=== design 1 ===
==> design_1/clock_wires.png <==
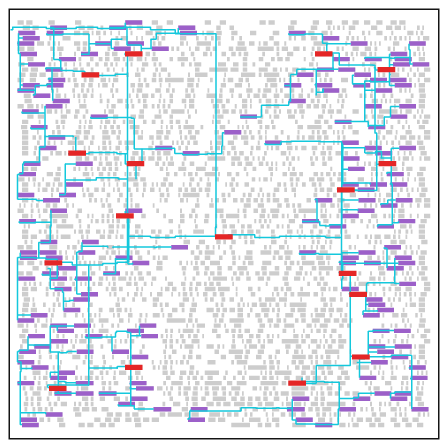

[config.mk]
export PLATFORM = sky130hd
export DESIGN_NAME = axi_rd_slave_flat
export DESIGN_NICKNAME = d
export VERILOG_FILES = /design/src/rtl/axi_pkg.sv /design/src/rtl/axi_interface.sv /design/src/rtl/axi_addr_gen.sv /design/src/rtl/axi_rd_slave.sv /design/src/flat_wrapper.sv
export SDC_FILE = /design/constraint.sdc
export NUM_CORES = 1
export LEC_CHECK = 0
export CAP_MARGIN = 25
export CELL_PAD_IN_SITES_DETAIL_PLACEMENT = 1
export CELL_PAD_IN_SITES_GLOBAL_PLACEMENT = 1
export CORE_MARGIN = 3
export CORE_UTILIZATION = 37
export DETAILED_ROUTE_END_ITERATION = 8
export PLACE_DENSITY_LB_ADDON = 0.1
export SETUP_SLACK_MARGIN = 0.5
export SKIP_CTS_REPAIR_TIMING = 1
export SLEW_MARGIN = 20
export SYNTH_ARGS = -nofsm -noshare
export SYNTH_HDL_FRONTEND = slang
export SYNTH_SLANG_ARGS = --single-unit
[constraint.sdc]
create_clock -name clk -period 5.8 [get_ports clk]
set_input_delay 1.16 -clock clk [delete_from_list [all_inputs] [get_ports clk]]
set_output_delay 1.16 -clock clk [all_outputs]
set_load 0.02 [all_outputs]
[src/rtl/axi_pkg.sv]
// Shared AXI4 constants, field types and the read-slave state encoding.
package axi_pkg;

    typedef logic [1:0] axi_burst_t;
    typedef logic [1:0] axi_resp_t;

    localparam axi_burst_t AXBURST_FIXED = 2'b00;
    localparam axi_burst_t AXBURST_INCR  = 2'b01;
    localparam axi_burst_t AXBURST_WRAP  = 2'b10;
    localparam axi_burst_t AXBURST_RSVD  = 2'b11;

    localparam axi_resp_t XRESP_OKAY   = 2'b00;
    localparam axi_resp_t XRESP_EXOKAY = 2'b01;
    localparam axi_resp_t XRESP_SLVERR = 2'b10;
    localparam axi_resp_t XRESP_DECERR = 2'b11;

    localparam logic [2:0] AXSIZE_1 = 3'd0;
    localparam logic [2:0] AXSIZE_2 = 3'd1;
    localparam logic [2:0] AXSIZE_4 = 3'd2;
    localparam logic [2:0] AXSIZE_8 = 3'd3;

    typedef enum logic [1:0] {
        ST_IDLE,
        ST_FETCH,
        ST_DATA
    } rd_state_t;

    // A burst this slave cannot serve: reserved burst type, beats wider than
    // the 64-bit bus, or a WRAP with an illegal length or unaligned start.
    function automatic logic burst_illegal(input logic [63:0] addr, input logic [7:0] len,
                                           input logic [2:0] size, input axi_burst_t burst);
        logic [63:0] lane_mask;
        logic        bad;
        lane_mask = (64'd1 << size) - 64'd1;
        bad = (burst == AXBURST_RSVD) || (size > AXSIZE_8);
        if (burst == AXBURST_WRAP) begin
            bad = bad || !(len inside {8'd1, 8'd3, 8'd7, 8'd15}) || ((addr & lane_mask) != 64'd0);
        end
        return bad;
    endfunction

endpackage

[src/rtl/axi_interface.sv]
// AXI4 read-address and read-data channels bundled for master and slave use.
interface axi_interface;
    import axi_pkg::*;

    logic [3:0]  ARID;
    logic [63:0] ARADDR;
    logic [7:0]  ARLEN;
    logic [2:0]  ARSIZE;
    axi_burst_t  ARBURST;
    logic        ARVALID;
    logic        ARREADY;

    logic [3:0]  RID;
    logic [63:0] RDATA;
    axi_resp_t   RRESP;
    logic        RLAST;
    logic        RVALID;
    logic        RREADY;

    modport master (
        output ARID, ARADDR, ARLEN, ARSIZE, ARBURST, ARVALID, RREADY,
        input  ARREADY, RID, RDATA, RRESP, RLAST, RVALID
    );

    modport slave (
        input  ARID, ARADDR, ARLEN, ARSIZE, ARBURST, ARVALID, RREADY,
        output ARREADY, RID, RDATA, RRESP, RLAST, RVALID
    );

endinterface

[src/rtl/axi_addr_gen.sv]
// Next-beat address for FIXED, INCR and WRAP bursts; purely combinational.
module axi_addr_gen
    import axi_pkg::*;
(
    input  logic [63:0] addr,
    input  logic [7:0]  len,
    input  logic [2:0]  size,
    input  axi_burst_t  burst,
    output logic [63:0] next_addr
);

    logic [63:0] step;
    logic [63:0] wrap_mask;

    // Step by one beat, folding back inside the wrap window for WRAP bursts.
    always_comb begin
        // NOTE: every output gets a value before the case so no path can infer a latch.
        step      = 64'd1 << size;
        wrap_mask = (({56'd0, len} + 64'd1) << size) - 64'd1;
        next_addr = addr;
        case (burst)
            AXBURST_INCR: next_addr = (addr & ~(step - 64'd1)) + step;
            AXBURST_WRAP: next_addr = (addr & ~wrap_mask) | ((addr + step) & wrap_mask);
            default:      next_addr = addr;
        endcase
    end

endmodule

[src/rtl/axi_rd_slave.sv]
// Single-outstanding AXI4 read slave in front of a 1-cycle synchronous-read memory.
module axi_rd_slave
    import axi_pkg::*;
#(
    parameter logic [63:0] ADDR_BASE = 64'h8000_0000,
    parameter int          MEM_AW    = 16
) (
    input  logic              clk,
    input  logic              rst,
    axi_interface.slave       axi,
    output logic              mem_en,
    output logic [MEM_AW-1:0] mem_addr,
    input  logic [63:0]       mem_rdata
);

    localparam logic [63:0] MEM_BYTES = 64'd8 << MEM_AW;

    rd_state_t   state;
    logic [3:0]  id_q;
    logic [63:0] addr_q;
    logic [7:0]  len_q;
    logic [2:0]  size_q;
    axi_burst_t  burst_q;
    logic [7:0]  cnt_q;
    logic        err_q;
    logic        dec_q;
    logic        first_q;
    logic [63:0] rdata_q;

    logic [63:0] next_addr;
    logic [63:0] fetch_addr;
    logic [63:0] fetch_off;
    logic        fetch_err;
    logic        fetch_dec;
    logic        fetch_ok;
    logic [63:0] rdata_out;

    axi_addr_gen u_addr_gen (
        .addr      (addr_q),
        .len       (len_q),
        .size      (size_q),
        .burst     (burst_q),
        .next_addr (next_addr)
    );

    // Classify the beat about to be fetched: a new burst from AR, or the next beat.
    always_comb begin
        fetch_addr = (state == ST_IDLE) ? axi.ARADDR : next_addr;
        fetch_err  = (state == ST_IDLE)
                   ? burst_illegal(axi.ARADDR, axi.ARLEN, axi.ARSIZE, axi.ARBURST) : err_q;
        fetch_off  = fetch_addr - ADDR_BASE;
        fetch_dec  = (fetch_addr < ADDR_BASE) || (fetch_off >= MEM_BYTES);
        fetch_ok   = !fetch_err && !fetch_dec;
    end

    // Memory data arrives in the first DATA cycle; it is held in rdata_q during stalls.
    always_comb begin
        rdata_out = rdata_q;
        if (first_q) begin
            rdata_out = (axi.RRESP == XRESP_OKAY) ? mem_rdata : 64'd0;
        end
    end

    assign axi.RDATA = rdata_out;

    // Burst sequencer: IDLE accepts AR, FETCH issues the memory read, DATA presents the beat.
    always_ff @(posedge clk or posedge rst) begin
        if (rst) begin
            state       <= ST_IDLE;
            id_q        <= '0;
            addr_q      <= '0;
            len_q       <= '0;
            size_q      <= '0;
            burst_q     <= AXBURST_FIXED;
            cnt_q       <= '0;
            err_q       <= 1'b0;
            dec_q       <= 1'b0;
            first_q     <= 1'b0;
            rdata_q     <= '0;
            mem_en      <= 1'b0;
            mem_addr    <= '0;
            axi.ARREADY <= 1'b0;
            axi.RVALID  <= 1'b0;
            axi.RLAST   <= 1'b0;
            axi.RID     <= '0;
            axi.RRESP   <= XRESP_OKAY;
        end else begin
            // NOTE: non-blocking assignments here so every register samples pre-edge values.
            mem_en <= 1'b0;
            case (state)
                ST_IDLE: begin
                    axi.ARREADY <= 1'b1;
                    if (axi.ARVALID && axi.ARREADY) begin
                        id_q        <= axi.ARID;
                        addr_q      <= axi.ARADDR;
                        len_q       <= axi.ARLEN;
                        size_q      <= axi.ARSIZE;
                        burst_q     <= axi.ARBURST;
                        cnt_q       <= axi.ARLEN;
                        err_q       <= fetch_err;
                        dec_q       <= fetch_dec;
                        mem_en      <= fetch_ok;
                        mem_addr    <= MEM_AW'(fetch_off >> 3);
                        axi.ARREADY <= 1'b0;
                        state       <= ST_FETCH;
                    end
                end
                ST_FETCH: begin
                    axi.RVALID <= 1'b1;
                    axi.RID    <= id_q;
                    axi.RLAST  <= (cnt_q == 8'd0);
                    axi.RRESP  <= err_q ? XRESP_SLVERR : (dec_q ? XRESP_DECERR : XRESP_OKAY);
                    first_q    <= 1'b1;
                    state      <= ST_DATA;
                end
                ST_DATA: begin
                    first_q <= 1'b0;
                    if (first_q) begin
                        rdata_q <= rdata_out;
                    end
                    if (axi.RREADY) begin
                        axi.RVALID <= 1'b0;
                        if (axi.RLAST) begin
                            axi.ARREADY <= 1'b1;
                            state       <= ST_IDLE;
                        end else begin
                            cnt_q    <= cnt_q - 8'd1;
                            addr_q   <= next_addr;
                            dec_q    <= fetch_dec;
                            mem_en   <= fetch_ok;
                            mem_addr <= MEM_AW'(fetch_off >> 3);
                            state    <= ST_FETCH;
                        end
                    end
                end
                default: state <= ST_IDLE;
            endcase
        end
    end

endmodule

[src/flat_wrapper.sv]
// flat-port wrapper written by rule: the top's interface ports become plain ports
module axi_rd_slave_flat import axi_pkg::*;
#(
    parameter logic [63:0] ADDR_BASE = 64'h8000_0000,
    parameter int          MEM_AW    = 16
)
  (clk, rst, mem_en, mem_addr, mem_rdata, axi_ARID, axi_ARADDR, axi_ARLEN, axi_ARSIZE, axi_ARBURST, axi_ARVALID, axi_RREADY, axi_ARREADY, axi_RID, axi_RDATA, axi_RRESP, axi_RLAST, axi_RVALID);
  axi_interface axi_i ();
  input  logic clk;
  input  logic rst;
  output logic mem_en;
  output logic [MEM_AW-1:0] mem_addr;
  input  logic [63:0] mem_rdata;
  input wire logic [$bits(axi_i.ARID)-1:0] axi_ARID;
  input wire logic [$bits(axi_i.ARADDR)-1:0] axi_ARADDR;
  input wire logic [$bits(axi_i.ARLEN)-1:0] axi_ARLEN;
  input wire logic [$bits(axi_i.ARSIZE)-1:0] axi_ARSIZE;
  input wire logic [$bits(axi_i.ARBURST)-1:0] axi_ARBURST;
  input wire logic [$bits(axi_i.ARVALID)-1:0] axi_ARVALID;
  input wire logic [$bits(axi_i.RREADY)-1:0] axi_RREADY;
  output wire logic [$bits(axi_i.ARREADY)-1:0] axi_ARREADY;
  output wire logic [$bits(axi_i.RID)-1:0] axi_RID;
  output wire logic [$bits(axi_i.RDATA)-1:0] axi_RDATA;
  output wire logic [$bits(axi_i.RRESP)-1:0] axi_RRESP;
  output wire logic [$bits(axi_i.RLAST)-1:0] axi_RLAST;
  output wire logic [$bits(axi_i.RVALID)-1:0] axi_RVALID;
  assign axi_i.ARID = axi_ARID;
  assign axi_i.ARADDR = axi_ARADDR;
  assign axi_i.ARLEN = axi_ARLEN;
  assign axi_i.ARSIZE = axi_ARSIZE;
  assign axi_i.ARBURST = axi_ARBURST;
  assign axi_i.ARVALID = axi_ARVALID;
  assign axi_i.RREADY = axi_RREADY;
  assign axi_ARREADY = axi_i.ARREADY;
  assign axi_RID = axi_i.RID;
  assign axi_RDATA = axi_i.RDATA;
  assign axi_RRESP = axi_i.RRESP;
  assign axi_RLAST = axi_i.RLAST;
  assign axi_RVALID = axi_i.RVALID;
  axi_rd_slave #(.ADDR_BASE(ADDR_BASE), .MEM_AW(MEM_AW)) u_core (.clk(clk), .rst(rst), .axi(axi_i), .mem_en(mem_en), .mem_addr(mem_addr), .mem_rdata(mem_rdata));
endmodule
=== design 2 ===
[src/rtl/gaplus_tile_layer.sv]
// gaplus_tile_layer: scrollable tilemap layer generator.
// Three-stage fetch (VRAM address -> char ROM address -> pixel select) with
// frame-synchronous shadowed scroll/control registers. Output latency is
// 3 VCLK from PH/PV to PIX/PRIO/OPQ.
// Optional build macro ROWSCROLL_EN adds a 32-entry per-row X scroll table.
module gaplus_tile_layer #(
    parameter int BPP      = 2,
    parameter int PAL_W    = 6,
    parameter int MAPW     = 6,
    parameter int MAPH     = 5,
    parameter int HOFS     = 16,
    parameter int HACT     = 288,
    parameter int VBL_LINE = 224
) (
    input  logic                   VCLK,
    input  logic                   RESET,
    input  logic [8:0]             PH,
    input  logic [8:0]             PV,
    input  logic                   REG_WE,
    input  logic [2:0]             REG_AD,
    input  logic [7:0]             REG_DT,
    output logic [MAPW+MAPH-1:0]   VRAM_A,
    input  logic [15:0]            VRAM_D,
    output logic [13:0]            CHR_A,
    input  logic [4*BPP-1:0]       CHR_D,
    output logic [PAL_W+BPP-1:0]   PIX,
    output logic                   PRIO,
    output logic                   OPQ
);

    localparam int SXW = MAPW + 3;
    localparam int SYW = MAPH + 3;
    localparam int AW  = MAPW + MAPH;

    // ---------------- register file: live and shadow copies ----------------
    logic [8:0] scx_live_q, scx_live_d;
    logic [7:0] scy_live_q, scy_live_d;
    logic       en_live_q, en_live_d;
    logic       flip_live_q, flip_live_d;

    logic [8:0] scx_sh_q, scx_sh_d;
    logic [7:0] scy_sh_q, scy_sh_d;
    logic       en_sh_q, en_sh_d;
    logic       flip_sh_q, flip_sh_d;

    logic       shadow_load;

`ifdef ROWSCROLL_EN
    logic [4:0] rs_idx_q, rs_idx_d;
    logic [7:0] rs_lo_q, rs_lo_d;
    logic [8:0] rs_tab_q [32];
    logic [8:0] rs_tab_d [32];
`endif

    assign shadow_load = (PV == 9'(VBL_LINE)) && (PH == 9'd0);

    // Register writes land in the live copy; shadow copy samples live once per frame
    always_comb begin
        scx_live_d  = scx_live_q;
        scy_live_d  = scy_live_q;
        en_live_d   = en_live_q;
        flip_live_d = flip_live_q;
`ifdef ROWSCROLL_EN
        rs_idx_d    = rs_idx_q;
        rs_lo_d     = rs_lo_q;
        rs_tab_d    = rs_tab_q;
`endif
        if (REG_WE) begin
            case (REG_AD)
                3'd0: scx_live_d[7:0] = REG_DT;
                3'd1: scx_live_d[8]   = REG_DT[0];
                3'd2: scy_live_d      = REG_DT;
                3'd3: begin
                    en_live_d   = REG_DT[0];
                    flip_live_d = REG_DT[1];
                end
`ifdef ROWSCROLL_EN
                3'd4: rs_idx_d = REG_DT[4:0];
                3'd5: rs_lo_d  = REG_DT;
                3'd6: rs_tab_d[rs_idx_q] = {REG_DT[0], rs_lo_q};
`endif
                default: ;
            endcase
        end

        // Shadow takes the pre-write live value, so a same-cycle write waits a frame
        scx_sh_d  = scx_sh_q;
        scy_sh_d  = scy_sh_q;
        en_sh_d   = en_sh_q;
        flip_sh_d = flip_sh_q;
        if (shadow_load) begin
            scx_sh_d  = scx_live_q;
            scy_sh_d  = scy_live_q;
            en_sh_d   = en_live_q;
            flip_sh_d = flip_live_q;
        end
    end

    // Register file state
    always_ff @(posedge VCLK or posedge RESET) begin
        if (RESET) begin
            scx_live_q  <= '0;
            scy_live_q  <= '0;
            en_live_q   <= 1'b0;
            flip_live_q <= 1'b0;
            scx_sh_q    <= '0;
            scy_sh_q    <= '0;
            en_sh_q     <= 1'b0;
            flip_sh_q   <= 1'b0;
`ifdef ROWSCROLL_EN
            rs_idx_q    <= '0;
            rs_lo_q     <= '0;
            rs_tab_q    <= '{default: '0};
`endif
        end else begin
            scx_live_q  <= scx_live_d;
            scy_live_q  <= scy_live_d;
            en_live_q   <= en_live_d;
            flip_live_q <= flip_live_d;
            scx_sh_q    <= scx_sh_d;
            scy_sh_q    <= scy_sh_d;
            en_sh_q     <= en_sh_d;
            flip_sh_q   <= flip_sh_d;
`ifdef ROWSCROLL_EN
            rs_idx_q    <= rs_idx_d;
            rs_lo_q     <= rs_lo_d;
            rs_tab_q    <= rs_tab_d;
`endif
        end
    end

    // ---------------- stage 0: screen -> map coordinates ----------------
    logic [8:0]     hx_raw;
    logic [8:0]     hx;
    logic [7:0]     vy;
    logic [8:0]     scx_eff;
    logic [SXW-1:0] sx;
    logic [SYW-1:0] sy;
    logic           win;

    logic [AW-1:0]  vram_a_q, vram_a_d;
    logic [2:0]     sx_lo_s1_q, sx_lo_s1_d;
    logic [2:0]     sy_lo_s1_q, sy_lo_s1_d;
    logic           flip_s1_q, flip_s1_d;
    logic           act_s1_q, act_s1_d;

`ifdef ROWSCROLL_EN
    logic [7:0]     sy_pre;
`endif

    // Flip mirrors both axes before scrolling; map coordinates wrap silently
    always_comb begin
        hx_raw = PH - 9'(HOFS);
        hx     = flip_sh_q ? (9'(HACT - 1) - hx_raw) : hx_raw;
        vy     = flip_sh_q ? (8'd255 - PV[7:0]) : PV[7:0];
`ifdef ROWSCROLL_EN
        // Row index comes from the Y position before any X adjustment
        sy_pre  = vy + scy_sh_q;
        scx_eff = scx_sh_q + rs_tab_q[sy_pre[7:3]];
`else
        scx_eff = scx_sh_q;
`endif
        sx  = SXW'(hx) + SXW'(scx_eff);
        sy  = SYW'(vy) + SYW'(scy_sh_q);
        win = ({1'b0, PH} >= 10'(HOFS)) && ({1'b0, PH} < 10'(HOFS + HACT));

        vram_a_d   = {sy[SYW-1:3], sx[SXW-1:3]};
        sx_lo_s1_d = sx[2:0];
        sy_lo_s1_d = sy[2:0];
        flip_s1_d  = flip_sh_q;
        act_s1_d   = win & en_sh_q;
    end

    // Stage 0 pipeline register
    always_ff @(posedge VCLK or posedge RESET) begin
        if (RESET) begin
            vram_a_q   <= '0;
            sx_lo_s1_q <= '0;
            sy_lo_s1_q <= '0;
            flip_s1_q  <= 1'b0;
            act_s1_q   <= 1'b0;
        end else begin
            vram_a_q   <= vram_a_d;
            sx_lo_s1_q <= sx_lo_s1_d;
            sy_lo_s1_q <= sy_lo_s1_d;
            flip_s1_q  <= flip_s1_d;
            act_s1_q   <= act_s1_d;
        end
    end

    assign VRAM_A = vram_a_q;

    // ---------------- stage 1: tile word -> char ROM address ----------------
    logic [8:0]       code;
    logic [13:0]      chr_a_q, chr_a_d;
    logic [PAL_W-1:0] pal_s2_q, pal_s2_d;
    logic             prio_s2_q, prio_s2_d;
    logic [1:0]       sel_s2_q, sel_s2_d;
    logic             flip_s2_q, flip_s2_d;
    logic             act_s2_q, act_s2_d;

    // Decode tile word and form {code, half, line} for the char ROM
    always_comb begin
        code      = {VRAM_D[15], VRAM_D[7:0]};
        chr_a_d   = 14'({code, sx_lo_s1_q[2], sy_lo_s1_q});
        pal_s2_d  = VRAM_D[8 +: PAL_W];
        prio_s2_d = VRAM_D[14];
        sel_s2_d  = sx_lo_s1_q[1:0];
        flip_s2_d = flip_s1_q;
        act_s2_d  = act_s1_q;
    end

    // Stage 1 pipeline register
    always_ff @(posedge VCLK or posedge RESET) begin
        if (RESET) begin
            chr_a_q   <= '0;
            pal_s2_q  <= '0;
            prio_s2_q <= 1'b0;
            sel_s2_q  <= '0;
            flip_s2_q <= 1'b0;
            act_s2_q  <= 1'b0;
        end else begin
            chr_a_q   <= chr_a_d;
            pal_s2_q  <= pal_s2_d;
            prio_s2_q <= prio_s2_d;
            sel_s2_q  <= sel_s2_d;
            flip_s2_q <= flip_s2_d;
            act_s2_q  <= act_s2_d;
        end
    end

    assign CHR_A = chr_a_q;

    // ---------------- stage 2: pixel select and output ----------------
    logic [1:0]             pix_idx;
    logic [BPP-1:0]         pen;
    logic [PAL_W+BPP-1:0]   pix_q, pix_d;
    logic                   prio_q, prio_d;
    logic                   opq_q, opq_d;

    // Gather the BPP planes of the selected pixel; flip reverses pixel order
    always_comb begin
        pix_idx = flip_s2_q ? (2'd3 - sel_s2_q) : sel_s2_q;
        pen     = '0;
        for (int unsigned b = 0; b < BPP; b++) begin
            pen[b] = CHR_D[4*b + pix_idx];
        end
        pix_d  = {pal_s2_q, pen};
        prio_d = prio_s2_q & act_s2_q;
        opq_d  = (pen != '0) & act_s2_q;
    end

    // Output register
    always_ff @(posedge VCLK or posedge RESET) begin
        if (RESET) begin
            pix_q  <= '0;
            prio_q <= 1'b0;
            opq_q  <= 1'b0;
        end else begin
            pix_q  <= pix_d;
            prio_q <= prio_d;
            opq_q  <= opq_d;
        end
    end

    assign PIX  = pix_q;
    assign PRIO = prio_q;
    assign OPQ  = opq_q;

endmodule
[config.mk]
export PLATFORM = sky130hd
export DESIGN_NAME = gaplus_tile_layer
export DESIGN_NICKNAME = d
export VERILOG_FILES = /design/src/rtl/gaplus_tile_layer.sv
export SDC_FILE = /design/constraint.sdc
export NUM_CORES = 1
export LEC_CHECK = 0
export CAP_MARGIN = 0
export CELL_PAD_IN_SITES_DETAIL_PLACEMENT = 0
export CELL_PAD_IN_SITES_GLOBAL_PLACEMENT = 2
export CORE_ASPECT_RATIO = 1.2
export CORE_MARGIN = 3
export CORE_UTILIZATION = 33
export DETAILED_ROUTE_END_ITERATION = 12
export PLACE_DENSITY = 0.84
export SYNTH_ARGS = -nofsm -noshare
export SYNTH_HDL_FRONTEND = slang
export SYNTH_SLANG_ARGS = --single-unit
[constraint.sdc]
create_clock -name VCLK -period 3.2 [get_ports VCLK]
set_input_delay 0.32 -clock VCLK [delete_from_list [all_inputs] [get_ports VCLK]]
set_output_delay 0.32 -clock VCLK [all_outputs]
set_load 0.01 [all_outputs]
=== design 3 ===
--- src/rtl/memory_loader_pkg.sv ---
// memory_loader_pkg
// Shared definitions for the framed-stream memory loader: FSM state
// encoding, the frame SYNC byte and the TARGET codes that select RAM or
// register bank.
package memory_loader_pkg;

  typedef enum logic [2:0] {
    IDLE,
    TARGET,
    ADDR,
    COUNT,
    DATA,
    CHECK,
    DONE,
    ERROR
  } state_t;

  localparam logic [7:0] SYNC_BYTE = 8'hA5;
  localparam logic [7:0] TGT_RAM   = 8'h00;
  localparam logic [7:0] TGT_REG   = 8'h01;

endpackage

--- src/rtl/memory_loader.sv ---
// memory_loader
// Receives a framed byte stream over a valid/ready handshake and writes the
// payload into the RAM or the register bank, replacing a simulation-time
// preload. Frame: SYNC, TARGET, ADDR, COUNT, COUNT data bytes, CHK, where the
// byte sum of everything after SYNC (CHK included) must be zero.
//
// Ports:
//   clk, rst            clock (rising edge), asynchronous active-high reset
//   in_data, in_valid   stream byte and its valid
//   in_ready            loader can accept a byte this cycle
//   ram_we, reg_we      one-cycle write strobes, one cycle after a data accept
//   wr_addr, wr_data    write address/data, held between strobes
//   cpu_hold            high while a frame is in progress
//   done, err           sticky result of the last frame
module memory_loader
  import memory_loader_pkg::*;
#(
  parameter int DATA_WIDTH = 8,
  parameter int ADDR_WIDTH = 3
) (
  input  logic                  clk,
  input  logic                  rst,
  input  logic [DATA_WIDTH-1:0] in_data,
  input  logic                  in_valid,
  output logic                  in_ready,
  output logic                  ram_we,
  output logic                  reg_we,
  output logic [ADDR_WIDTH-1:0] wr_addr,
  output logic [DATA_WIDTH-1:0] wr_data,
  output logic                  cpu_hold,
  output logic                  done,
  output logic                  err
);

  state_t                state;
  logic                  tgt_reg;    // 1 selects the register bank
  logic [ADDR_WIDTH-1:0] ptr;
  logic [DATA_WIDTH-1:0] remaining;
  logic [DATA_WIDTH-1:0] sum;
  logic [DATA_WIDTH-1:0] sum_next;
  logic                  accept;

  // DONE and ERROR are single report cycles; the stream is paused there so
  // the byte following a frame is never swallowed by the report.
  assign in_ready = (state != DONE) && (state != ERROR);
  assign accept   = in_valid && in_ready;
  assign sum_next = sum + in_data;

  always_ff @(posedge clk or posedge rst) begin
    if (rst) begin
      state     <= IDLE;
      tgt_reg   <= 1'b0;
      ptr       <= '0;
      remaining <= '0;
      sum       <= '0;
      ram_we    <= 1'b0;
      reg_we    <= 1'b0;
      wr_addr   <= '0;
      wr_data   <= '0;
      cpu_hold  <= 1'b0;
      done      <= 1'b0;
      err       <= 1'b0;
    end else begin
      ram_we <= 1'b0;
      reg_we <= 1'b0;
      case (state)
        IDLE: begin
          // Non-SYNC bytes are consumed and dropped to resynchronise.
          if (accept && (in_data == DATA_WIDTH'(SYNC_BYTE))) begin
            state    <= TARGET;
            done     <= 1'b0;
            err      <= 1'b0;
            sum      <= '0;
            cpu_hold <= 1'b1;
          end
        end
        TARGET: begin
          if (accept) begin
            if (in_data > DATA_WIDTH'(TGT_REG)) begin
              state <= ERROR;
            end else begin
              tgt_reg <= (in_data == DATA_WIDTH'(TGT_REG));
              sum     <= sum_next;
              state   <= ADDR;
            end
          end
        end
        ADDR: begin
          if (accept) begin
            ptr   <= in_data[ADDR_WIDTH-1:0];
            sum   <= sum_next;
            state <= COUNT;
          end
        end
        COUNT: begin
          if (accept) begin
            remaining <= in_data;
            sum       <= sum_next;
            state     <= (in_data == '0) ? CHECK : DATA;
          end
        end
        DATA: begin
          if (accept) begin
            wr_data   <= in_data;
            wr_addr   <= ptr;
            ram_we    <= ~tgt_reg;
            reg_we    <= tgt_reg;
            ptr       <= ptr + 1'b1;  // wraps modulo depth
            remaining <= remaining - 1'b1;
            sum       <= sum_next;
            if (remaining == DATA_WIDTH'(1)) state <= CHECK;
          end
        end
        CHECK: begin
          if (accept) begin
            sum   <= sum_next;
            state <= (sum_next == '0) ? DONE : ERROR;
          end
        end
        DONE: begin
          done     <= 1'b1;
          cpu_hold <= 1'b0;
          state    <= IDLE;
        end
        ERROR: begin
          err      <= 1'b1;
          cpu_hold <= 1'b0;
          state    <= IDLE;
        end
        default: state <= IDLE;
      endcase
    end
  end

endmodule
--- config.mk ---
export PLATFORM = sky130hd
export DESIGN_NAME = memory_loader
export DESIGN_NICKNAME = d
export VERILOG_FILES = /design/src/rtl/memory_loader_pkg.sv /design/src/rtl/memory_loader.sv
export SDC_FILE = /design/constraint.sdc
export NUM_CORES = 1
export LEC_CHECK = 0
export CAP_MARGIN = 20
export CELL_PAD_IN_SITES_DETAIL_PLACEMENT = 1
export CELL_PAD_IN_SITES_GLOBAL_PLACEMENT = 2
export CORE_ASPECT_RATIO = 1.2
export CORE_MARGIN = 2
export CORE_UTILIZATION = 37
export CTS_BUF_LIST = sky130_fd_sc_hd__clkbuf_8
export DETAILED_ROUTE_END_ITERATION = 8
export PLACE_DENSITY = 0.91
export SLEW_MARGIN = 20
export SYNTH_ARGS = -nofsm -noshare
export SYNTH_HDL_FRONTEND = slang
export SYNTH_SLANG_ARGS = --single-unit
--- constraint.sdc ---
create_clock -name clk -period 2.4 [get_ports clk]
set_input_delay 0.36 -clock clk [delete_from_list [all_inputs] [get_ports clk]]
set_output_delay 0.36 -clock clk [all_outputs]
set_load 0.01 [all_outputs]
=== design 4 ===
## config.mk

```make
export PLATFORM = sky130hd
export DESIGN_NAME = br_pred
export DESIGN_NICKNAME = d
export VERILOG_FILES = /design/src/rtl/br_pred.sv
export SDC_FILE = /design/constraint.sdc
export NUM_CORES = 1
export LEC_CHECK = 0
export ABC_AREA = 1
export CORE_MARGIN = 2
export CORE_UTILIZATION = 40
export DETAILED_ROUTE_END_ITERATION = 6
export GPL_TIMING_DRIVEN = 1
export HOLD_SLACK_MARGIN = 0.02
export SLEW_MARGIN = 20
export SYNTH_ARGS = -nofsm -noshare
export SYNTH_HDL_FRONTEND = slang
export SYNTH_SLANG_ARGS = --single-unit
```

## constraint.sdc

```tcl
create_clock -name clk -period 11.6 [get_ports clk]
set_clock_uncertainty 0.05 [all_clocks]
set_input_delay 1.74 -clock clk [delete_from_list [all_inputs] [get_ports clk]]
set_output_delay 1.74 -clock clk [all_outputs]
set_load 0.01 [all_outputs]
```

## src/rtl/br_pred.sv

```systemverilog
// rtl/br_pred.sv - gshare conditional-branch predictor with resolution-time training
module br_pred #(
  parameter int IDX_W = 6
) (
  input  logic             clk,
  input  logic             rst_n,
  output logic             ready,
  input  logic [63:0]      f_pc,
  input  logic [31:0]      f_ir,
  output logic             pr_taken,
  output logic [63:0]      pr_addr,
  output logic [IDX_W-1:0] pr_idx,
  input  logic             u_branch,
  input  logic [IDX_W-1:0] u_idx,
  input  logic             u_pr_taken,
  input  logic             u_pr_miss,
  output logic [31:0]      stat_br,
  output logic [31:0]      stat_miss
);

  localparam int DEPTH = 1 << IDX_W;

  typedef enum logic {S_INIT, S_RUN} state_t;

  state_t           state;
  state_t           state_nx;
  logic [IDX_W-1:0] ptr;
  logic [IDX_W-1:0] ghr;
  logic [1:0]       pht [DEPTH];

  logic             run;
  logic             is_br;
  logic [63:0]      br_off;
  logic             upd;
  logic             actual;
  logic [1:0]       ctr_cur;
  logic [1:0]       ctr_nx;
  logic             unused_ir;

  // Instruction bits that play no part in branch detection or target decode
  assign unused_ir = ^f_ir[24:12];

  // State register; reset always restarts table initialisation
  always_ff @(posedge clk or negedge rst_n) begin
    if (!rst_n) state <= S_INIT;
    else        state <= state_nx;
  end

  // Next state: leave INIT once the last table entry has been written
  always_comb begin
    state_nx = state;
    ready    = 1'b0;
    case (state)
      S_INIT: if (ptr == '1) state_nx = S_RUN;
      S_RUN:  ready = 1'b1;
      default: state_nx = S_INIT;
    endcase
  end

  assign run = (state == S_RUN);

  // Init pointer sweeps the table once after each reset
  always_ff @(posedge clk or negedge rst_n) begin
    if (!rst_n)              ptr <= '0;
    else if (state == S_INIT) ptr <= ptr + 1'b1;
  end

  // Training: resolved direction is the carried prediction corrected by the miss flag
  assign upd     = run & u_branch;
  assign actual  = u_pr_taken ^ u_pr_miss;
  assign ctr_cur = pht[u_idx];
  assign ctr_nx  = actual ? ((ctr_cur == 2'b11) ? 2'b11 : ctr_cur + 2'b01)
                          : ((ctr_cur == 2'b00) ? 2'b00 : ctr_cur - 2'b01);

  // Pattern table: filled with weakly-not-taken during INIT, trained in RUN
  always_ff @(posedge clk) begin
    if (state == S_INIT) pht[ptr]   <= 2'b01;
    else if (upd)        pht[u_idx] <= ctr_nx;
  end

  // Global history shifts only on resolved branches, never speculatively
  always_ff @(posedge clk or negedge rst_n) begin
    if (!rst_n)   ghr <= '0;
    else if (upd) ghr <= {ghr[IDX_W-2:0], actual};
  end

  // Branch and mispredict counters, free-running with wrap
  always_ff @(posedge clk or negedge rst_n) begin
    if (!rst_n) begin
      stat_br   <= '0;
      stat_miss <= '0;
    end else if (upd) begin
      stat_br   <= stat_br + 32'd1;
      stat_miss <= stat_miss + {31'd0, u_pr_miss};
    end
  end

  // Fetch-side prediction reads table and history before this edge's write
  assign is_br    = (f_ir[6:0] == 7'b1100011);
  assign pr_idx   = f_pc[IDX_W+1:2] ^ ghr;
  assign pr_taken = run & is_br & pht[pr_idx][1];
  assign br_off   = {{51{f_ir[31]}}, f_ir[31], f_ir[7], f_ir[30:25], f_ir[11:8], 1'b0};
  assign pr_addr  = pr_taken ? (f_pc + br_off) : (f_pc + 64'd4);

endmodule

```

==> design_3/clock_wires.png <==
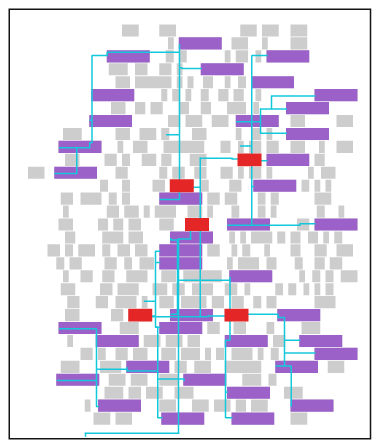
Key: cyan = clock wires [length 538 µm]; purple = flip-flops [count 39]; red = clock-net drivers [count 5]
There are 6 routed clock nets.
part of the power in the clock network: 12.2%
power in the clock group: 422 µW
Latency at later pin: 290 ps

==> metrics.json, design 3 <==
{
  "synth-main-ff-cell": "dfrtp_1",
  "p_per_area_mw_per_mm2": 1200,
  "io_pins": 28,
  "status": "complete, no violations",
  "ctsResizeCount": 3,
  "type_of_destination_of_the_critical_path": "flip-flop",
  "number_of_hold_buffers_added_after_cts": 0,
  "layout_top_cell_excl_fill_tap": "dfrtp_1",
  "syn2layout_area_growth_pct": 26.7,
  "n_all_inverters": 7,
  "max_stage_delay_ps": 530,
  "antenna_violating_nets_post_route": 0,
  "synth_stat.cells": 224,
  "worst_hold_startpoint": "tgt_reg",
  "topCellsByArea": "dfrtp_1 (43%), mux2_2 (5.9%), ha_1 (5.5%)",
  "die.size.y_um": 90.0,
  "worst_hold_path_type": "flip-flop to flip-flop",
  "die_area_mm2": 0.00681,
  "clkTransAtPathRegs_ps": 70,
  "drive_above_1_share_pct": 19.9,
  "cts_htree_levels": 2,
  "worst_path_max_delay_cell": "or4b_1",
  "seq_share_pct": 33.8,
  "edf_count": 0,
  "top_regs": "remaining: 8 flops, sum: 8 flops, wr_data: 8 flops",
  "remaining_drc_errors": 0,
  "area.combinational_mm2": 0.00123,
  "register_bit_count_reported_by_yosys": 39,
  "cell_internal_pwr_mw": 2.07
}
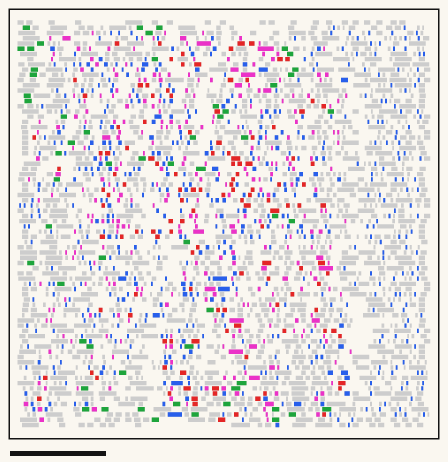
(design_1/gates.png)
Scale bar: 50 µm.
Key: magenta = nor cells [cells 309, most used nor2_1]; blue = nand cells [cells 550, most used nand2_1, where all over the die]; green = mux cells [cells 58, most used mux2_2, where all over the die]; red = and/or cells [cells 128, most used and3_1]
multi-input gate share of the layout cell area: 53.8%
non-filler cells, final: 3,259

## Picture notes: design_1/clock_wires.png
Key: cyan = clock wires [length 3,180 µm]; red = clock-net drivers [count 17]; purple = flip-flops [count 184]
Position of the flops: all over the die.

==> metrics.json, design 1 <==
{
  "timing.critical_path.arrival_ps": 5830,
  "coreArea_mm2": 0.0459,
  "crit_type": "flip-flop to flip-flop",
  "synth.cells.most_frequent": "nand2_1 (385), o21ai_0 (302), dfrtp_1 (184)",
  "relSlewSlack_pct": 36.1,
  "die_area_mm2": 0.0496,
  "nNetsFinal": 2823,
  "use_met2_pct": 49.1,
  "total_of_plain_and_repair_buffers_excluding_clock_buffers": 422,
  "sequential_cell_area_mm2": 0.00461,
  "worst-path-buf-inv": 3,
  "post-route-min-period_ps": 5400,
  "fillCellCount": 5692,
  "worst_setup_path_endpoint": "u_core.mem_en",
  "clockNetworkAreaShare_pct": 2.62,
  "required_ps": 6230,
  "die-width_um": 223,
  "status": "complete, no violations",
  "worst_hold_path_type": "flip-flop to flip-flop",
  "seq_share_pct": 20.6,
  "synthesis.area_mm2": 0.0174,
  "synth_area_leader_cell": "dfrtp_1",
  "synth.comb.largest_family": "AND-OR/OR-AND gates",
  "synthesis.nets": 2578,
  "finalHoldViolCount": 0,
  "worst_hold_startpoint": "u_core.mem_addr[15]",
  "cp_num_cells": 19,
  "finalWirelength_mm": 87.7,
  "n_all_inverters": 124
}
==> design_4/clock_wires.png <==
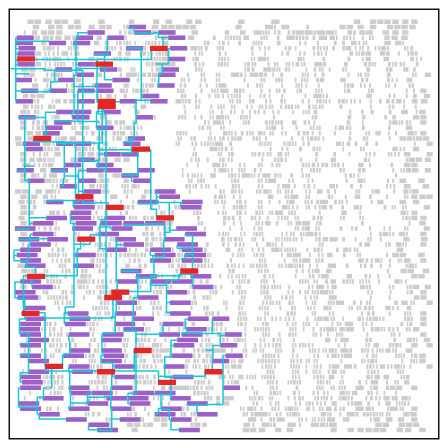
Key: purple = flip-flops [count 205]; red = clock-net drivers [count 21]; cyan = clock wires [length 2,670 µm]
There are 22 routed clock nets.
part of the power in the clock network: 34.9%
power in the clock group: 690 µW
Latency at later pin: 520 ps

==> metrics.json, design 4 <==
{
  "status": "complete, no violations",
  "p_comb_uw": 519,
  "n_clock_buffer": 24,
  "post-route-min-period_ps": 7890,
  "powerSeq_uw": 769,
  "grt_first_pass_wirelength_mm": 108,
  "netlist-cell-type-count": 39,
  "die-width_um": 220,
  "grt_util_met1_pct": 37.8,
  "leak_pwr_nw": 11.0,
  "grt_use_total_pct": 29.3,
  "fraction_of_power_consumed_by_sequential_logic_pct": 38.9,
  "via_per_inst": 5.21,
  "vias": 19700,
  "post-synth-top-area-fraction_pct": 22.2,
  "aoi_share_pct": 3.23,
  "final_cell_area_mm2": 0.0221,
  "die_area_mm2": 0.0482,
  "final-nonclk-buf-share_pct": 10.6,
  "final_core_util_pct": 48.6,
  "power.combinational.fraction_pct": 26.2,
  "synth_area_leader_cell": "nand2_1",
  "openroad.warnings": 39,
  "dominant_cells": "combinational gates",
  "setup_total_negative_slack_ps": 0
}
==> design_2/route_heat.png <==
The die is cut into 21 by 25 equal tiles; black is low, pale yellow is high, scaled to the fullest tile. Values are wire area over tile area, all layers added.
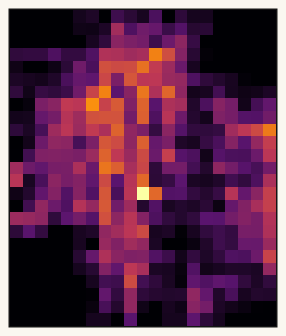
The mean over all tiles is 0.093. The emptiest ninth of the die: south-west. 9.3% of the tiles are over half the peak. 21% of the tiles are nearly empty. The fullest tile reaches 0.43.

==> metrics.json, design 2 <==
{
  "rsz_0062_raised_after_global_routing": "false",
  "synthesis.nets": 337,
  "edf_count": 0,
  "cts_num_sinks": 91,
  "place_ws_ps": 378,
  "critPathLaunch": "PH[4]",
  "io_pins": 91,
  "number_of_buffers_on_the_longest_clock_path": 2,
  "seq_share_pct": 43.9,
  "synthesis.area_mm2": 0.00378,
  "worst_setup_path_endpoint": "VRAM_A[4]",
  "number_of_hold_buffers_added_after_cts": 0,
  "openroad.warnings": 27,
  "yosys_warnings": 0,
  "cell_internal_pwr_mw": 2.06,
  "fmaxAchievable_mhz": 402,
  "coreArea_mm2": 0.0111,
  "post_cts_buffers": 0,
  "status": "complete, no violations",
  "synth_area_leader_cell": "dfrtp_1",
  "grt_use_total_pct": 12.8,
  "synth_seq_share_pct": 60.3,
  "use_met2_pct": 20.9,
  "grt_util_met1_pct": 15.9,
  "clock_net_power_mw": 1.08,
  "layout_top_cell_excl_fill_tap": "dfrtp_1",
  "power.total_mw": 2.66,
  "final-max-slew-violation-count": 0,
  "clk_root_buffer_cell": "clkbuf_16",
  "globalRouteOverflowTotal": 0
}

=== design 5 ===
==> design_5/closeup.png <==
Scale bar: 10 µm. Region (24, 10) to (49, 35) µm. Cells in grey, sequential cells in the stronger grey; small squares are vias.
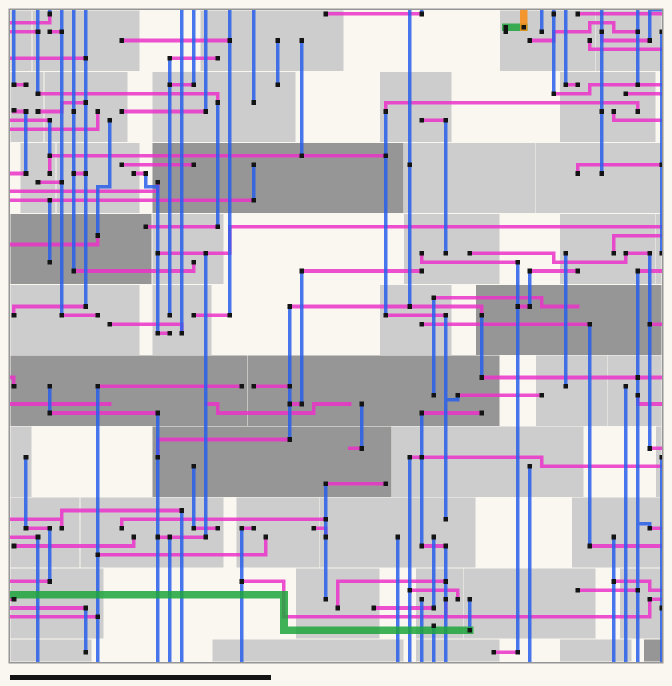

$ cat src/rtl/rx_frame_ctrl.sv
// rx_frame_ctrl: UART-style receive frame controller.
// Tracks the oversample index inside each bit, consumes the sampler's
// majority-voted bit once per bit period, assembles an LSB-first payload and
// reports good frames, parity errors and stop-bit errors as one-cycle strobes.
// Optional parity support is built only when the macro RX_PARITY_EN is defined;
// without it PAR_EN/PAR_TYP are ignored and par_err stays low.
module rx_frame_ctrl #(
    parameter int DATA_WIDTH = 8
) (
    input  logic                  CLK,
    input  logic                  RST,
    input  logic                  RX_IN,
    input  logic                  sampled_bit,
    input  logic [5:0]            Prescale,
    input  logic                  PAR_EN,
    input  logic                  PAR_TYP,
    output logic [4:0]            edge_cnt,
    output logic                  dat_samp_en,
    output logic [DATA_WIDTH-1:0] P_DATA,
    output logic                  data_valid,
    output logic                  par_err,
    output logic                  stp_err
);

    localparam int CNT_W = (DATA_WIDTH > 1) ? $clog2(DATA_WIDTH) : 1;
    localparam logic [CNT_W-1:0] LAST_BIT = CNT_W'(DATA_WIDTH - 1);

    typedef enum logic [2:0] {
        IDLE   = 3'd0,
        START  = 3'd1,
        DATA   = 3'd2,
        PARITY = 3'd3,
        STOP   = 3'd4
    } state_t;

    // Last oversample index for a prescale value; unsupported ratios fall back to 8.
    function automatic logic [4:0] last_edge(input logic [5:0] ps);
        logic [4:0] res;
        case (ps)
            6'd16:   res = 5'd15;
            6'd32:   res = 5'd31;
            default: res = 5'd7;
        endcase
        return res;
    endfunction

    // Expected parity bit: XOR of the payload, inverted for odd parity.
    function automatic logic parity_bit(input logic [DATA_WIDTH-1:0] d, input logic odd);
        return (^d) ^ odd;
    endfunction

    state_t                state_r;
    state_t                state_nxt_s;
    logic [4:0]            edge_r;
    logic [4:0]            edge_nxt_s;
    logic [4:0]            last_r;
    logic                  consume_r;
    logic [CNT_W-1:0]      bit_cnt_r;
    logic [DATA_WIDTH-1:0] shift_r;
    logic                  armed_r;
    logic                  dat_samp_en_r;
    logic [DATA_WIDTH-1:0] p_data_r;
    logic                  dv_r;
    logic                  pe_r;
    logic                  se_r;
    logic                  start_s;
    logic                  stop_done_s;
    logic                  par_use_s;
    logic                  par_bad_s;

    assign start_s     = (state_r == IDLE) && (state_nxt_s == START);
    assign stop_done_s = (state_r == STOP) && consume_r;

    // Next-state logic; transitions out of a bit state only on its consume cycle.
    always_comb begin
        state_nxt_s = state_r;
        case (state_r)
            IDLE: begin
                if (armed_r && !RX_IN) begin
                    state_nxt_s = START;
                end else begin
                    state_nxt_s = IDLE;
                end
            end
            START: begin
                if (consume_r) begin
                    if (sampled_bit) begin
                        state_nxt_s = IDLE;
                    end else begin
                        state_nxt_s = DATA;
                    end
                end else begin
                    state_nxt_s = START;
                end
            end
            DATA: begin
                if (consume_r && (bit_cnt_r == LAST_BIT)) begin
                    if (par_use_s) begin
                        state_nxt_s = PARITY;
                    end else begin
                        state_nxt_s = STOP;
                    end
                end else begin
                    state_nxt_s = DATA;
                end
            end
            PARITY: begin
                if (consume_r) begin
                    state_nxt_s = STOP;
                end else begin
                    state_nxt_s = PARITY;
                end
            end
            STOP: begin
                if (consume_r) begin
                    state_nxt_s = IDLE;
                end else begin
                    state_nxt_s = STOP;
                end
            end
            default: state_nxt_s = IDLE;
        endcase
    end

    // Oversample index: parked at 0 in IDLE and on the first START cycle, wraps at the latched ratio.
    always_comb begin
        edge_nxt_s = edge_r;
        if ((state_nxt_s == IDLE) || (state_r == IDLE)) begin
            edge_nxt_s = 5'd0;
        end else if (edge_r == last_r) begin
            edge_nxt_s = 5'd0;
        end else begin
            edge_nxt_s = edge_r + 5'd1;
        end
    end

    // State register, oversample counter, consume flag and sampler enable.
    always_ff @(posedge CLK or posedge RST) begin
        if (RST) begin
            state_r       <= IDLE;
            edge_r        <= 5'd0;
            consume_r     <= 1'b0;
            dat_samp_en_r <= 1'b0;
        end else begin
            state_r       <= state_nxt_s;
            edge_r        <= edge_nxt_s;
            consume_r     <= (state_r != IDLE) && (edge_r == last_r);
            dat_samp_en_r <= (state_nxt_s != IDLE);
        end
    end

    // Bit period is frozen at frame start so mid-frame Prescale changes wait for the next frame.
    always_ff @(posedge CLK or posedge RST) begin
        if (RST) begin
            last_r <= 5'd7;
        end else if (start_s) begin
            last_r <= last_edge(Prescale);
        end else begin
            last_r <= last_r;
        end
    end

    // Payload assembly: each consumed data bit lands at the index given by the bit counter.
    always_ff @(posedge CLK or posedge RST) begin
        if (RST) begin
            bit_cnt_r <= '0;
            shift_r   <= '0;
        end else if (start_s) begin
            bit_cnt_r <= '0;
            shift_r   <= shift_r;
        end else if ((state_r == DATA) && consume_r) begin
            bit_cnt_r          <= bit_cnt_r + CNT_W'(1);
            shift_r[bit_cnt_r] <= sampled_bit;
        end else begin
            bit_cnt_r <= bit_cnt_r;
            shift_r   <= shift_r;
        end
    end

    // Break handling: a bad stop bit disarms start detection until the line is seen high.
    always_ff @(posedge CLK or posedge RST) begin
        if (RST) begin
            armed_r <= 1'b1;
        end else if (stop_done_s && !sampled_bit) begin
            armed_r <= 1'b0;
        end else if (RX_IN) begin
            armed_r <= 1'b1;
        end else begin
            armed_r <= armed_r;
        end
    end

    // Frame result: strobes for one cycle, payload only updated by a clean frame.
    always_ff @(posedge CLK or posedge RST) begin
        if (RST) begin
            p_data_r <= '0;
            dv_r     <= 1'b0;
            pe_r     <= 1'b0;
            se_r     <= 1'b0;
        end else if (stop_done_s) begin
            se_r <= !sampled_bit;
            pe_r <= par_bad_s;
            if (sampled_bit && !par_bad_s) begin
                dv_r     <= 1'b1;
                p_data_r <= shift_r;
            end else begin
                dv_r     <= 1'b0;
                p_data_r <= p_data_r;
            end
        end else begin
            p_data_r <= p_data_r;
            dv_r     <= 1'b0;
            pe_r     <= 1'b0;
            se_r     <= 1'b0;
        end
    end

`ifdef RX_PARITY_EN
    logic par_en_r;
    logic par_typ_r;
    logic par_bad_r;

    // Parity configuration captured at frame start; mismatch recorded at the parity consume cycle.
    always_ff @(posedge CLK or posedge RST) begin
        if (RST) begin
            par_en_r  <= 1'b0;
            par_typ_r <= 1'b0;
            par_bad_r <= 1'b0;
        end else if (start_s) begin
            par_en_r  <= PAR_EN;
            par_typ_r <= PAR_TYP;
            par_bad_r <= 1'b0;
        end else if ((state_r == PARITY) && consume_r) begin
            par_en_r  <= par_en_r;
            par_typ_r <= par_typ_r;
            par_bad_r <= (sampled_bit != parity_bit(shift_r, par_typ_r));
        end else begin
            par_en_r  <= par_en_r;
            par_typ_r <= par_typ_r;
            par_bad_r <= par_bad_r;
        end
    end

    assign par_use_s = par_en_r;
    assign par_bad_s = par_bad_r;
`else
    logic unused_par_s;

    assign unused_par_s = PAR_EN ^ PAR_TYP;
    assign par_use_s    = 1'b0;
    assign par_bad_s    = 1'b0;
`endif

    assign edge_cnt    = edge_r;
    assign dat_samp_en = dat_samp_en_r;
    assign P_DATA      = p_data_r;
    assign data_valid  = dv_r;
    assign par_err     = pe_r;
    assign stp_err     = se_r;

endmodule

$ cat config.mk
export PLATFORM = sky130hd
export DESIGN_NAME = rx_frame_ctrl
export DESIGN_NICKNAME = d
export VERILOG_FILES = /design/src/rtl/rx_frame_ctrl.sv
export SDC_FILE = /design/constraint.sdc
export NUM_CORES = 1
export LEC_CHECK = 0
export CELL_PAD_IN_SITES_DETAIL_PLACEMENT = 0
export CELL_PAD_IN_SITES_GLOBAL_PLACEMENT = 2
export CORE_UTILIZATION = 31
export DETAILED_ROUTE_END_ITERATION = 8
export PLACE_DENSITY = 0.77
export SETUP_SLACK_MARGIN = 0.15
export SYNTH_ARGS = -nofsm -noshare
export SYNTH_HDL_FRONTEND = slang
export SYNTH_SLANG_ARGS = --single-unit
$ cat constraint.sdc
create_clock -name CLK -period 1.35 [get_ports CLK]
set_input_delay 0.135 -clock CLK [delete_from_list [all_inputs] [get_ports CLK]]
set_output_delay 0.135 -clock CLK [all_outputs]
set_load 0.1 [all_outputs]
=== design 6 ===
==> config.mk <==
export PLATFORM = sky130hd
export DESIGN_NAME = score_bcd_display
export DESIGN_NICKNAME = d
export VERILOG_FILES = /design/src/rtl/score_bcd_display.sv
export SDC_FILE = /design/constraint.sdc
export NUM_CORES = 1
export LEC_CHECK = 0
export CORE_MARGIN = 2
export CORE_UTILIZATION = 45
export DETAILED_ROUTE_END_ITERATION = 12
export GPL_TIMING_DRIVEN = 0
export PLACE_DENSITY = 0.65
export SYNTH_ARGS = -nofsm -noshare
export SYNTH_HDL_FRONTEND = slang
export SYNTH_SLANG_ARGS = --single-unit
==> constraint.sdc <==
create_clock -name C -period 7.6 [get_ports C]
set_clock_uncertainty 0.15 [all_clocks]
set_input_delay 1.52 -clock C [delete_from_list [all_inputs] [get_ports C]]
set_output_delay 1.52 -clock C [all_outputs]
set_load 0.1 [all_outputs]
==> src/rtl/score_bcd_display.sv <==
// Score readout: 8-bit binary score -> three BCD digits (sequential double-dabble) -> 4-digit muxed 7-seg.
// Optional leading-zero blanking when SCORE_LZB_EN is defined.
module score_bcd_display #(
    parameter int SCAN_DIV = 16
) (
    input  logic       C,
    input  logic       INIT_N,
    input  logic [7:0] SCORE,
    input  logic       LOAD,
    output logic       BUSY,
    output logic       DONE,
    output logic [3:0] HUND,
    output logic [3:0] TENS,
    output logic [3:0] ONES,
    output logic [3:0] AN,
    output logic [6:0] SEG
);

    localparam int DIV_W = $clog2(SCAN_DIV);

    typedef enum logic {IDLE, SHIFT} state_t;

    state_t           state_q, state_d;
    logic [19:0]      work_q, work_d;
    logic [2:0]       cnt_q, cnt_d;
    logic [3:0]       hund_q, hund_d;
    logic [3:0]       tens_q, tens_d;
    logic [3:0]       ones_q, ones_d;
    logic             done_q, done_d;
    logic [DIV_W-1:0] div_q, div_d;
    logic [1:0]       dig_q, dig_d;

    logic [19:0]      work_adj;
    logic [19:0]      work_sh;
    logic [3:0]       sel_digit;
    logic             blank;

    function automatic logic [3:0] add3(input logic [3:0] n);
        return (n >= 4'd5) ? n + 4'd3 : n;
    endfunction

    function automatic logic [6:0] seg_decode(input logic [3:0] d);
        case (d)
            4'd0:    return 7'b1000000;
            4'd1:    return 7'b1111001;
            4'd2:    return 7'b0100100;
            4'd3:    return 7'b0110000;
            4'd4:    return 7'b0011001;
            4'd5:    return 7'b0010010;
            4'd6:    return 7'b0000010;
            4'd7:    return 7'b1111000;
            4'd8:    return 7'b0000000;
            4'd9:    return 7'b0010000;
            default: return 7'b1111111;
        endcase
    endfunction

    // The work MSB is always 0 for an 8-bit input, so rotating is identical to shifting in a 0.
    assign work_adj = {add3(work_q[19:16]), add3(work_q[15:12]), add3(work_q[11:8]), work_q[7:0]};
    assign work_sh  = {work_adj[18:0], work_adj[19]};

    always_ff @(posedge C or negedge INIT_N) begin
        if (!INIT_N) state_q <= IDLE;
        else         state_q <= state_d;
    end

    always_comb begin
        state_d = state_q;
        work_d  = work_q;
        cnt_d   = cnt_q;
        hund_d  = hund_q;
        tens_d  = tens_q;
        ones_d  = ones_q;
        done_d  = 1'b0;
        case (state_q)
            IDLE: begin
                if (LOAD) begin
                    work_d  = {12'd0, SCORE};
                    cnt_d   = 3'd0;
                    state_d = SHIFT;
                end
            end
            SHIFT: begin
                work_d = work_sh;
                cnt_d  = cnt_q + 3'd1;
                if (cnt_q == 3'd7) begin
                    hund_d  = work_sh[19:16];
                    tens_d  = work_sh[15:12];
                    ones_d  = work_sh[11:8];
                    done_d  = 1'b1;
                    state_d = IDLE;
                end
            end
            default: state_d = IDLE;
        endcase
    end

    always_comb begin
        BUSY = (state_q == SHIFT);
        DONE = done_q;
    end

    always_ff @(posedge C or negedge INIT_N) begin
        if (!INIT_N) begin
            work_q <= '0;
            cnt_q  <= '0;
            hund_q <= '0;
            tens_q <= '0;
            ones_q <= '0;
            done_q <= 1'b0;
        end else begin
            work_q <= work_d;
            cnt_q  <= cnt_d;
            hund_q <= hund_d;
            tens_q <= tens_d;
            ones_q <= ones_d;
            done_q <= done_d;
        end
    end

    assign HUND = hund_q;
    assign TENS = tens_q;
    assign ONES = ones_q;

    // Display scan runs continuously, independent of the conversion engine.
    always_comb begin
        div_d = div_q + 1'b1;
        dig_d = dig_q;
        if (div_q == DIV_W'(SCAN_DIV - 1)) begin
            div_d = '0;
            dig_d = (dig_q == 2'd2) ? 2'd0 : dig_q + 2'd1;
        end
    end

    always_ff @(posedge C or negedge INIT_N) begin
        if (!INIT_N) begin
            div_q <= '0;
            dig_q <= '0;
        end else begin
            div_q <= div_d;
            dig_q <= dig_d;
        end
    end

    always_comb begin
        sel_digit = ones_q;
        blank     = 1'b0;
        case (dig_q)
            2'd1:    sel_digit = tens_q;
            2'd2:    sel_digit = hund_q;
            default: sel_digit = ones_q;
        endcase
`ifdef SCORE_LZB_EN
        if (dig_q == 2'd2 && hund_q == 4'd0)                     blank = 1'b1;
        if (dig_q == 2'd1 && hund_q == 4'd0 && tens_q == 4'd0)   blank = 1'b1;
`endif
        AN  = ~(4'b0001 << dig_q);
        SEG = blank ? 7'b1111111 : seg_decode(sel_digit);
    end

endmodule

=== design 7 ===
--- config.mk ---
export PLATFORM = sky130hd
export DESIGN_NAME = uart_tx_fifo
export DESIGN_NICKNAME = d
export VERILOG_FILES = /design/src/rtl/uart_16550_pkg.sv /design/src/rtl/uart_baud_gen.sv /design/src/rtl/uart_tx_fifo.sv
export SDC_FILE = /design/constraint.sdc
export NUM_CORES = 1
export LEC_CHECK = 0
export CAP_MARGIN = 0
export CORE_MARGIN = 2
export CORE_UTILIZATION = 50
export CTS_BUF_LIST = sky130_fd_sc_hd__clkbuf_2 sky130_fd_sc_hd__clkbuf_4 sky130_fd_sc_hd__clkbuf_8
export DETAILED_ROUTE_END_ITERATION = 10
export GPL_ROUTABILITY_DRIVEN = 0
export MAX_ROUTING_LAYER = met4
export PLACE_DENSITY = 0.74
export SETUP_SLACK_MARGIN = 0.3
export SLEW_MARGIN = 10
export SYNTH_ARGS = -nofsm -noshare
export SYNTH_HDL_FRONTEND = slang
export SYNTH_SLANG_ARGS = --single-unit
--- constraint.sdc ---
create_clock -name clk -period 5.5 [get_ports clk]
set_clock_uncertainty 0.15 [all_clocks]
set_input_delay 1.1 -clock clk [delete_from_list [all_inputs] [get_ports clk]]
set_output_delay 1.1 -clock clk [all_outputs]
set_load 0.02 [all_outputs]
--- src/rtl/uart_16550_pkg.sv ---
// uart_16550_pkg: shared UART register layouts and transmitter types.
package uart_16550_pkg;
    typedef struct packed {
        logic       dlab;
        logic       set_break;
        logic       stick;
        logic       eps;
        logic       pen;
        logic       stb;
        logic [1:0] wls;
    } LCR_t;
    typedef enum logic [2:0] {IDLE, START, DATA, PARITY, STOP} tx_state_t;
    typedef struct packed {
        logic [1:0] wls;
        logic       stb;
        logic       pen;
        logic       eps;
        logic       stick;
    } tx_cfg_t;
    function automatic tx_cfg_t lcr_to_cfg(LCR_t l);
        return '{wls: l.wls, stb: l.stb, pen: l.pen, eps: l.eps, stick: l.stick};
    endfunction
    // Only the bits actually sent (5..8 per wls) contribute to parity
    function automatic logic tx_parity(logic [7:0] d, tx_cfg_t c);
        logic [7:0] md;
        md = d & (8'hFF >> (2'd3 - c.wls));
        return c.stick ? ~c.eps : (c.eps ? ^md : ~^md);
    endfunction
endpackage

--- src/rtl/uart_baud_gen.sv ---
// uart_baud_gen: 16x-oversample tick generator, one tick every div clocks.
module uart_baud_gen #(
    parameter int DIV_W = 16
) (
    input  logic             clk,
    input  logic             rst,
    input  logic [DIV_W-1:0] div,
    input  logic             restart,
    output logic             tick
);
    logic [DIV_W-1:0] cnt;
    assign tick = (div != '0) && (cnt == '0);
    always_ff @(posedge clk or posedge rst)
        if (rst)
            cnt <= '0;
        else if (div != '0)
            cnt <= (restart || cnt == '0) ? div - DIV_W'(1) : cnt - DIV_W'(1);
endmodule

--- src/rtl/uart_tx_fifo.sv ---
// uart_tx_fifo: 16550-style transmitter, FIFO or holding register feeding a serial shifter.
module uart_tx_fifo
    import uart_16550_pkg::*;
#(
    parameter int FIFO_DEPTH = 16,
    parameter int DIV_W      = 16
) (
    input  logic                        clk,
    input  logic                        rst,
    input  logic [DIV_W-1:0]            div,
    input  logic [1:0]                  wls,
    input  logic                        stb,
    input  logic                        pen,
    input  logic                        eps,
    input  logic                        stick,
    input  logic                        set_break,
    input  logic                        fifo_en,
    input  logic                        fifo_reset,
    input  logic                        wr_valid,
    input  logic [7:0]                  wr_data,
    output logic                        wr_ready,
    output logic                        txd,
    output logic                        thre,
    output logic                        temt,
    output logic [$clog2(FIFO_DEPTH):0] level
);
    localparam int AW = $clog2(FIFO_DEPTH);
    localparam int LW = AW + 1;
    logic [7:0]    mem [FIFO_DEPTH];
    logic [AW-1:0] wp, rp;
    logic [LW-1:0] level_n;
    tx_state_t     state, state_n;
    tx_cfg_t       cfg, cfg_n, cfg_in;
    logic [7:0]    sh, sh_n;
    logic [2:0]    bcnt, bcnt_n;
    logic [4:0]    tcnt, tcnt_n, stop_last;
    logic          par, par_n, line, line_n;
    logic          tick, push, pop, avail, bit_done, stop_done, load;
    assign cfg_in   = lcr_to_cfg('{dlab: 1'b0, set_break: set_break, stick: stick, eps: eps,
                                   pen: pen, stb: stb, wls: wls});
    assign wr_ready = level < (fifo_en ? LW'(FIFO_DEPTH) : LW'(1));
    assign txd      = line & ~set_break;
    uart_baud_gen #(.DIV_W(DIV_W)) u_baud (
        .clk(clk), .rst(rst), .div(div), .restart(load), .tick(tick)
    );
    always_comb begin
        avail     = (level != '0) && !fifo_reset;
        push      = wr_valid && wr_ready && !fifo_reset;
        stop_last = cfg.stb ? (cfg.wls == 2'b00 ? 5'd23 : 5'd31) : 5'd15;
        bit_done  = tick && tcnt == 5'd15;
        stop_done = state == STOP && tick && tcnt == stop_last;
        load      = avail && ((state == IDLE && div != '0) || stop_done);
        pop       = load;
        state_n   = state;
        cfg_n     = cfg;
        sh_n      = sh;
        bcnt_n    = bcnt;
        par_n     = par;
        tcnt_n    = (tick && state != IDLE) ? tcnt + 5'd1 : tcnt;
        case (state)
            IDLE:    ;
            START:   if (bit_done) begin
                         state_n = DATA;
                         tcnt_n  = '0;
                     end
            DATA:    if (bit_done) begin
                         tcnt_n  = '0;
                         sh_n    = sh >> 1;
                         bcnt_n  = bcnt + 3'd1;
                         state_n = (bcnt == 3'd4 + {1'b0, cfg.wls}) ? (cfg.pen ? PARITY : STOP) : DATA;
                     end
            PARITY:  if (bit_done) begin
                         state_n = STOP;
                         tcnt_n  = '0;
                     end
            STOP:    if (stop_done) begin
                         state_n = IDLE;
                         tcnt_n  = '0;
                     end
            default: state_n = IDLE;
        endcase
        if (load) begin
            state_n = START;
            cfg_n   = cfg_in;
            sh_n    = mem[rp];
            par_n   = tx_parity(mem[rp], cfg_in);
            bcnt_n  = '0;
            tcnt_n  = '0;
        end
        line_n  = state_n == START ? 1'b0 : state_n == DATA ? sh_n[0] : state_n == PARITY ? par_n : 1'b1;
        level_n = fifo_reset ? '0 : level + LW'(push) - LW'(pop);
    end
    always_ff @(posedge clk or posedge rst)
        if (rst) begin
            state <= IDLE;
            cfg   <= '0;
            sh    <= '0;
            bcnt  <= '0;
            tcnt  <= '0;
            par   <= 1'b0;
            line  <= 1'b1;
            wp    <= '0;
            rp    <= '0;
            level <= '0;
            thre  <= 1'b1;
            temt  <= 1'b1;
        end else begin
            state <= state_n;
            cfg   <= cfg_n;
            sh    <= sh_n;
            bcnt  <= bcnt_n;
            tcnt  <= tcnt_n;
            par   <= par_n;
            line  <= line_n;
            wp    <= fifo_reset ? '0 : wp + AW'(push);
            rp    <= fifo_reset ? '0 : rp + AW'(pop);
            level <= level_n;
            thre  <= level_n == '0;
            temt  <= level_n == '0 && state_n == IDLE;
        end
    always_ff @(posedge clk)
        if (push)
            mem[wp] <= wr_data;
endmodule

=== design 8 ===
`src/rtl/rvx_core_trap_csr_if.sv`:
```
// Stage-1 trap/CSR bus between the pipeline (master) and the machine-mode trap CSR file (slave).
interface rvx_core_trap_csr_if;
  logic        stall_s1;
  logic        take_trap_s1;
  logic        mret_s1;
  logic        illegal_instruction_s1;
  logic        misaligned_instruction_address_s1;
  logic        ecall_s1;
  logic        ebreak_s1;
  logic        misaligned_load_s1;
  logic        misaligned_store_s1;
  logic        irq_external;
  logic        irq_timer;
  logic        irq_software;
  logic [31:0] pc_s1;
  logic [31:0] instruction_s1;
  logic [31:0] target_address_s1;
  logic [31:0] data_address_s1;
  logic        csr_write_enable_s1;
  logic [11:0] csr_address_s1;
  logic [31:0] csr_write_data_s1;
  logic [31:0] csr_read_data_s1;
  logic        global_interrupt_enable_s1;
  logic        interrupt_pending_s1;
  logic [31:0] trap_address_s1;

  modport master (
    output stall_s1, take_trap_s1, mret_s1,
           illegal_instruction_s1, misaligned_instruction_address_s1, ecall_s1, ebreak_s1,
           misaligned_load_s1, misaligned_store_s1,
           irq_external, irq_timer, irq_software,
           pc_s1, instruction_s1, target_address_s1, data_address_s1,
           csr_write_enable_s1, csr_address_s1, csr_write_data_s1,
    input  csr_read_data_s1, global_interrupt_enable_s1, interrupt_pending_s1, trap_address_s1
  );

  modport slave (
    input  stall_s1, take_trap_s1, mret_s1,
           illegal_instruction_s1, misaligned_instruction_address_s1, ecall_s1, ebreak_s1,
           misaligned_load_s1, misaligned_store_s1,
           irq_external, irq_timer, irq_software,
           pc_s1, instruction_s1, target_address_s1, data_address_s1,
           csr_write_enable_s1, csr_address_s1, csr_write_data_s1,
    output csr_read_data_s1, global_interrupt_enable_s1, interrupt_pending_s1, trap_address_s1
  );
endinterface

```
`src/rtl/rvx_core_trap_csr.sv`:
```
// Machine-mode trap CSR file: cause selection, trap/mret state update and redirect address.
// Optional vectored mtvec mode is enabled with `define RVX_VECTORED_MTVEC_EN.
module rvx_core_trap_csr #(
  parameter logic [31:0] RESET_MTVEC = 32'h0000_0000
) (
  input logic                  clock,
  input logic                  reset_n,
  rvx_core_trap_csr_if.slave   bus
);

  localparam logic [11:0] ADDR_MSTATUS  = 12'h300;
  localparam logic [11:0] ADDR_MISA     = 12'h301;
  localparam logic [11:0] ADDR_MIE      = 12'h304;
  localparam logic [11:0] ADDR_MTVEC    = 12'h305;
  localparam logic [11:0] ADDR_MSCRATCH = 12'h340;
  localparam logic [11:0] ADDR_MEPC     = 12'h341;
  localparam logic [11:0] ADDR_MCAUSE   = 12'h342;
  localparam logic [11:0] ADDR_MTVAL    = 12'h343;
  localparam logic [11:0] ADDR_MIP      = 12'h344;
  localparam logic [31:0] MISA_VALUE    = 32'h4000_0100;

  logic        mstatus_mie;
  logic        mstatus_mpie;
  logic [2:0]  mie_q;        // {MEIE, MTIE, MSIE}
  logic [2:0]  mip_q;        // {MEIP, MTIP, MSIP}
  logic [31:2] mtvec_base;
`ifdef RVX_VECTORED_MTVEC_EN
  logic        mtvec_mode;
`endif
  logic [31:0] mscratch;
  logic [31:0] mepc;
  logic [31:0] mcause;
  logic [31:0] mtval;

  logic [31:0] mstatus_word;
  logic [31:0] mie_word;
  logic [31:0] mip_word;
  logic [31:0] mtvec_word;
  logic [2:0]  irq_active;
  logic        irq_selected;
  logic [31:0] sel_cause;
  logic [31:0] sel_tval;
  logic [31:0] trap_base;
  logic        trap_en;
  logic        mret_en;
  logic        csr_we;

  assign mstatus_word = {19'b0, 2'b11, 3'b0, mstatus_mpie, 3'b0, mstatus_mie, 3'b0};
  assign mie_word     = {20'b0, mie_q[2], 3'b0, mie_q[1], 3'b0, mie_q[0], 3'b0};
  assign mip_word     = {20'b0, mip_q[2], 3'b0, mip_q[1], 3'b0, mip_q[0], 3'b0};
`ifdef RVX_VECTORED_MTVEC_EN
  assign mtvec_word   = {mtvec_base, 1'b0, mtvec_mode};
`else
  assign mtvec_word   = {mtvec_base, 2'b00};
`endif
  assign trap_base    = {mtvec_base, 2'b00};

  assign irq_active   = mip_q & mie_q;
  assign irq_selected = mstatus_mie & (|irq_active);

  assign bus.global_interrupt_enable_s1 = mstatus_mie;
  assign bus.interrupt_pending_s1       = |irq_active;

  assign trap_en = bus.take_trap_s1 & ~bus.stall_s1;
  assign mret_en = bus.mret_s1 & ~bus.stall_s1 & ~bus.take_trap_s1;
  assign csr_we  = bus.csr_write_enable_s1 & ~bus.stall_s1 & ~bus.take_trap_s1 & ~bus.mret_s1;

  // Interrupts override exceptions; interrupt order is MEI > MSI > MTI.
  always_comb begin
    sel_cause = '0;
    sel_tval  = '0;
    if (irq_selected) begin
      if (irq_active[2])      sel_cause = 32'h8000_000B;
      else if (irq_active[0]) sel_cause = 32'h8000_0003;
      else                    sel_cause = 32'h8000_0007;
    end else if (bus.illegal_instruction_s1) begin
      sel_cause = 32'd2;
      sel_tval  = bus.instruction_s1;
    end else if (bus.misaligned_instruction_address_s1) begin
      sel_cause = 32'd0;
      sel_tval  = bus.target_address_s1;
    end else if (bus.ecall_s1) begin
      sel_cause = 32'd11;
    end else if (bus.ebreak_s1) begin
      sel_cause = 32'd3;
    end else if (bus.misaligned_load_s1) begin
      sel_cause = 32'd4;
      sel_tval  = bus.data_address_s1;
    end else if (bus.misaligned_store_s1) begin
      sel_cause = 32'd6;
      sel_tval  = bus.data_address_s1;
    end
  end

  always_comb begin
    bus.trap_address_s1 = trap_base;
    if (bus.mret_s1 && !bus.take_trap_s1) begin
      bus.trap_address_s1 = mepc;
    end
`ifdef RVX_VECTORED_MTVEC_EN
    else if (mtvec_mode && irq_selected) begin
      bus.trap_address_s1 = trap_base + {26'b0, sel_cause[3:0], 2'b00};
    end
`endif
  end

  always_comb begin
    bus.csr_read_data_s1 = '0;
    case (bus.csr_address_s1)
      ADDR_MSTATUS:  bus.csr_read_data_s1 = mstatus_word;
      ADDR_MISA:     bus.csr_read_data_s1 = MISA_VALUE;
      ADDR_MIE:      bus.csr_read_data_s1 = mie_word;
      ADDR_MTVEC:    bus.csr_read_data_s1 = mtvec_word;
      ADDR_MSCRATCH: bus.csr_read_data_s1 = mscratch;
      ADDR_MEPC:     bus.csr_read_data_s1 = mepc;
      ADDR_MCAUSE:   bus.csr_read_data_s1 = mcause;
      ADDR_MTVAL:    bus.csr_read_data_s1 = mtval;
      ADDR_MIP:      bus.csr_read_data_s1 = mip_word;
      default:       bus.csr_read_data_s1 = '0;
    endcase
  end

  always_ff @(posedge clock) begin
    if (!reset_n) begin
      mstatus_mie  <= 1'b0;
      mstatus_mpie <= 1'b0;
      mie_q        <= '0;
      mip_q        <= '0;
      mtvec_base   <= RESET_MTVEC[31:2];
`ifdef RVX_VECTORED_MTVEC_EN
      mtvec_mode   <= RESET_MTVEC[0];
`endif
      mscratch     <= '0;
      mepc         <= '0;
      mcause       <= '0;
      mtval        <= '0;
    end else begin
      // mip tracks the irq lines even while stalled.
      mip_q <= {bus.irq_external, bus.irq_timer, bus.irq_software};
      if (trap_en) begin
        mepc         <= {bus.pc_s1[31:2], 2'b00};
        mcause       <= sel_cause;
        mtval        <= sel_tval;
        mstatus_mpie <= mstatus_mie;
        mstatus_mie  <= 1'b0;
      end else if (mret_en) begin
        mstatus_mie  <= mstatus_mpie;
        mstatus_mpie <= 1'b1;
      end else if (csr_we) begin
        case (bus.csr_address_s1)
          ADDR_MSTATUS: begin
            mstatus_mie  <= bus.csr_write_data_s1[3];
            mstatus_mpie <= bus.csr_write_data_s1[7];
          end
          ADDR_MIE: mie_q <= {bus.csr_write_data_s1[11], bus.csr_write_data_s1[7],
                              bus.csr_write_data_s1[3]};
          ADDR_MTVEC: begin
            mtvec_base <= bus.csr_write_data_s1[31:2];
`ifdef RVX_VECTORED_MTVEC_EN
            mtvec_mode <= bus.csr_write_data_s1[0];
`endif
          end
          ADDR_MSCRATCH: mscratch <= bus.csr_write_data_s1;
          ADDR_MEPC:     mepc     <= {bus.csr_write_data_s1[31:2], 2'b00};
          ADDR_MCAUSE:   mcause   <= bus.csr_write_data_s1;
          ADDR_MTVAL:    mtval    <= bus.csr_write_data_s1;
          default: ;
        endcase
      end
    end
  end

endmodule

```
`src/flat_wrapper.sv`:
```
// flat-port wrapper written by rule: the top's interface ports become plain ports
module rvx_core_trap_csr_flat 
#(
  parameter logic [31:0] RESET_MTVEC = 32'h0000_0000
)
  (clock, reset_n, bus_stall_s1, bus_take_trap_s1, bus_mret_s1, bus_illegal_instruction_s1, bus_misaligned_instruction_address_s1, bus_ecall_s1, bus_ebreak_s1, bus_misaligned_load_s1, bus_misaligned_store_s1, bus_irq_external, bus_irq_timer, bus_irq_software, bus_pc_s1, bus_instruction_s1, bus_target_address_s1, bus_data_address_s1, bus_csr_write_enable_s1, bus_csr_address_s1, bus_csr_write_data_s1, bus_csr_read_data_s1, bus_global_interrupt_enable_s1, bus_interrupt_pending_s1, bus_trap_address_s1);
  rvx_core_trap_csr_if bus_i ();
  input logic clock;
  input logic reset_n;
  input wire logic [$bits(bus_i.stall_s1)-1:0] bus_stall_s1;
  input wire logic [$bits(bus_i.take_trap_s1)-1:0] bus_take_trap_s1;
  input wire logic [$bits(bus_i.mret_s1)-1:0] bus_mret_s1;
  input wire logic [$bits(bus_i.illegal_instruction_s1)-1:0] bus_illegal_instruction_s1;
  input wire logic [$bits(bus_i.misaligned_instruction_address_s1)-1:0] bus_misaligned_instruction_address_s1;
  input wire logic [$bits(bus_i.ecall_s1)-1:0] bus_ecall_s1;
  input wire logic [$bits(bus_i.ebreak_s1)-1:0] bus_ebreak_s1;
  input wire logic [$bits(bus_i.misaligned_load_s1)-1:0] bus_misaligned_load_s1;
  input wire logic [$bits(bus_i.misaligned_store_s1)-1:0] bus_misaligned_store_s1;
  input wire logic [$bits(bus_i.irq_external)-1:0] bus_irq_external;
  input wire logic [$bits(bus_i.irq_timer)-1:0] bus_irq_timer;
  input wire logic [$bits(bus_i.irq_software)-1:0] bus_irq_software;
  input wire logic [$bits(bus_i.pc_s1)-1:0] bus_pc_s1;
  input wire logic [$bits(bus_i.instruction_s1)-1:0] bus_instruction_s1;
  input wire logic [$bits(bus_i.target_address_s1)-1:0] bus_target_address_s1;
  input wire logic [$bits(bus_i.data_address_s1)-1:0] bus_data_address_s1;
  input wire logic [$bits(bus_i.csr_write_enable_s1)-1:0] bus_csr_write_enable_s1;
  input wire logic [$bits(bus_i.csr_address_s1)-1:0] bus_csr_address_s1;
  input wire logic [$bits(bus_i.csr_write_data_s1)-1:0] bus_csr_write_data_s1;
  output wire logic [$bits(bus_i.csr_read_data_s1)-1:0] bus_csr_read_data_s1;
  output wire logic [$bits(bus_i.global_interrupt_enable_s1)-1:0] bus_global_interrupt_enable_s1;
  output wire logic [$bits(bus_i.interrupt_pending_s1)-1:0] bus_interrupt_pending_s1;
  output wire logic [$bits(bus_i.trap_address_s1)-1:0] bus_trap_address_s1;
  assign bus_i.stall_s1 = bus_stall_s1;
  assign bus_i.take_trap_s1 = bus_take_trap_s1;
  assign bus_i.mret_s1 = bus_mret_s1;
  assign bus_i.illegal_instruction_s1 = bus_illegal_instruction_s1;
  assign bus_i.misaligned_instruction_address_s1 = bus_misaligned_instruction_address_s1;
  assign bus_i.ecall_s1 = bus_ecall_s1;
  assign bus_i.ebreak_s1 = bus_ebreak_s1;
  assign bus_i.misaligned_load_s1 = bus_misaligned_load_s1;
  assign bus_i.misaligned_store_s1 = bus_misaligned_store_s1;
  assign bus_i.irq_external = bus_irq_external;
  assign bus_i.irq_timer = bus_irq_timer;
  assign bus_i.irq_software = bus_irq_software;
  assign bus_i.pc_s1 = bus_pc_s1;
  assign bus_i.instruction_s1 = bus_instruction_s1;
  assign bus_i.target_address_s1 = bus_target_address_s1;
  assign bus_i.data_address_s1 = bus_data_address_s1;
  assign bus_i.csr_write_enable_s1 = bus_csr_write_enable_s1;
  assign bus_i.csr_address_s1 = bus_csr_address_s1;
  assign bus_i.csr_write_data_s1 = bus_csr_write_data_s1;
  assign bus_csr_read_data_s1 = bus_i.csr_read_data_s1;
  assign bus_global_interrupt_enable_s1 = bus_i.global_interrupt_enable_s1;
  assign bus_interrupt_pending_s1 = bus_i.interrupt_pending_s1;
  assign bus_trap_address_s1 = bus_i.trap_address_s1;
  rvx_core_trap_csr #(.RESET_MTVEC(RESET_MTVEC)) u_core (.clock(clock), .reset_n(reset_n), .bus(bus_i));
endmodule
```
`config.mk`:
```
export PLATFORM = sky130hd
export DESIGN_NAME = rvx_core_trap_csr_flat
export DESIGN_NICKNAME = d
export VERILOG_FILES = /design/src/rtl/rvx_core_trap_csr_if.sv /design/src/rtl/rvx_core_trap_csr.sv /design/src/flat_wrapper.sv
export SDC_FILE = /design/constraint.sdc
export NUM_CORES = 1
export LEC_CHECK = 0
export CORE_MARGIN = 2
export CORE_UTILIZATION = 50
export CTS_BUF_LIST = sky130_fd_sc_hd__clkbuf_8
export DETAILED_ROUTE_END_ITERATION = 16
export PLACE_DENSITY_LB_ADDON = 0.12
export SETUP_SLACK_MARGIN = 0.1
export SYNTH_ARGS = -nofsm -noshare
export SYNTH_HDL_FRONTEND = slang
export SYNTH_SLANG_ARGS = --single-unit
```
`constraint.sdc`:
```
create_clock -name clock -period 2 [get_ports clock]
set_clock_uncertainty 0.05 [all_clocks]
set_input_delay 0.3 -clock clock [delete_from_list [all_inputs] [get_ports clock]]
set_output_delay 0.3 -clock clock [all_outputs]
set_load 0.03 [all_outputs]
```
==> design_5/route_heat.png <==
The die is cut into 15 by 15 equal tiles; black is low, pale yellow is high, scaled to the fullest tile. Values are wire area over tile area, all layers added.
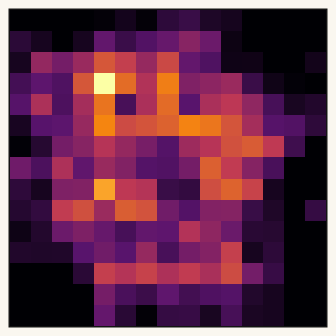
The densest ninth of the die: centre. The fullest tile reaches 0.45. The mean over all tiles is 0.11. 21% of the tiles are nearly empty. The emptiest ninth of the die: north-east.
Total Wirelength: 3.96 mm
Total GRT Usage: 15.9%
total number of vias: 1,249
WL/cell: 15.2 µm

## Picture notes: design_5/closeup.png
Key: blue = M2; green = M3; orange = M4; magenta = M1
Sequential cells in the window: 6. Netlist names of flops here include bit_cnt_r (2), edge_cnt (2), last_r (2). Most frequent: buf_4 (5). 39 logic cells have their middle in the window.

==> metrics.json, design 5 <==
{
  "status": "complete, but fails checks",
  "failed_checks": "negative setup slack",
  "multiInputCombCellCount": 85,
  "reg2reg_slack_ps": -190,
  "route.met3.wl_um": 125,
  "post-route-worst-setup-slack_ps": -194,
  "grt_start_max_net_pins": 21,
  "route.layer.met1.wl_mm": 1.61,
  "number_of_cells_on_the_worst_reg_to_reg_path": 3,
  "ctsResizeCount": 39,
  "aoi_share_pct": 6.00,
  "post_cts_buffers": 8,
  "netlist-cell-type-count": 42,
  "setup_violations": 28,
  "gr-usage-met3_pct": 4.88,
  "clk-insertion-delay-late_ps": 290
}
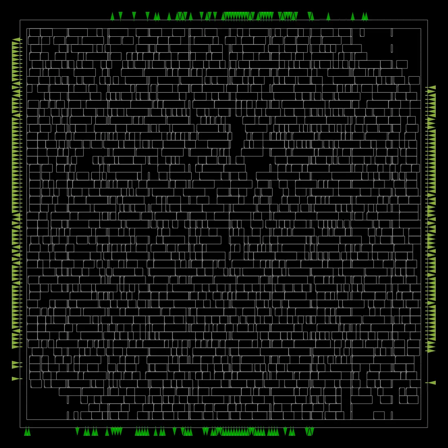
(design_8/placed.png)
non-filler cells, final: 1,604
fraction of area in registers: 24.2%
fillcell total: 1,346

==> metrics.json, design 8 <==
{
  "failed_checks": "negative setup slack",
  "setup_violations": 30,
  "use_met2_pct": 60.1,
  "synthesis.instances": 1071,
  "status": "complete, but fails checks",
  "synth_area_leader_cell": "dfxtp_1",
  "synth_stat.cells": 1071,
  "worst-path-buf-inv": 5,
  "post-route-worst-setup-slack_ps": -164,
  "clk_root_buffer_cell": "clkbuf_8",
  "max_cap_viol_count": 0,
  "grt_busiest_layer": "met2",
  "max_stage_delay_ps": 550,
  "number_of_buffers_on_the_longest_clock_path": 2,
  "place_ws_ps": -599,
  "yosys_area_mm2": 0.00910
}
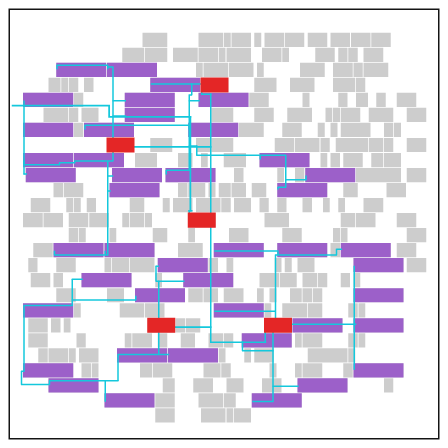
(design_6/clock_wires.png)
Key: red = clock-net drivers [count 5]; cyan = clock wires [length 541 µm]; purple = flip-flops [count 43]
Position of the flops: all over the die. There are 6 routed clock nets.

==> metrics.json, design 6 <==
{
  "status": "complete, no violations",
  "synth_area_leader_cell": "dfrtp_1",
  "tritoncts.num_buffers": 5,
  "cpMostUsedCell": "inv_1",
  "r2r_start": "cnt_q[0]",
  "grt_start_max_net_pins": 27,
  "placed_cells": 336,
  "setup_total_negative_slack_ps": 0,
  "vias": 1728,
  "edf_count": 0,
  "number_of_hold_buffers_added_after_cts": 0,
  "finalHoldViolCount": 0,
  "netlist-cell-type-count": 37,
  "globalRouteOverflowTotal": 0,
  "die.size.y_um": 77.5,
  "yosys_area_mm2": 0.00243,
  "crit_chain": "inv_1 > ha_1 > a22oi_1 > a21oi_1 > inv_1 > ha_1 > inv_1 > mux2i_1 > a21oi_1 > clkdlybuf4s50_1",
  "max_stage_delay_ps": 1160,
  "cts_tree": "built"
}
==> design_7/closeup.png <==
Scale bar: 10 µm. Region (55, 28) to (80, 53) µm. Cells in grey, sequential cells in the stronger grey; small squares are vias.
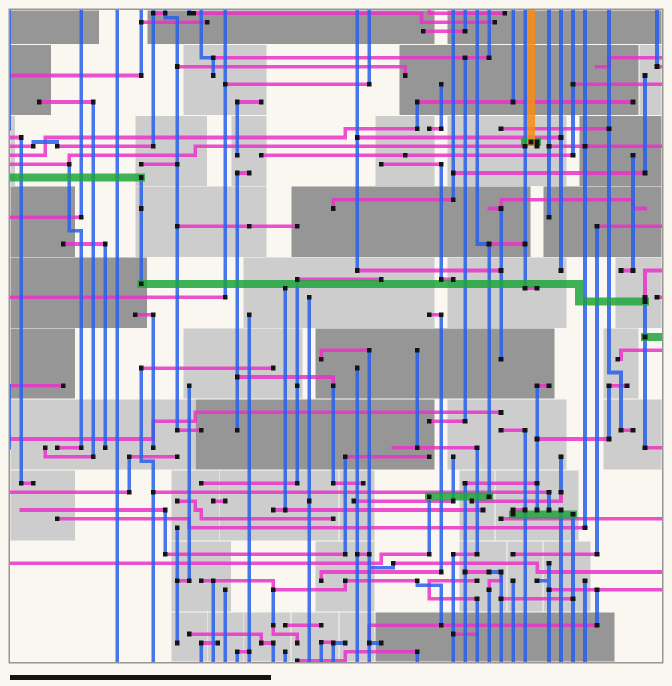
Key: magenta = M1; orange = M4; green = M3; blue = M2
34 logic cells have their middle in the window. Netlist names of flops here include rp (3), level (2). Most frequent: ha_1 (5), dfrtp_1 (5). Sequential cells in the window: 5.

==> metrics.json, design 7 <==
{
  "final_cell_area_mm2": 0.00968,
  "fp-row-count": 48,
  "synth.cells.most_frequent": "edfxtp_1 (128), nor2_1 (61), dfrtp_1 (53)",
  "crit_chain": "clkdlybuf4s50_1 > nor3_1 > nand4_1 > nor3_2 > or4_1 > inv_1 > ha_1 > inv_1 > ha_1 > fa_1 > xor2_1 > nor2_1 > or4_1 > nor2_1 > nor3b_1",
  "worst_setup_path_start_kind": "primary input",
  "grt_util_met1_pct": 27.2,
  "synthesis.nets": 686,
  "status": "complete, no violations",
  "mostFrequentLayoutCells": "edfxtp_1 (128), nor2_1 (61), dfrtp_1 (52), clkdlybuf4s50_1 (44), nand2_1 (41)",
  "met2RoutedLength_mm": 9.10,
  "nFlopsAndLatches": 184,
  "remaining_drc_errors": 0,
  "clockNetworkAreaShare_pct": 3.73,
  "dominant_cells": "registers",
  "tritoncts.num_buffers": 17,
  "worst_path_max_delay_cell": "nor3_1",
  "number_of_detailed_routing_iterations_run_before_antenna_repair": 7,
  "place_ws_ps": 283,
  "synth_area_leader_cell": "edfxtp_1",
  "die-width_um": 135,
  "worst_setup_path_endpoint": "temt",
  "worstReg2RegEnd": "temt",
  "gr-usage-met3_pct": 3.97
}

=== design 9 ===
==> design_9/placed.png <==
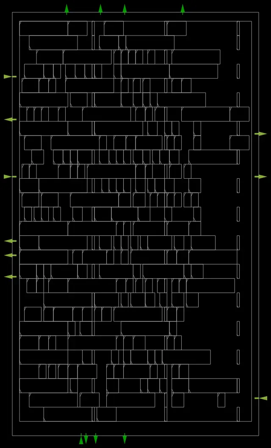

File: src/rtl/tick_monitor_pkg.sv
// +----------------------------------------------------------------------------+
// | tick_monitor_pkg : shared state type and default constants for tick_monitor |
// | Revision: 1.0                                                              |
// +----------------------------------------------------------------------------+
`default_nettype none

package tick_monitor_pkg;

  typedef enum logic [1:0] {
    IDLE    = 2'd0,
    MEASURE = 2'd1,
    FAULT   = 2'd2
  } tick_state_e;

  localparam int PERIOD_DEF = 20001;
  localparam int CBITS_DEF  = 15;
  localparam int SEQ_W_DEF  = 8;

endpackage

`default_nettype wire

File: src/rtl/tick_evt_slot.sv
// +----------------------------------------------------------------------------+
// | tick_evt_slot : single-entry tick event register with overrun detection     |
// | Revision: 1.0                                                              |
// +----------------------------------------------------------------------------+
`default_nettype none

module tick_evt_slot
  import tick_monitor_pkg::*;
#(
  parameter int SEQ_W = SEQ_W_DEF
) (
  input  logic             clk,
  input  logic             rst_n,
  input  logic             load,
  input  logic             ready,
  output logic             valid,
  output logic [SEQ_W-1:0] seq,
  output logic             overrun
);

  logic [SEQ_W-1:0] r_next_seq;

  always_ff @(posedge clk or negedge rst_n) begin
    if (!rst_n) begin
      r_next_seq <= '0;
      valid      <= 1'b0;
      seq        <= '0;
      overrun    <= 1'b0;
    end else begin
      // A newer event replacing one the consumer has not taken is an overrun.
      overrun <= load & valid & ~ready;
      if (load) begin
        seq        <= r_next_seq;
        r_next_seq <= r_next_seq + SEQ_W'(1);
        valid      <= 1'b1;
      end else if (ready) begin
        valid <= 1'b0;
      end
    end
  end

endmodule

`default_nettype wire

File: src/rtl/tick_monitor.sv
// +----------------------------------------------------------------------------+
// | tick_monitor : checks tick spacing against PERIOD and queues tick events.   |
// | Option TICK_MONITOR_STICKY_EN: fault is terminal and error flags latch.     |
// | Revision: 1.0                                                              |
// +----------------------------------------------------------------------------+
`default_nettype none

module tick_monitor
  import tick_monitor_pkg::*;
#(
  parameter int PERIOD = PERIOD_DEF,
  parameter int CBITS  = CBITS_DEF,
  parameter int SEQ_W  = SEQ_W_DEF
) (
  input  logic             clk,
  input  logic             rst_n,
  input  logic             tick,
  output logic             evt_valid,
  input  logic             evt_ready,
  output logic [SEQ_W-1:0] evt_seq,
  output logic             locked,
  output logic             err_early,
  output logic             err_late,
  output logic             overrun
);

  localparam logic [CBITS-1:0] C_PERIOD_M1 = CBITS'(PERIOD - 1);

  tick_state_e      r_state;
  tick_state_e      w_state_nxt;
  logic [CBITS-1:0] r_icnt;
  logic             w_locked_nxt;
  logic             w_early_nxt;
  logic             w_late_nxt;

  always_ff @(posedge clk or negedge rst_n) begin
    if (!rst_n) begin
      r_state   <= IDLE;
      r_icnt    <= '0;
      locked    <= 1'b0;
      err_early <= 1'b0;
      err_late  <= 1'b0;
    end else begin
      r_state   <= w_state_nxt;
      locked    <= w_locked_nxt;
      err_early <= w_early_nxt;
      err_late  <= w_late_nxt;
      if (tick) begin
        r_icnt <= '0;
      end else if (r_icnt != '1) begin
        r_icnt <= r_icnt + CBITS'(1);
      end
    end
  end

  always_comb begin
    w_state_nxt  = r_state;
    w_locked_nxt = locked;
`ifdef TICK_MONITOR_STICKY_EN
    w_early_nxt  = err_early;
    w_late_nxt   = err_late;
`else
    w_early_nxt  = 1'b0;
    w_late_nxt   = 1'b0;
`endif
    case (r_state)
      IDLE: begin
        if (tick) begin
          w_state_nxt = MEASURE;
        end
      end
      MEASURE: begin
        // A tick with icnt past PERIOD-1 (after a late fault) simply restarts the interval.
        if (tick) begin
          if (r_icnt == C_PERIOD_M1) begin
            w_locked_nxt = 1'b1;
          end else if (r_icnt < C_PERIOD_M1) begin
            w_early_nxt  = 1'b1;
            w_locked_nxt = 1'b0;
            w_state_nxt  = FAULT;
          end
        end else if (r_icnt == C_PERIOD_M1) begin
          w_late_nxt   = 1'b1;
          w_locked_nxt = 1'b0;
          w_state_nxt  = FAULT;
        end
      end
      FAULT: begin
`ifdef TICK_MONITOR_STICKY_EN
        w_state_nxt = FAULT;
`else
        w_state_nxt = MEASURE;
`endif
      end
      default: begin
        w_state_nxt = IDLE;
      end
    endcase
  end

  tick_evt_slot #(
    .SEQ_W(SEQ_W)
  ) u_evt_slot (
    .clk    (clk),
    .rst_n  (rst_n),
    .load   (tick),
    .ready  (evt_ready),
    .valid  (evt_valid),
    .seq    (evt_seq),
    .overrun(overrun)
  );

endmodule

`default_nettype wire
File: config.mk
export PLATFORM = sky130hd
export DESIGN_NAME = tick_monitor
export DESIGN_NICKNAME = d
export VERILOG_FILES = /design/src/rtl/tick_monitor_pkg.sv /design/src/rtl/tick_evt_slot.sv /design/src/rtl/tick_monitor.sv
export SDC_FILE = /design/constraint.sdc
export NUM_CORES = 1
export LEC_CHECK = 0
export ABC_AREA = 1
export CORE_ASPECT_RATIO = 1.75
export CORE_UTILIZATION = 54
export DETAILED_ROUTE_END_ITERATION = 7
export PLACE_DENSITY = 0.83
export RECOVER_POWER = 25
export SETUP_SLACK_MARGIN = 0.3
export SYNTH_ARGS = -nofsm -noshare
export SYNTH_HDL_FRONTEND = slang
export SYNTH_SLANG_ARGS = --single-unit
File: constraint.sdc
create_clock -name clk -period 3.8 [get_ports clk]
set_input_delay 0.38 -clock clk [delete_from_list [all_inputs] [get_ports clk]]
set_output_delay 0.38 -clock clk [all_outputs]
set_load 0.1 [all_outputs]
=== design 10 ===
File: src/rtl/serial_frame_tx_pkg.sv
// rtl/serial_frame_tx_pkg.sv - shared line-format constants and state type for the serial frame link
package serial_frame_tx_pkg;

  typedef enum logic [2:0] {
    ST_IDLE,
    ST_SYNC,
    ST_LEN,
    ST_PAYLOAD,
    ST_GAP
  } state_e;

  localparam int         SYNC_W_DEF     = 4;
  localparam logic [3:0] SYNC_DEF       = 4'b1101;
  localparam int         LEN_W_DEF      = 3;
  localparam int         DATA_W_DEF     = 8;
  localparam int         GAP_CYCLES_DEF = 2;

  function automatic int max3(input int a, input int b, input int c);
    int m;
    m = (a > b) ? a : b;
    return (m > c) ? m : c;
  endfunction

endpackage

File: src/rtl/serial_frame_tx_shift_reg.sv
// rtl/serial_frame_tx_shift_reg.sv - loadable MSB-first parallel-in/serial-out shifter
// A load of width N places din_i[N-1:0] at the top so the next N shifts emit it MSB first.
module frame_shift_reg #(
  parameter int W    = 8,
  parameter int WS_W = $clog2(W) + 1
) (
  input  logic            clk_i,
  input  logic            rst_ni,
  input  logic            load_i,
  input  logic            shift_i,
  input  logic [WS_W-1:0] width_i,
  input  logic [W-1:0]    din_i,
  output logic            msb_o
);

  logic [W-1:0]    sr_q;
  logic [WS_W-1:0] shamt;

  assign shamt = WS_W'(W) - width_i;

  always_ff @(posedge clk_i or negedge rst_ni) begin
    if (!rst_ni) begin
      sr_q <= '0;
    end else if (load_i) begin
      sr_q <= din_i << shamt;
    end else if (shift_i) begin
      sr_q <= {sr_q[W-2:0], 1'b0};
    end
  end

  assign msb_o = sr_q[W-1];

endmodule

File: src/rtl/serial_frame_tx.sv
// rtl/serial_frame_tx.sv - serial frame transmitter: sync, length, payload, idle gap on one line
module serial_frame_tx
  import serial_frame_tx_pkg::*;
#(
  parameter int                SYNC_W     = SYNC_W_DEF,
  parameter logic [SYNC_W-1:0] SYNC       = SYNC_DEF,
  parameter int                LEN_W      = LEN_W_DEF,
  parameter int                DATA_W     = DATA_W_DEF,
  parameter int                GAP_CYCLES = GAP_CYCLES_DEF
) (
  input  logic              clk,
  input  logic              rst,
  input  logic              start,
  input  logic [LEN_W-1:0]  len,
  input  logic [DATA_W-1:0] data,
  output logic              ready,
  output logic              out,
  output logic              busy,
  output logic              done
);

  localparam int SR_W  = max3(SYNC_W, LEN_W, DATA_W);
  localparam int CNT_W = $clog2(SR_W) + 1;

  localparam logic [CNT_W-1:0] SYNC_LAST = CNT_W'(SYNC_W - 1);
  localparam logic [CNT_W-1:0] LEN_LAST  = CNT_W'(LEN_W - 1);
  localparam logic [CNT_W-1:0] GAP_LAST  = CNT_W'(GAP_CYCLES - 1);

  state_e            state_q;
  logic [CNT_W-1:0]  cnt_q;
  logic [LEN_W-1:0]  len_q;
  logic [DATA_W-1:0] data_q;
  logic              ready_q;
  logic              busy_q;
  logic              done_q;

  logic              accept;
  logic              cnt_zero;
  logic              sr_load;
  logic              sr_shift;
  logic [CNT_W-1:0]  sr_width;
  logic [SR_W-1:0]   sr_din;
  logic              sr_msb;

  assign accept   = start & ready_q;
  assign cnt_zero = (cnt_q == '0);

  // The shifter is reloaded on the same edge the FSM changes phase; loading
  // zero on gap entry keeps the line low until the next frame's sync load.
  always_comb begin
    sr_load  = 1'b0;
    sr_shift = 1'b0;
    sr_width = '0;
    sr_din   = '0;
    case (state_q)
      ST_IDLE: begin
        if (accept) begin
          sr_load  = 1'b1;
          sr_din   = SR_W'(SYNC);
          sr_width = CNT_W'(SYNC_W);
        end
      end
      ST_SYNC: begin
        if (cnt_zero) begin
          sr_load  = 1'b1;
          sr_din   = SR_W'(len_q);
          sr_width = CNT_W'(LEN_W);
        end else begin
          sr_shift = 1'b1;
        end
      end
      ST_LEN: begin
        if (cnt_zero) begin
          sr_load = 1'b1;
          if (len_q != '0) begin
            sr_din   = SR_W'(data_q);
            sr_width = CNT_W'(len_q);
          end else begin
            sr_width = CNT_W'(SR_W);
          end
        end else begin
          sr_shift = 1'b1;
        end
      end
      ST_PAYLOAD: begin
        if (cnt_zero) begin
          sr_load  = 1'b1;
          sr_width = CNT_W'(SR_W);
        end else begin
          sr_shift = 1'b1;
        end
      end
      default: ;
    endcase
  end

  frame_shift_reg #(
    .W    (SR_W),
    .WS_W (CNT_W)
  ) u_shift (
    .clk_i   (clk),
    .rst_ni  (rst),
    .load_i  (sr_load),
    .shift_i (sr_shift),
    .width_i (sr_width),
    .din_i   (sr_din),
    .msb_o   (sr_msb)
  );

  always_ff @(posedge clk or negedge rst) begin
    if (!rst) begin
      state_q <= ST_IDLE;
      cnt_q   <= '0;
      len_q   <= '0;
      data_q  <= '0;
      ready_q <= 1'b1;
      busy_q  <= 1'b0;
      done_q  <= 1'b0;
    end else begin
      done_q <= 1'b0;
      case (state_q)
        ST_IDLE: begin
          if (accept) begin
            state_q <= ST_SYNC;
            cnt_q   <= SYNC_LAST;
            len_q   <= len;
            data_q  <= data;
            ready_q <= 1'b0;
            busy_q  <= 1'b1;
          end
        end
        ST_SYNC: begin
          if (cnt_zero) begin
            state_q <= ST_LEN;
            cnt_q   <= LEN_LAST;
          end else begin
            cnt_q <= cnt_q - 1'b1;
          end
        end
        ST_LEN: begin
          if (cnt_zero) begin
            if (len_q != '0) begin
              state_q <= ST_PAYLOAD;
              cnt_q   <= CNT_W'(len_q) - CNT_W'(1);
            end else begin
              state_q <= ST_GAP;
              cnt_q   <= GAP_LAST;
              done_q  <= 1'b1;
            end
          end else begin
            cnt_q <= cnt_q - 1'b1;
          end
        end
        ST_PAYLOAD: begin
          if (cnt_zero) begin
            state_q <= ST_GAP;
            cnt_q   <= GAP_LAST;
            done_q  <= 1'b1;
          end else begin
            cnt_q <= cnt_q - 1'b1;
          end
        end
        ST_GAP: begin
          if (cnt_zero) begin
            state_q <= ST_IDLE;
            ready_q <= 1'b1;
            busy_q  <= 1'b0;
          end else begin
            cnt_q <= cnt_q - 1'b1;
          end
        end
        default: state_q <= ST_IDLE;
      endcase
    end
  end

  assign out   = sr_msb;
  assign ready = ready_q;
  assign busy  = busy_q;
  assign done  = done_q;

endmodule

File: config.mk
export PLATFORM = sky130hd
export DESIGN_NAME = serial_frame_tx
export DESIGN_NICKNAME = d
export VERILOG_FILES = /design/src/rtl/serial_frame_tx_pkg.sv /design/src/rtl/serial_frame_tx_shift_reg.sv /design/src/rtl/serial_frame_tx.sv
export SDC_FILE = /design/constraint.sdc
export NUM_CORES = 1
export LEC_CHECK = 0
export CORE_MARGIN = 5
export CORE_UTILIZATION = 35
export CTS_CLUSTER_SIZE = 14
export DETAILED_ROUTE_END_ITERATION = 12
export SLEW_MARGIN = 20
export SYNTH_ARGS = -nofsm -noshare
export SYNTH_HDL_FRONTEND = slang
export SYNTH_SLANG_ARGS = --single-unit
File: constraint.sdc
create_clock -name clk -period 4 [get_ports clk]
set_clock_uncertainty 0.1 [all_clocks]
set_input_delay 0.8 -clock clk [delete_from_list [all_inputs] [get_ports clk]]
set_output_delay 0.8 -clock clk [all_outputs]
set_load 0.02 [all_outputs]
=== design 11 ===
`config.mk`:
```
export PLATFORM = sky130hd
export DESIGN_NAME = serial_adder
export DESIGN_NICKNAME = d
export VERILOG_FILES = /design/src/rtl/serial_adder_pkg.sv /design/src/rtl/serial_adder_full_adder.sv /design/src/rtl/serial_adder.sv
export SDC_FILE = /design/constraint.sdc
export NUM_CORES = 1
export LEC_CHECK = 0
export CAP_MARGIN = 10
export CORE_MARGIN = 2
export CORE_UTILIZATION = 35
export DETAILED_ROUTE_END_ITERATION = 8
export GPL_TIMING_DRIVEN = 0
export PLACE_DENSITY_LB_ADDON = 0.3
export SYNTH_ARGS = -nofsm -noshare
export SYNTH_HDL_FRONTEND = slang
export SYNTH_SLANG_ARGS = --single-unit
export TNS_END_PERCENT = 20
```
`constraint.sdc`:
```
create_clock -name clk -period 1.86 [get_ports clk]
set_input_delay 0.372 -clock clk [delete_from_list [all_inputs] [get_ports clk]]
set_output_delay 0.372 -clock clk [all_outputs]
set_load 0.05 [all_outputs]
```
`src/rtl/serial_adder_pkg.sv`:
```
// Shared definitions for the bit-serial adder: FSM encodings, default width and
// a constant clog2 used to size the bit counter.
package serial_adder_pkg;

  typedef enum logic [1:0] {
    S_IDLE  = 2'd0,
    S_SHIFT = 2'd1,
    S_DONE  = 2'd2
  } state_e;

  localparam int unsigned SA_DEFAULT_WIDTH = 8;

  function automatic int unsigned clog2(input int unsigned v);
    int unsigned r;
    r = 0;
    for (int unsigned i = 0; i < 32; i++) begin
      if ((64'd1 << i) < 64'(v)) r = i + 1;
    end
    return r;
  endfunction

endpackage

```
`src/rtl/serial_adder_full_adder.sv`:
```
// Existing 1-bit full adder cell, reused as the single arithmetic element.
module full_adder (
  input  logic a_i,
  input  logic b_i,
  input  logic ci_i,
  output logic s_o,
  output logic co_o
);

  assign s_o  = a_i ^ b_i ^ ci_i;
  assign co_o = (a_i & b_i) | (ci_i & (a_i ^ b_i));

endmodule

```
`src/rtl/serial_adder.sv`:
```
// Bit-serial WIDTH-bit adder around one full_adder: one bit pair per clock, LSB first.
// Define SERIAL_ADDER_OVF_EN to add a registered signed-overflow output (ovf).
module serial_adder
  import serial_adder_pkg::*;
#(
  parameter int unsigned WIDTH = SA_DEFAULT_WIDTH
) (
  input  logic             clk,
  input  logic             rst_n,
  input  logic             start,
  input  logic [WIDTH-1:0] a,
  input  logic [WIDTH-1:0] b,
  input  logic             cin,
  output logic             busy,
  output logic             done,
  output logic [WIDTH-1:0] sum,
`ifdef SERIAL_ADDER_OVF_EN
  output logic             ovf,
`endif
  output logic             cout
);

  localparam int unsigned CNT_W = clog2(WIDTH);
  localparam logic [CNT_W-1:0] CNT_LAST = CNT_W'(WIDTH - 1);

  state_e             state_q, state_d;
  logic [CNT_W-1:0]   cnt_q, cnt_d;
  logic               carry_q, carry_d;
  logic [WIDTH-1:0]   a_sr_q, a_sr_d;
  logic [WIDTH-1:0]   b_sr_q, b_sr_d;
  logic [WIDTH-1:0]   res_q, res_d;
  logic [WIDTH-1:0]   sum_q, sum_d;
  logic               cout_q, cout_d;
  logic               fa_s, fa_co;
  logic               load;

  full_adder u_fa (
    .a_i  (a_sr_q[0]),
    .b_i  (b_sr_q[0]),
    .ci_i (carry_q),
    .s_o  (fa_s),
    .co_o (fa_co)
  );

  // The DONE edge also accepts a new start, so adds run back-to-back every
  // WIDTH+1 clocks; the finished result is already registered at that point.
  assign load = start && (state_q == S_IDLE || state_q == S_DONE);

  always_comb begin
    state_d = state_q;
    cnt_d   = cnt_q;
    carry_d = carry_q;
    a_sr_d  = a_sr_q;
    b_sr_d  = b_sr_q;
    res_d   = res_q;
    sum_d   = sum_q;
    cout_d  = cout_q;
    unique case (state_q)
      S_IDLE, S_DONE: begin
        state_d = S_IDLE;
        if (load) begin
          state_d = S_SHIFT;
          a_sr_d  = a;
          b_sr_d  = b;
          carry_d = cin;
          cnt_d   = '0;
        end
      end
      S_SHIFT: begin
        a_sr_d  = a_sr_q >> 1;
        b_sr_d  = b_sr_q >> 1;
        res_d   = {fa_s, res_q[WIDTH-1:1]};
        carry_d = fa_co;
        if (cnt_q == CNT_LAST) begin
          state_d = S_DONE;
          sum_d   = {fa_s, res_q[WIDTH-1:1]};
          cout_d  = fa_co;
        end else begin
          cnt_d = cnt_q + CNT_W'(1);
        end
      end
      default: state_d = S_IDLE;
    endcase
  end

  always_ff @(posedge clk or negedge rst_n) begin
    if (!rst_n) begin
      state_q <= S_IDLE;
      cnt_q   <= '0;
      carry_q <= 1'b0;
      a_sr_q  <= '0;
      b_sr_q  <= '0;
      res_q   <= '0;
      sum_q   <= '0;
      cout_q  <= 1'b0;
    end else begin
      state_q <= state_d;
      cnt_q   <= cnt_d;
      carry_q <= carry_d;
      a_sr_q  <= a_sr_d;
      b_sr_q  <= b_sr_d;
      res_q   <= res_d;
      sum_q   <= sum_d;
      cout_q  <= cout_d;
    end
  end

`ifdef SERIAL_ADDER_OVF_EN
  logic ovf_q;
  // On the last step carry_q is the carry into the MSB and fa_co the carry out.
  always_ff @(posedge clk or negedge rst_n) begin
    if (!rst_n) begin
      ovf_q <= 1'b0;
    end else if (state_q == S_SHIFT && cnt_q == CNT_LAST) begin
      ovf_q <= carry_q ^ fa_co;
    end
  end
  assign ovf = ovf_q;
`endif

  assign busy = (state_q != S_IDLE);
  assign done = (state_q == S_DONE);
  assign sum  = sum_q;
  assign cout = cout_q;

endmodule

```
==> design_9/gates.png <==
Scale bar: 10 µm.
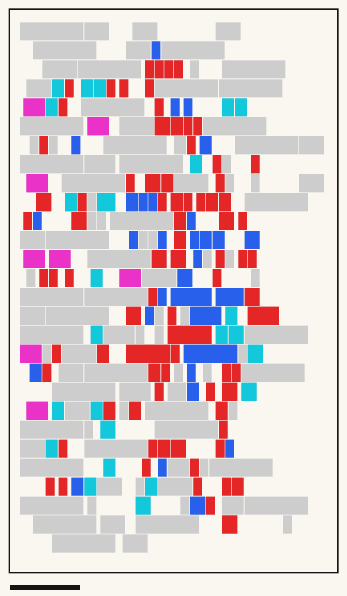
Key: magenta = xor and xnor cells [cells 8, most used xor2_1]; cyan = aoi and oai cells [cells 24, most used o21ai_0]; red = nand cells [cells 81, most used nand2_1]; blue = nor cells [cells 31, most used nor2_1]
multi-input gate share of the layout cell area: 37.5%
most used logic cell in the final layout: nand2_1
non-filler cells, final: 286

==> design_9/route_heat.png <==
The die is cut into 9 by 16 equal tiles; black is low, pale yellow is high, scaled to the fullest tile. Values are wire area over tile area, all layers added.
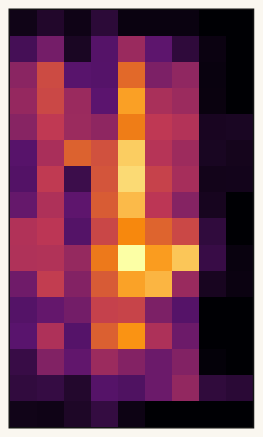
The mean over all tiles is 0.16. The fullest tile reaches 0.52. 12% of the tiles are nearly empty. 22% of the tiles are over half the peak. The densest ninth of the die: centre.

About design_9/placed.png:
flip-flop and latch count: 38
Placeable Area: 0.00336 mm²
fraction of area in registers: 43.4%
Layout Utilization: 65.1%

==> metrics.json, design 9 <==
{
  "final_cell_area_mm2": 0.00219,
  "power.combinational.fraction_pct": 37.7,
  "number_of_hold_buffers_added_after_cts": 0,
  "failed_checks": "max-capacitance violations, max-slew violations",
  "synth_seq_share_pct": 49.9,
  "powerSeq_uw": 555,
  "route.met3.wl_um": 125,
  "max_cap_viol_count": 1,
  "required_ps": 3420,
  "fillCellCount": 287,
  "place_ws_ps": 1390,
  "cts_tree": "built",
  "cell_internal_pwr_uw": 757,
  "setup_total_negative_slack_ps": 0,
  "status": "complete, but fails checks",
  "yosys_warnings": 0,
  "leak_pwr_nw": 1.09,
  "crit_chain": "clkdlybuf4s50_1",
  "power.total_mw": 1.35,
  "use_met2_pct": 40.4,
  "path_delay_family": "buffers and inverters",
  "final-max-slew-violation-count": 39,
  "clockNetworkAreaShare_pct": 4.34,
  "port-buffer-count": 16,
  "p_sw_uw": 594,
  "synthesis.instances": 222
}
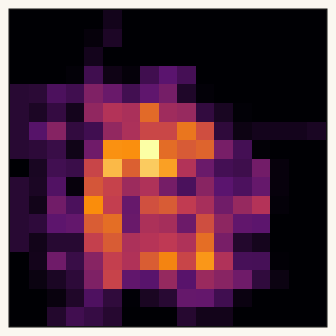
(design_10/route_heat.png)
The die is cut into 17 by 17 equal tiles; black is low, pale yellow is high, scaled to the fullest tile. Values are wire area over tile area, all layers added.
13% of the tiles are over half the peak. The densest ninth of the die: centre. The emptiest ninth of the die: north-east. 41% of the tiles are nearly empty. The mean over all tiles is 0.094.

==> metrics.json, design 10 <==
{
  "port-buffer-count": 17,
  "initial_antenna_violation_count": 0,
  "synthesis.instances": 196,
  "critPathLaunch": "cnt_q[1]",
  "finalHoldViolCount": 0,
  "synthAdderAreaFrac_pct": 2.53,
  "crit_fanout": 9,
  "synth.comb.largest_family": "AND-OR/OR-AND gates",
  "n_clock_buffer": 7,
  "area.combinational_mm2": 0.00105,
  "dp_hpwl_mm": 3.06,
  "synthXorXnorAreaFrac_pct": 2.26,
  "p_comb_uw": 19.8,
  "reg2reg_slack_ps": 1180,
  "number_of_buffers_on_the_longest_clock_path": 2,
  "relSlewSlack_pct": 60.4,
  "async_reset_ff_share_pct": 100,
  "nNetsFinal": 229,
  "clk-insertion-delay-late_ps": 280,
  "crit_chain": "inv_1 > ha_1 > nor3b_4 > buf_4 > nand2_2 > nor2_4 > inv_1 > ha_1 > xnor2_2 > and2_1 > a221oi_1 > o2bb2ai_1",
  "worst_hold_path.endpoint": "u_shift.sr_q[1]",
  "remaining_drc_errors": 0,
  "worst-slew-pin-transition_ps": 594,
  "antenna_violating_nets_post_route": 0,
  "synth-main-ff-cell": "dfrtp_1",
  "ctsResizeCount": 0,
  "route.layer.met1.wl_mm": 2.01,
  "top_regs": "data_q: 8 flops, u_shift.sr_q: 8 flops, cnt_q: 4 flops",
  "status": "complete, no violations",
  "clock_net_power_uw": 240
}
==> design_11/clock_wires.png <==
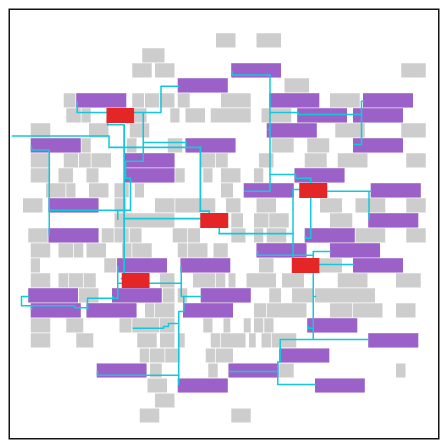
Key: red = clock-net drivers [count 5]; cyan = clock wires [length 493 µm]; purple = flip-flops [count 38]
There are 6 routed clock nets.

==> design_11/closeup.png <==
Scale bar: 10 µm. Region (26, 11) to (51, 36) µm. Cells in grey, sequential cells in the stronger grey; small squares are vias.
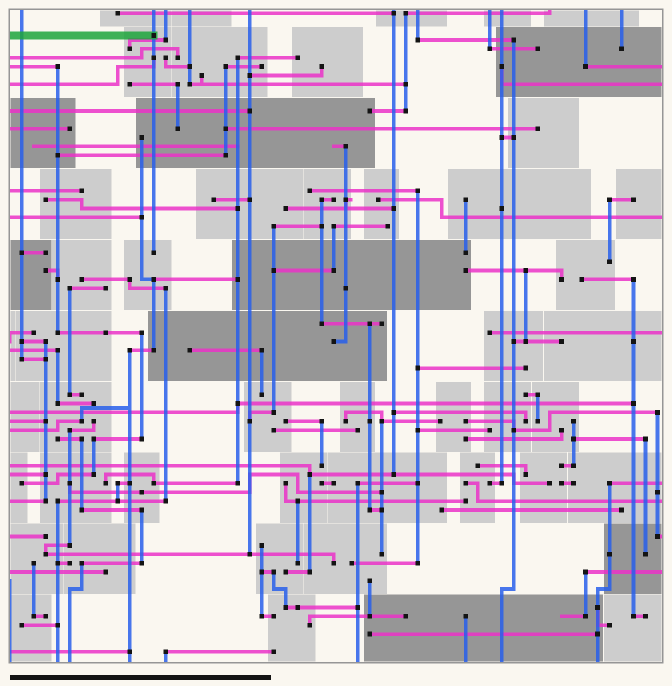
Key: blue = M2; magenta = M1; green = M3
40 logic cells have their middle in the window. Netlist names of flops here include b_sr_q (2), state_q (2). Most frequent: nand3_1 (6), buf_4 (5), dfrtp_1 (5). Sequential cells in the window: 5.

==> metrics.json, design 11 <==
{
  "synth-main-ff-cell": "dfrtp_1",
  "post-route-min-period_ps": 1820,
  "power.combinational.fraction_pct": 45.1,
  "setup_violations": 0,
  "clock_net_power_uw": 866,
  "netlist-cell-type-count": 23,
  "synth.cells.most_frequent": "dfrtp_1 (38), a21oi_1 (17), nor2b_1 (17)",
  "topCellsByArea": "dfrtp_1 (50%), mux2i_1 (7.9%), mux2_4 (7.1%)",
  "synth_stat.cells": 152,
  "clockPowerShare_pct": 20.2,
  "yosys_area_mm2": 0.00190,
  "cell_internal_pwr_mw": 2.78,
  "register_bit_count_reported_by_yosys": 38,
  "globalRouteOverflowTotal": 0,
  "grt_first_pass_wirelength_mm": 5.89,
  "fin_worst_skew_ps": 5.81,
  "p_comb_mw": 1.93,
  "status": "complete, no violations",
  "worst_setup_path_endpoint": "busy",
  "num_antenna_cells": 0,
  "cts_num_sinks": 38,
  "dominant_cells": "registers",
  "nFlopsAndLatches": 38,
  "place_congestion": 0.702,
  "worst_ir_drop_vdd_uv": 610,
  "worstReg2RegEnd": "cout",
  "fillCellCount": 485,
  "r2r_start": "cnt_q[0]",
  "simple_gate_area_share_pct": 10.0,
  "drt_iter0_markers": 20
}

=== design 12 ===
==> design_12/clock_wires.png <==
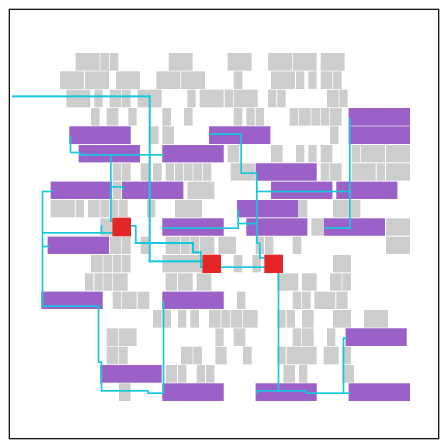
### src/rtl/tswitch_pkg.sv
// Shared types and constants for the transmit-switch issue path.
//   issue_arb_state_t         : issue_arbiter FSM encoding
//   ISSUE_ARB_TIMEOUT_DEFAULT : default watchdog limit, in WAIT cycles
package tswitch_pkg;

  typedef enum logic [1:0] {
    IDLE  = 2'd0,
    START = 2'd1,
    WAIT  = 2'd2,
    ABORT = 2'd3
  } issue_arb_state_t;

  localparam int ISSUE_ARB_TIMEOUT_DEFAULT = 1024;

endpackage

### src/rtl/rr_pick.sv
// Combinational round-robin selector.
//   req : request vector
//   ptr : index with the highest priority (must be < N)
//   gnt : one-hot grant, zero when no request is set
//   idx : index of the granted bit
//   any : at least one request is set
module rr_pick #(
  parameter  int N  = 2,
  localparam int IW = (N > 1) ? $clog2(N) : 1
) (
  input  logic [N-1:0]  req,
  input  logic [IW-1:0] ptr,
  output logic [N-1:0]  gnt,
  output logic [IW-1:0] idx,
  output logic          any
);

  int j;

  // Scan from ptr upward and wrap; the first set bit wins.
  always_comb begin
    gnt = '0;
    idx = '0;
    any = 1'b0;
    j   = 0;
    for (int i = 0; i < N; i++) begin
      j = int'(ptr) + i;
      if (j >= N) j = j - N;
      if (!any && req[j]) begin
        any    = 1'b1;
        gnt[j] = 1'b1;
        idx    = IW'(j);
      end
    end
  end

endmodule

### src/rtl/issue_arbiter.sv
// Shares one parallel_issuer between NUM_REQ requesters, one grant at a time.
//   clk, rst        : clock, async active-high reset
//   req_valid/mask  : per-requester request and target port mask
//   req_ready       : one-hot accept (combinational, IDLE only)
//   req_done        : 1-cycle pulse to owner on completion
//   req_timeout     : 1-cycle pulse to owner when the watchdog aborts
//   iss_start/clear : issuer control pulses
//   iss_target_mask : latched mask of the current grant
//   iss_issuing     : issuer busy
//   busy            : FSM not idle
module issue_arbiter
  import tswitch_pkg::*;
#(
  parameter int NUM_REQ        = 2,
  parameter int NUM_PORTS      = 4,
  parameter int TIMEOUT_CYCLES = ISSUE_ARB_TIMEOUT_DEFAULT
) (
  input  logic                         clk,
  input  logic                         rst,
  input  logic [NUM_REQ-1:0]           req_valid,
  input  logic [NUM_REQ*NUM_PORTS-1:0] req_mask,
  output logic [NUM_REQ-1:0]           req_ready,
  output logic [NUM_REQ-1:0]           req_done,
  output logic [NUM_REQ-1:0]           req_timeout,
  output logic                         iss_start,
  output logic                         iss_clear,
  output logic [NUM_PORTS-1:0]         iss_target_mask,
  input  logic                         iss_issuing,
  output logic                         busy
);

  localparam int IW = $clog2(NUM_REQ);
  localparam int TW = (TIMEOUT_CYCLES > 0) ? $clog2(TIMEOUT_CYCLES + 1) : 1;
  localparam logic [TW-1:0] TLAST = (TIMEOUT_CYCLES > 0) ? TW'(TIMEOUT_CYCLES - 1) : '0;

  issue_arb_state_t     state;
  logic [IW-1:0]        ptr, owner;
  logic [TW-1:0]        timer;
  logic [NUM_PORTS-1:0] mask_q;

  logic [NUM_REQ-1:0]   pick_gnt;
  logic [IW-1:0]        pick_idx;
  logic                 pick_any;
  logic                 grant;

  rr_pick #(.N(NUM_REQ)) u_pick (
    .req (req_valid),
    .ptr (ptr),
    .gnt (pick_gnt),
    .idx (pick_idx),
    .any (pick_any)
  );

  // No grant while the issuer is still busy (it would ignore start), and
  // none while reset is held so every output reads 0 during reset.
  assign grant           = (state == IDLE) && pick_any && !iss_issuing && !rst;
  assign req_ready       = grant ? pick_gnt : '0;
  assign iss_start       = (state == START);
  assign iss_clear       = (state == ABORT);
  assign busy            = (state != IDLE);
  assign iss_target_mask = mask_q;

  always_ff @(posedge clk or posedge rst) begin
    if (rst) begin
      state       <= IDLE;
      ptr         <= '0;
      owner       <= '0;
      timer       <= '0;
      mask_q      <= '0;
      req_done    <= '0;
      req_timeout <= '0;
    end else begin
      req_done    <= '0;
      req_timeout <= '0;
      case (state)
        IDLE: if (grant) begin
          owner  <= pick_idx;
          mask_q <= req_mask[pick_idx*NUM_PORTS +: NUM_PORTS];
          ptr    <= (pick_idx == IW'(NUM_REQ - 1)) ? '0 : pick_idx + 1'b1;
          state  <= START;
        end
        START: begin
          timer <= '0;
          state <= WAIT;
        end
        // issuing falling is the completion signal; it is checked before
        // the watchdog so a completion on the expiry cycle still counts.
        WAIT: begin
          if (!iss_issuing) begin
            req_done[owner] <= 1'b1;
            state           <= IDLE;
          end else if (TIMEOUT_CYCLES != 0 && timer == TLAST) begin
            state <= ABORT;
          end else if (timer != '1) begin
            timer <= timer + 1'b1;
          end
        end
        ABORT: begin
          req_timeout[owner] <= 1'b1;
          state              <= IDLE;
        end
        default: state <= IDLE;
      endcase
    end
  end

endmodule

### config.mk
export PLATFORM = sky130hd
export DESIGN_NAME = issue_arbiter
export DESIGN_NICKNAME = d
export VERILOG_FILES = /design/src/rtl/tswitch_pkg.sv /design/src/rtl/rr_pick.sv /design/src/rtl/issue_arbiter.sv
export SDC_FILE = /design/constraint.sdc
export NUM_CORES = 1
export LEC_CHECK = 0
export ABC_AREA = 1
export CORE_MARGIN = 4
export CORE_UTILIZATION = 40
export DETAILED_ROUTE_END_ITERATION = 7
export PLACE_DENSITY = 0.62
export SYNTH_ARGS = -nofsm -noshare
export SYNTH_HDL_FRONTEND = slang
export SYNTH_HIERARCHICAL = 1
export SYNTH_SLANG_ARGS = --single-unit
### constraint.sdc
create_clock -name clk -period 4.2 [get_ports clk]
set_input_delay 0.84 -clock clk [delete_from_list [all_inputs] [get_ports clk]]
set_output_delay 0.84 -clock clk [all_outputs]
set_load 0.01 [all_outputs]
==> metrics.json <==
{
  "nNetsFinal": 204,
  "p_comb_uw": 297,
  "fp-row-count": 19,
  "rsz_0062_raised_after_global_routing": "false",
  "initial_antenna_violation_count": 0,
  "worst-path-buf-inv": 2,
  "worst_hold_path_type": "flip-flop to flip-flop",
  "place_ws_ps": 829,
  "ctsResizeCount": 0,
  "status": "complete, no violations",
  "final_cell_area_mm2": 0.00154,
  "flip_flop_count_of_the_largest_register_all_copies_and_words_added": 11,
  "floorplan.tapcells": 31,
  "r2r_start": "timer[0]",
  "setup_total_negative_slack_ps": 0,
  "relSlewSlack_pct": 73.0,
  "route.layer.met1.wl_mm": 1.35,
  "gr-usage-met3_pct": 3.91,
  "yosys_warnings": 6
}
About design_12/clock_wires.png:
Key: purple = flip-flops [count 23]; cyan = clock wires [length 308 µm]; red = clock-net drivers [count 3]
There are 4 routed clock nets.



==> screenshots <==
Signal metal coverage by tile.
Plate I
The die is cut into 13 by 13 equal tiles; black is low, pale yellow is high, scaled to the fullest tile. Values are wire area over tile area, all layers added.
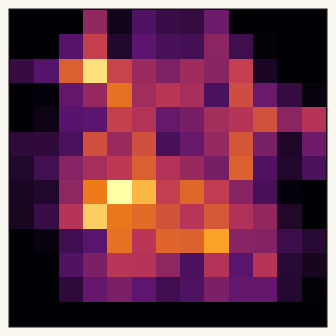
Plate II
The die is cut into 22 by 22 equal tiles; black is low, pale yellow is high, scaled to the fullest tile. Values are wire area over tile area, all layers added.
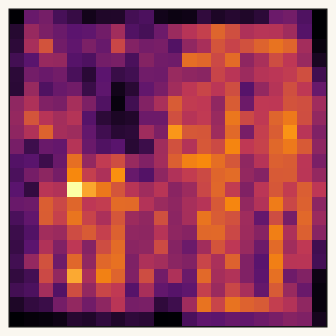
Plate III
The die is cut into 27 by 27 equal tiles; black is low, pale yellow is high, scaled to the fullest tile. Values are wire area over tile area, all layers added.
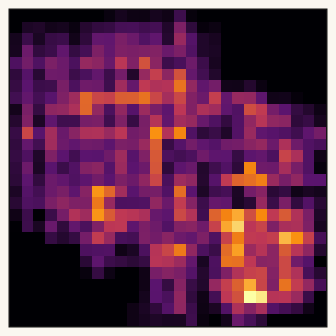
Plate IV
The die is cut into 15 by 18 equal tiles; black is low, pale yellow is high, scaled to the fullest tile. Values are wire area over tile area, all layers added.
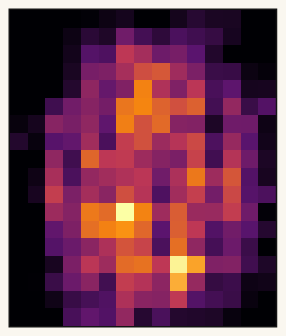
Plate V
The die is cut into 28 by 28 equal tiles; black is low, pale yellow is high, scaled to the fullest tile. Values are wire area over tile area, all layers added.
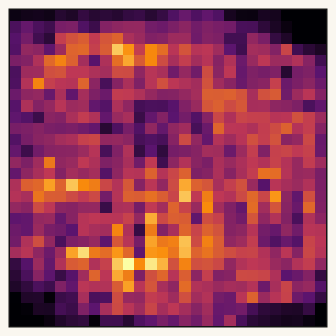
Plate VI
The die is cut into 22 by 22 equal tiles; black is low, pale yellow is high, scaled to the fullest tile. Values are wire area over tile area, all layers added.
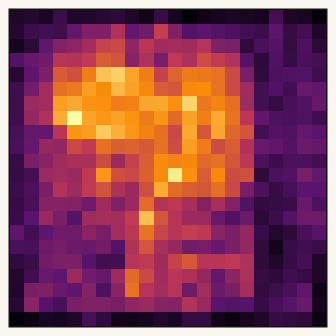
Plate V comes from design 8.
Plate II comes from design 4.
Plate III comes from design 7.
Plate I comes from design 12.
Plate VI comes from design 1.
Plate IV comes from design 3.


==> notes/layouts.md <==
Pictures saved along the way, in no particular order.

Clock wires, drivers and flops.
(a)
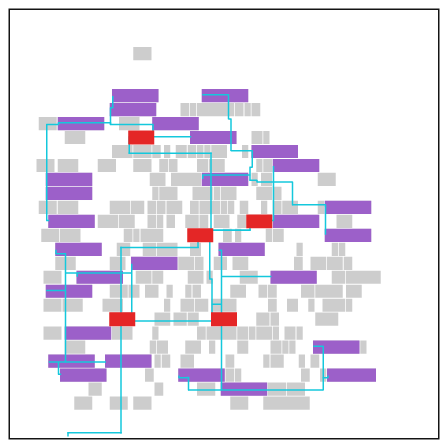
(b)
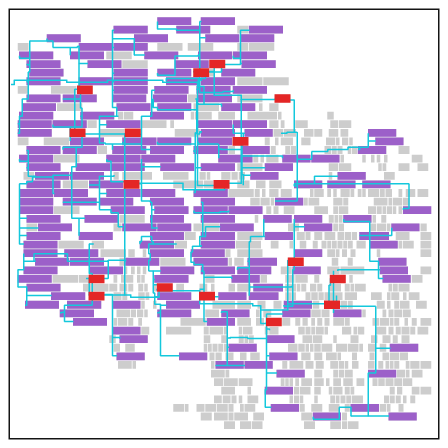
(c)
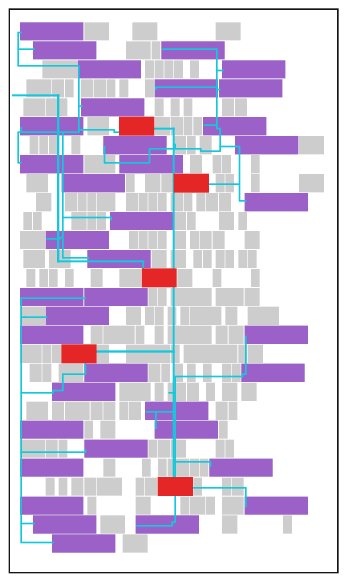
(d)
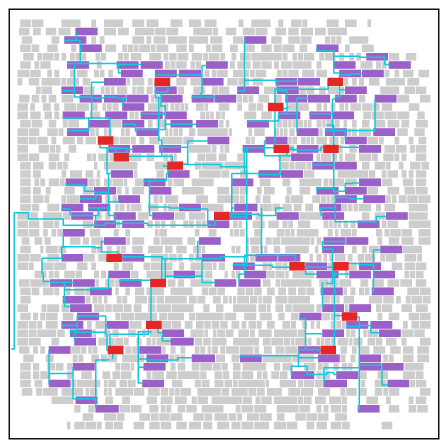
(e)
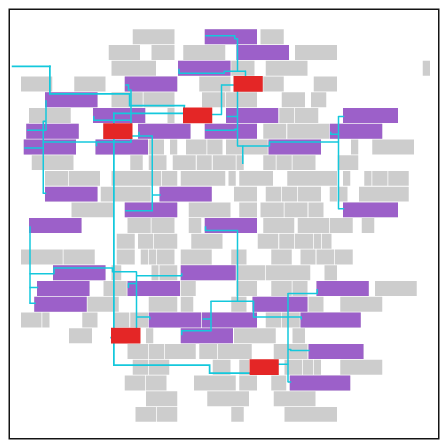
(f)
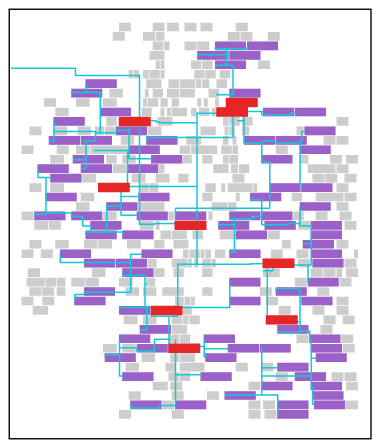
(d) is design 8.
(f) is design 2.
(c) is design 9.
(a) is design 10.
(e) is design 5.
(b) is design 7.

Key to (b):
Key: red = clock-net drivers [count 17]; cyan = clock wires [length 1,910 µm]; purple = flip-flops [count 184]
There are 18 routed clock nets.

No activity file was given, so power comes from the tool's default toggle rates.
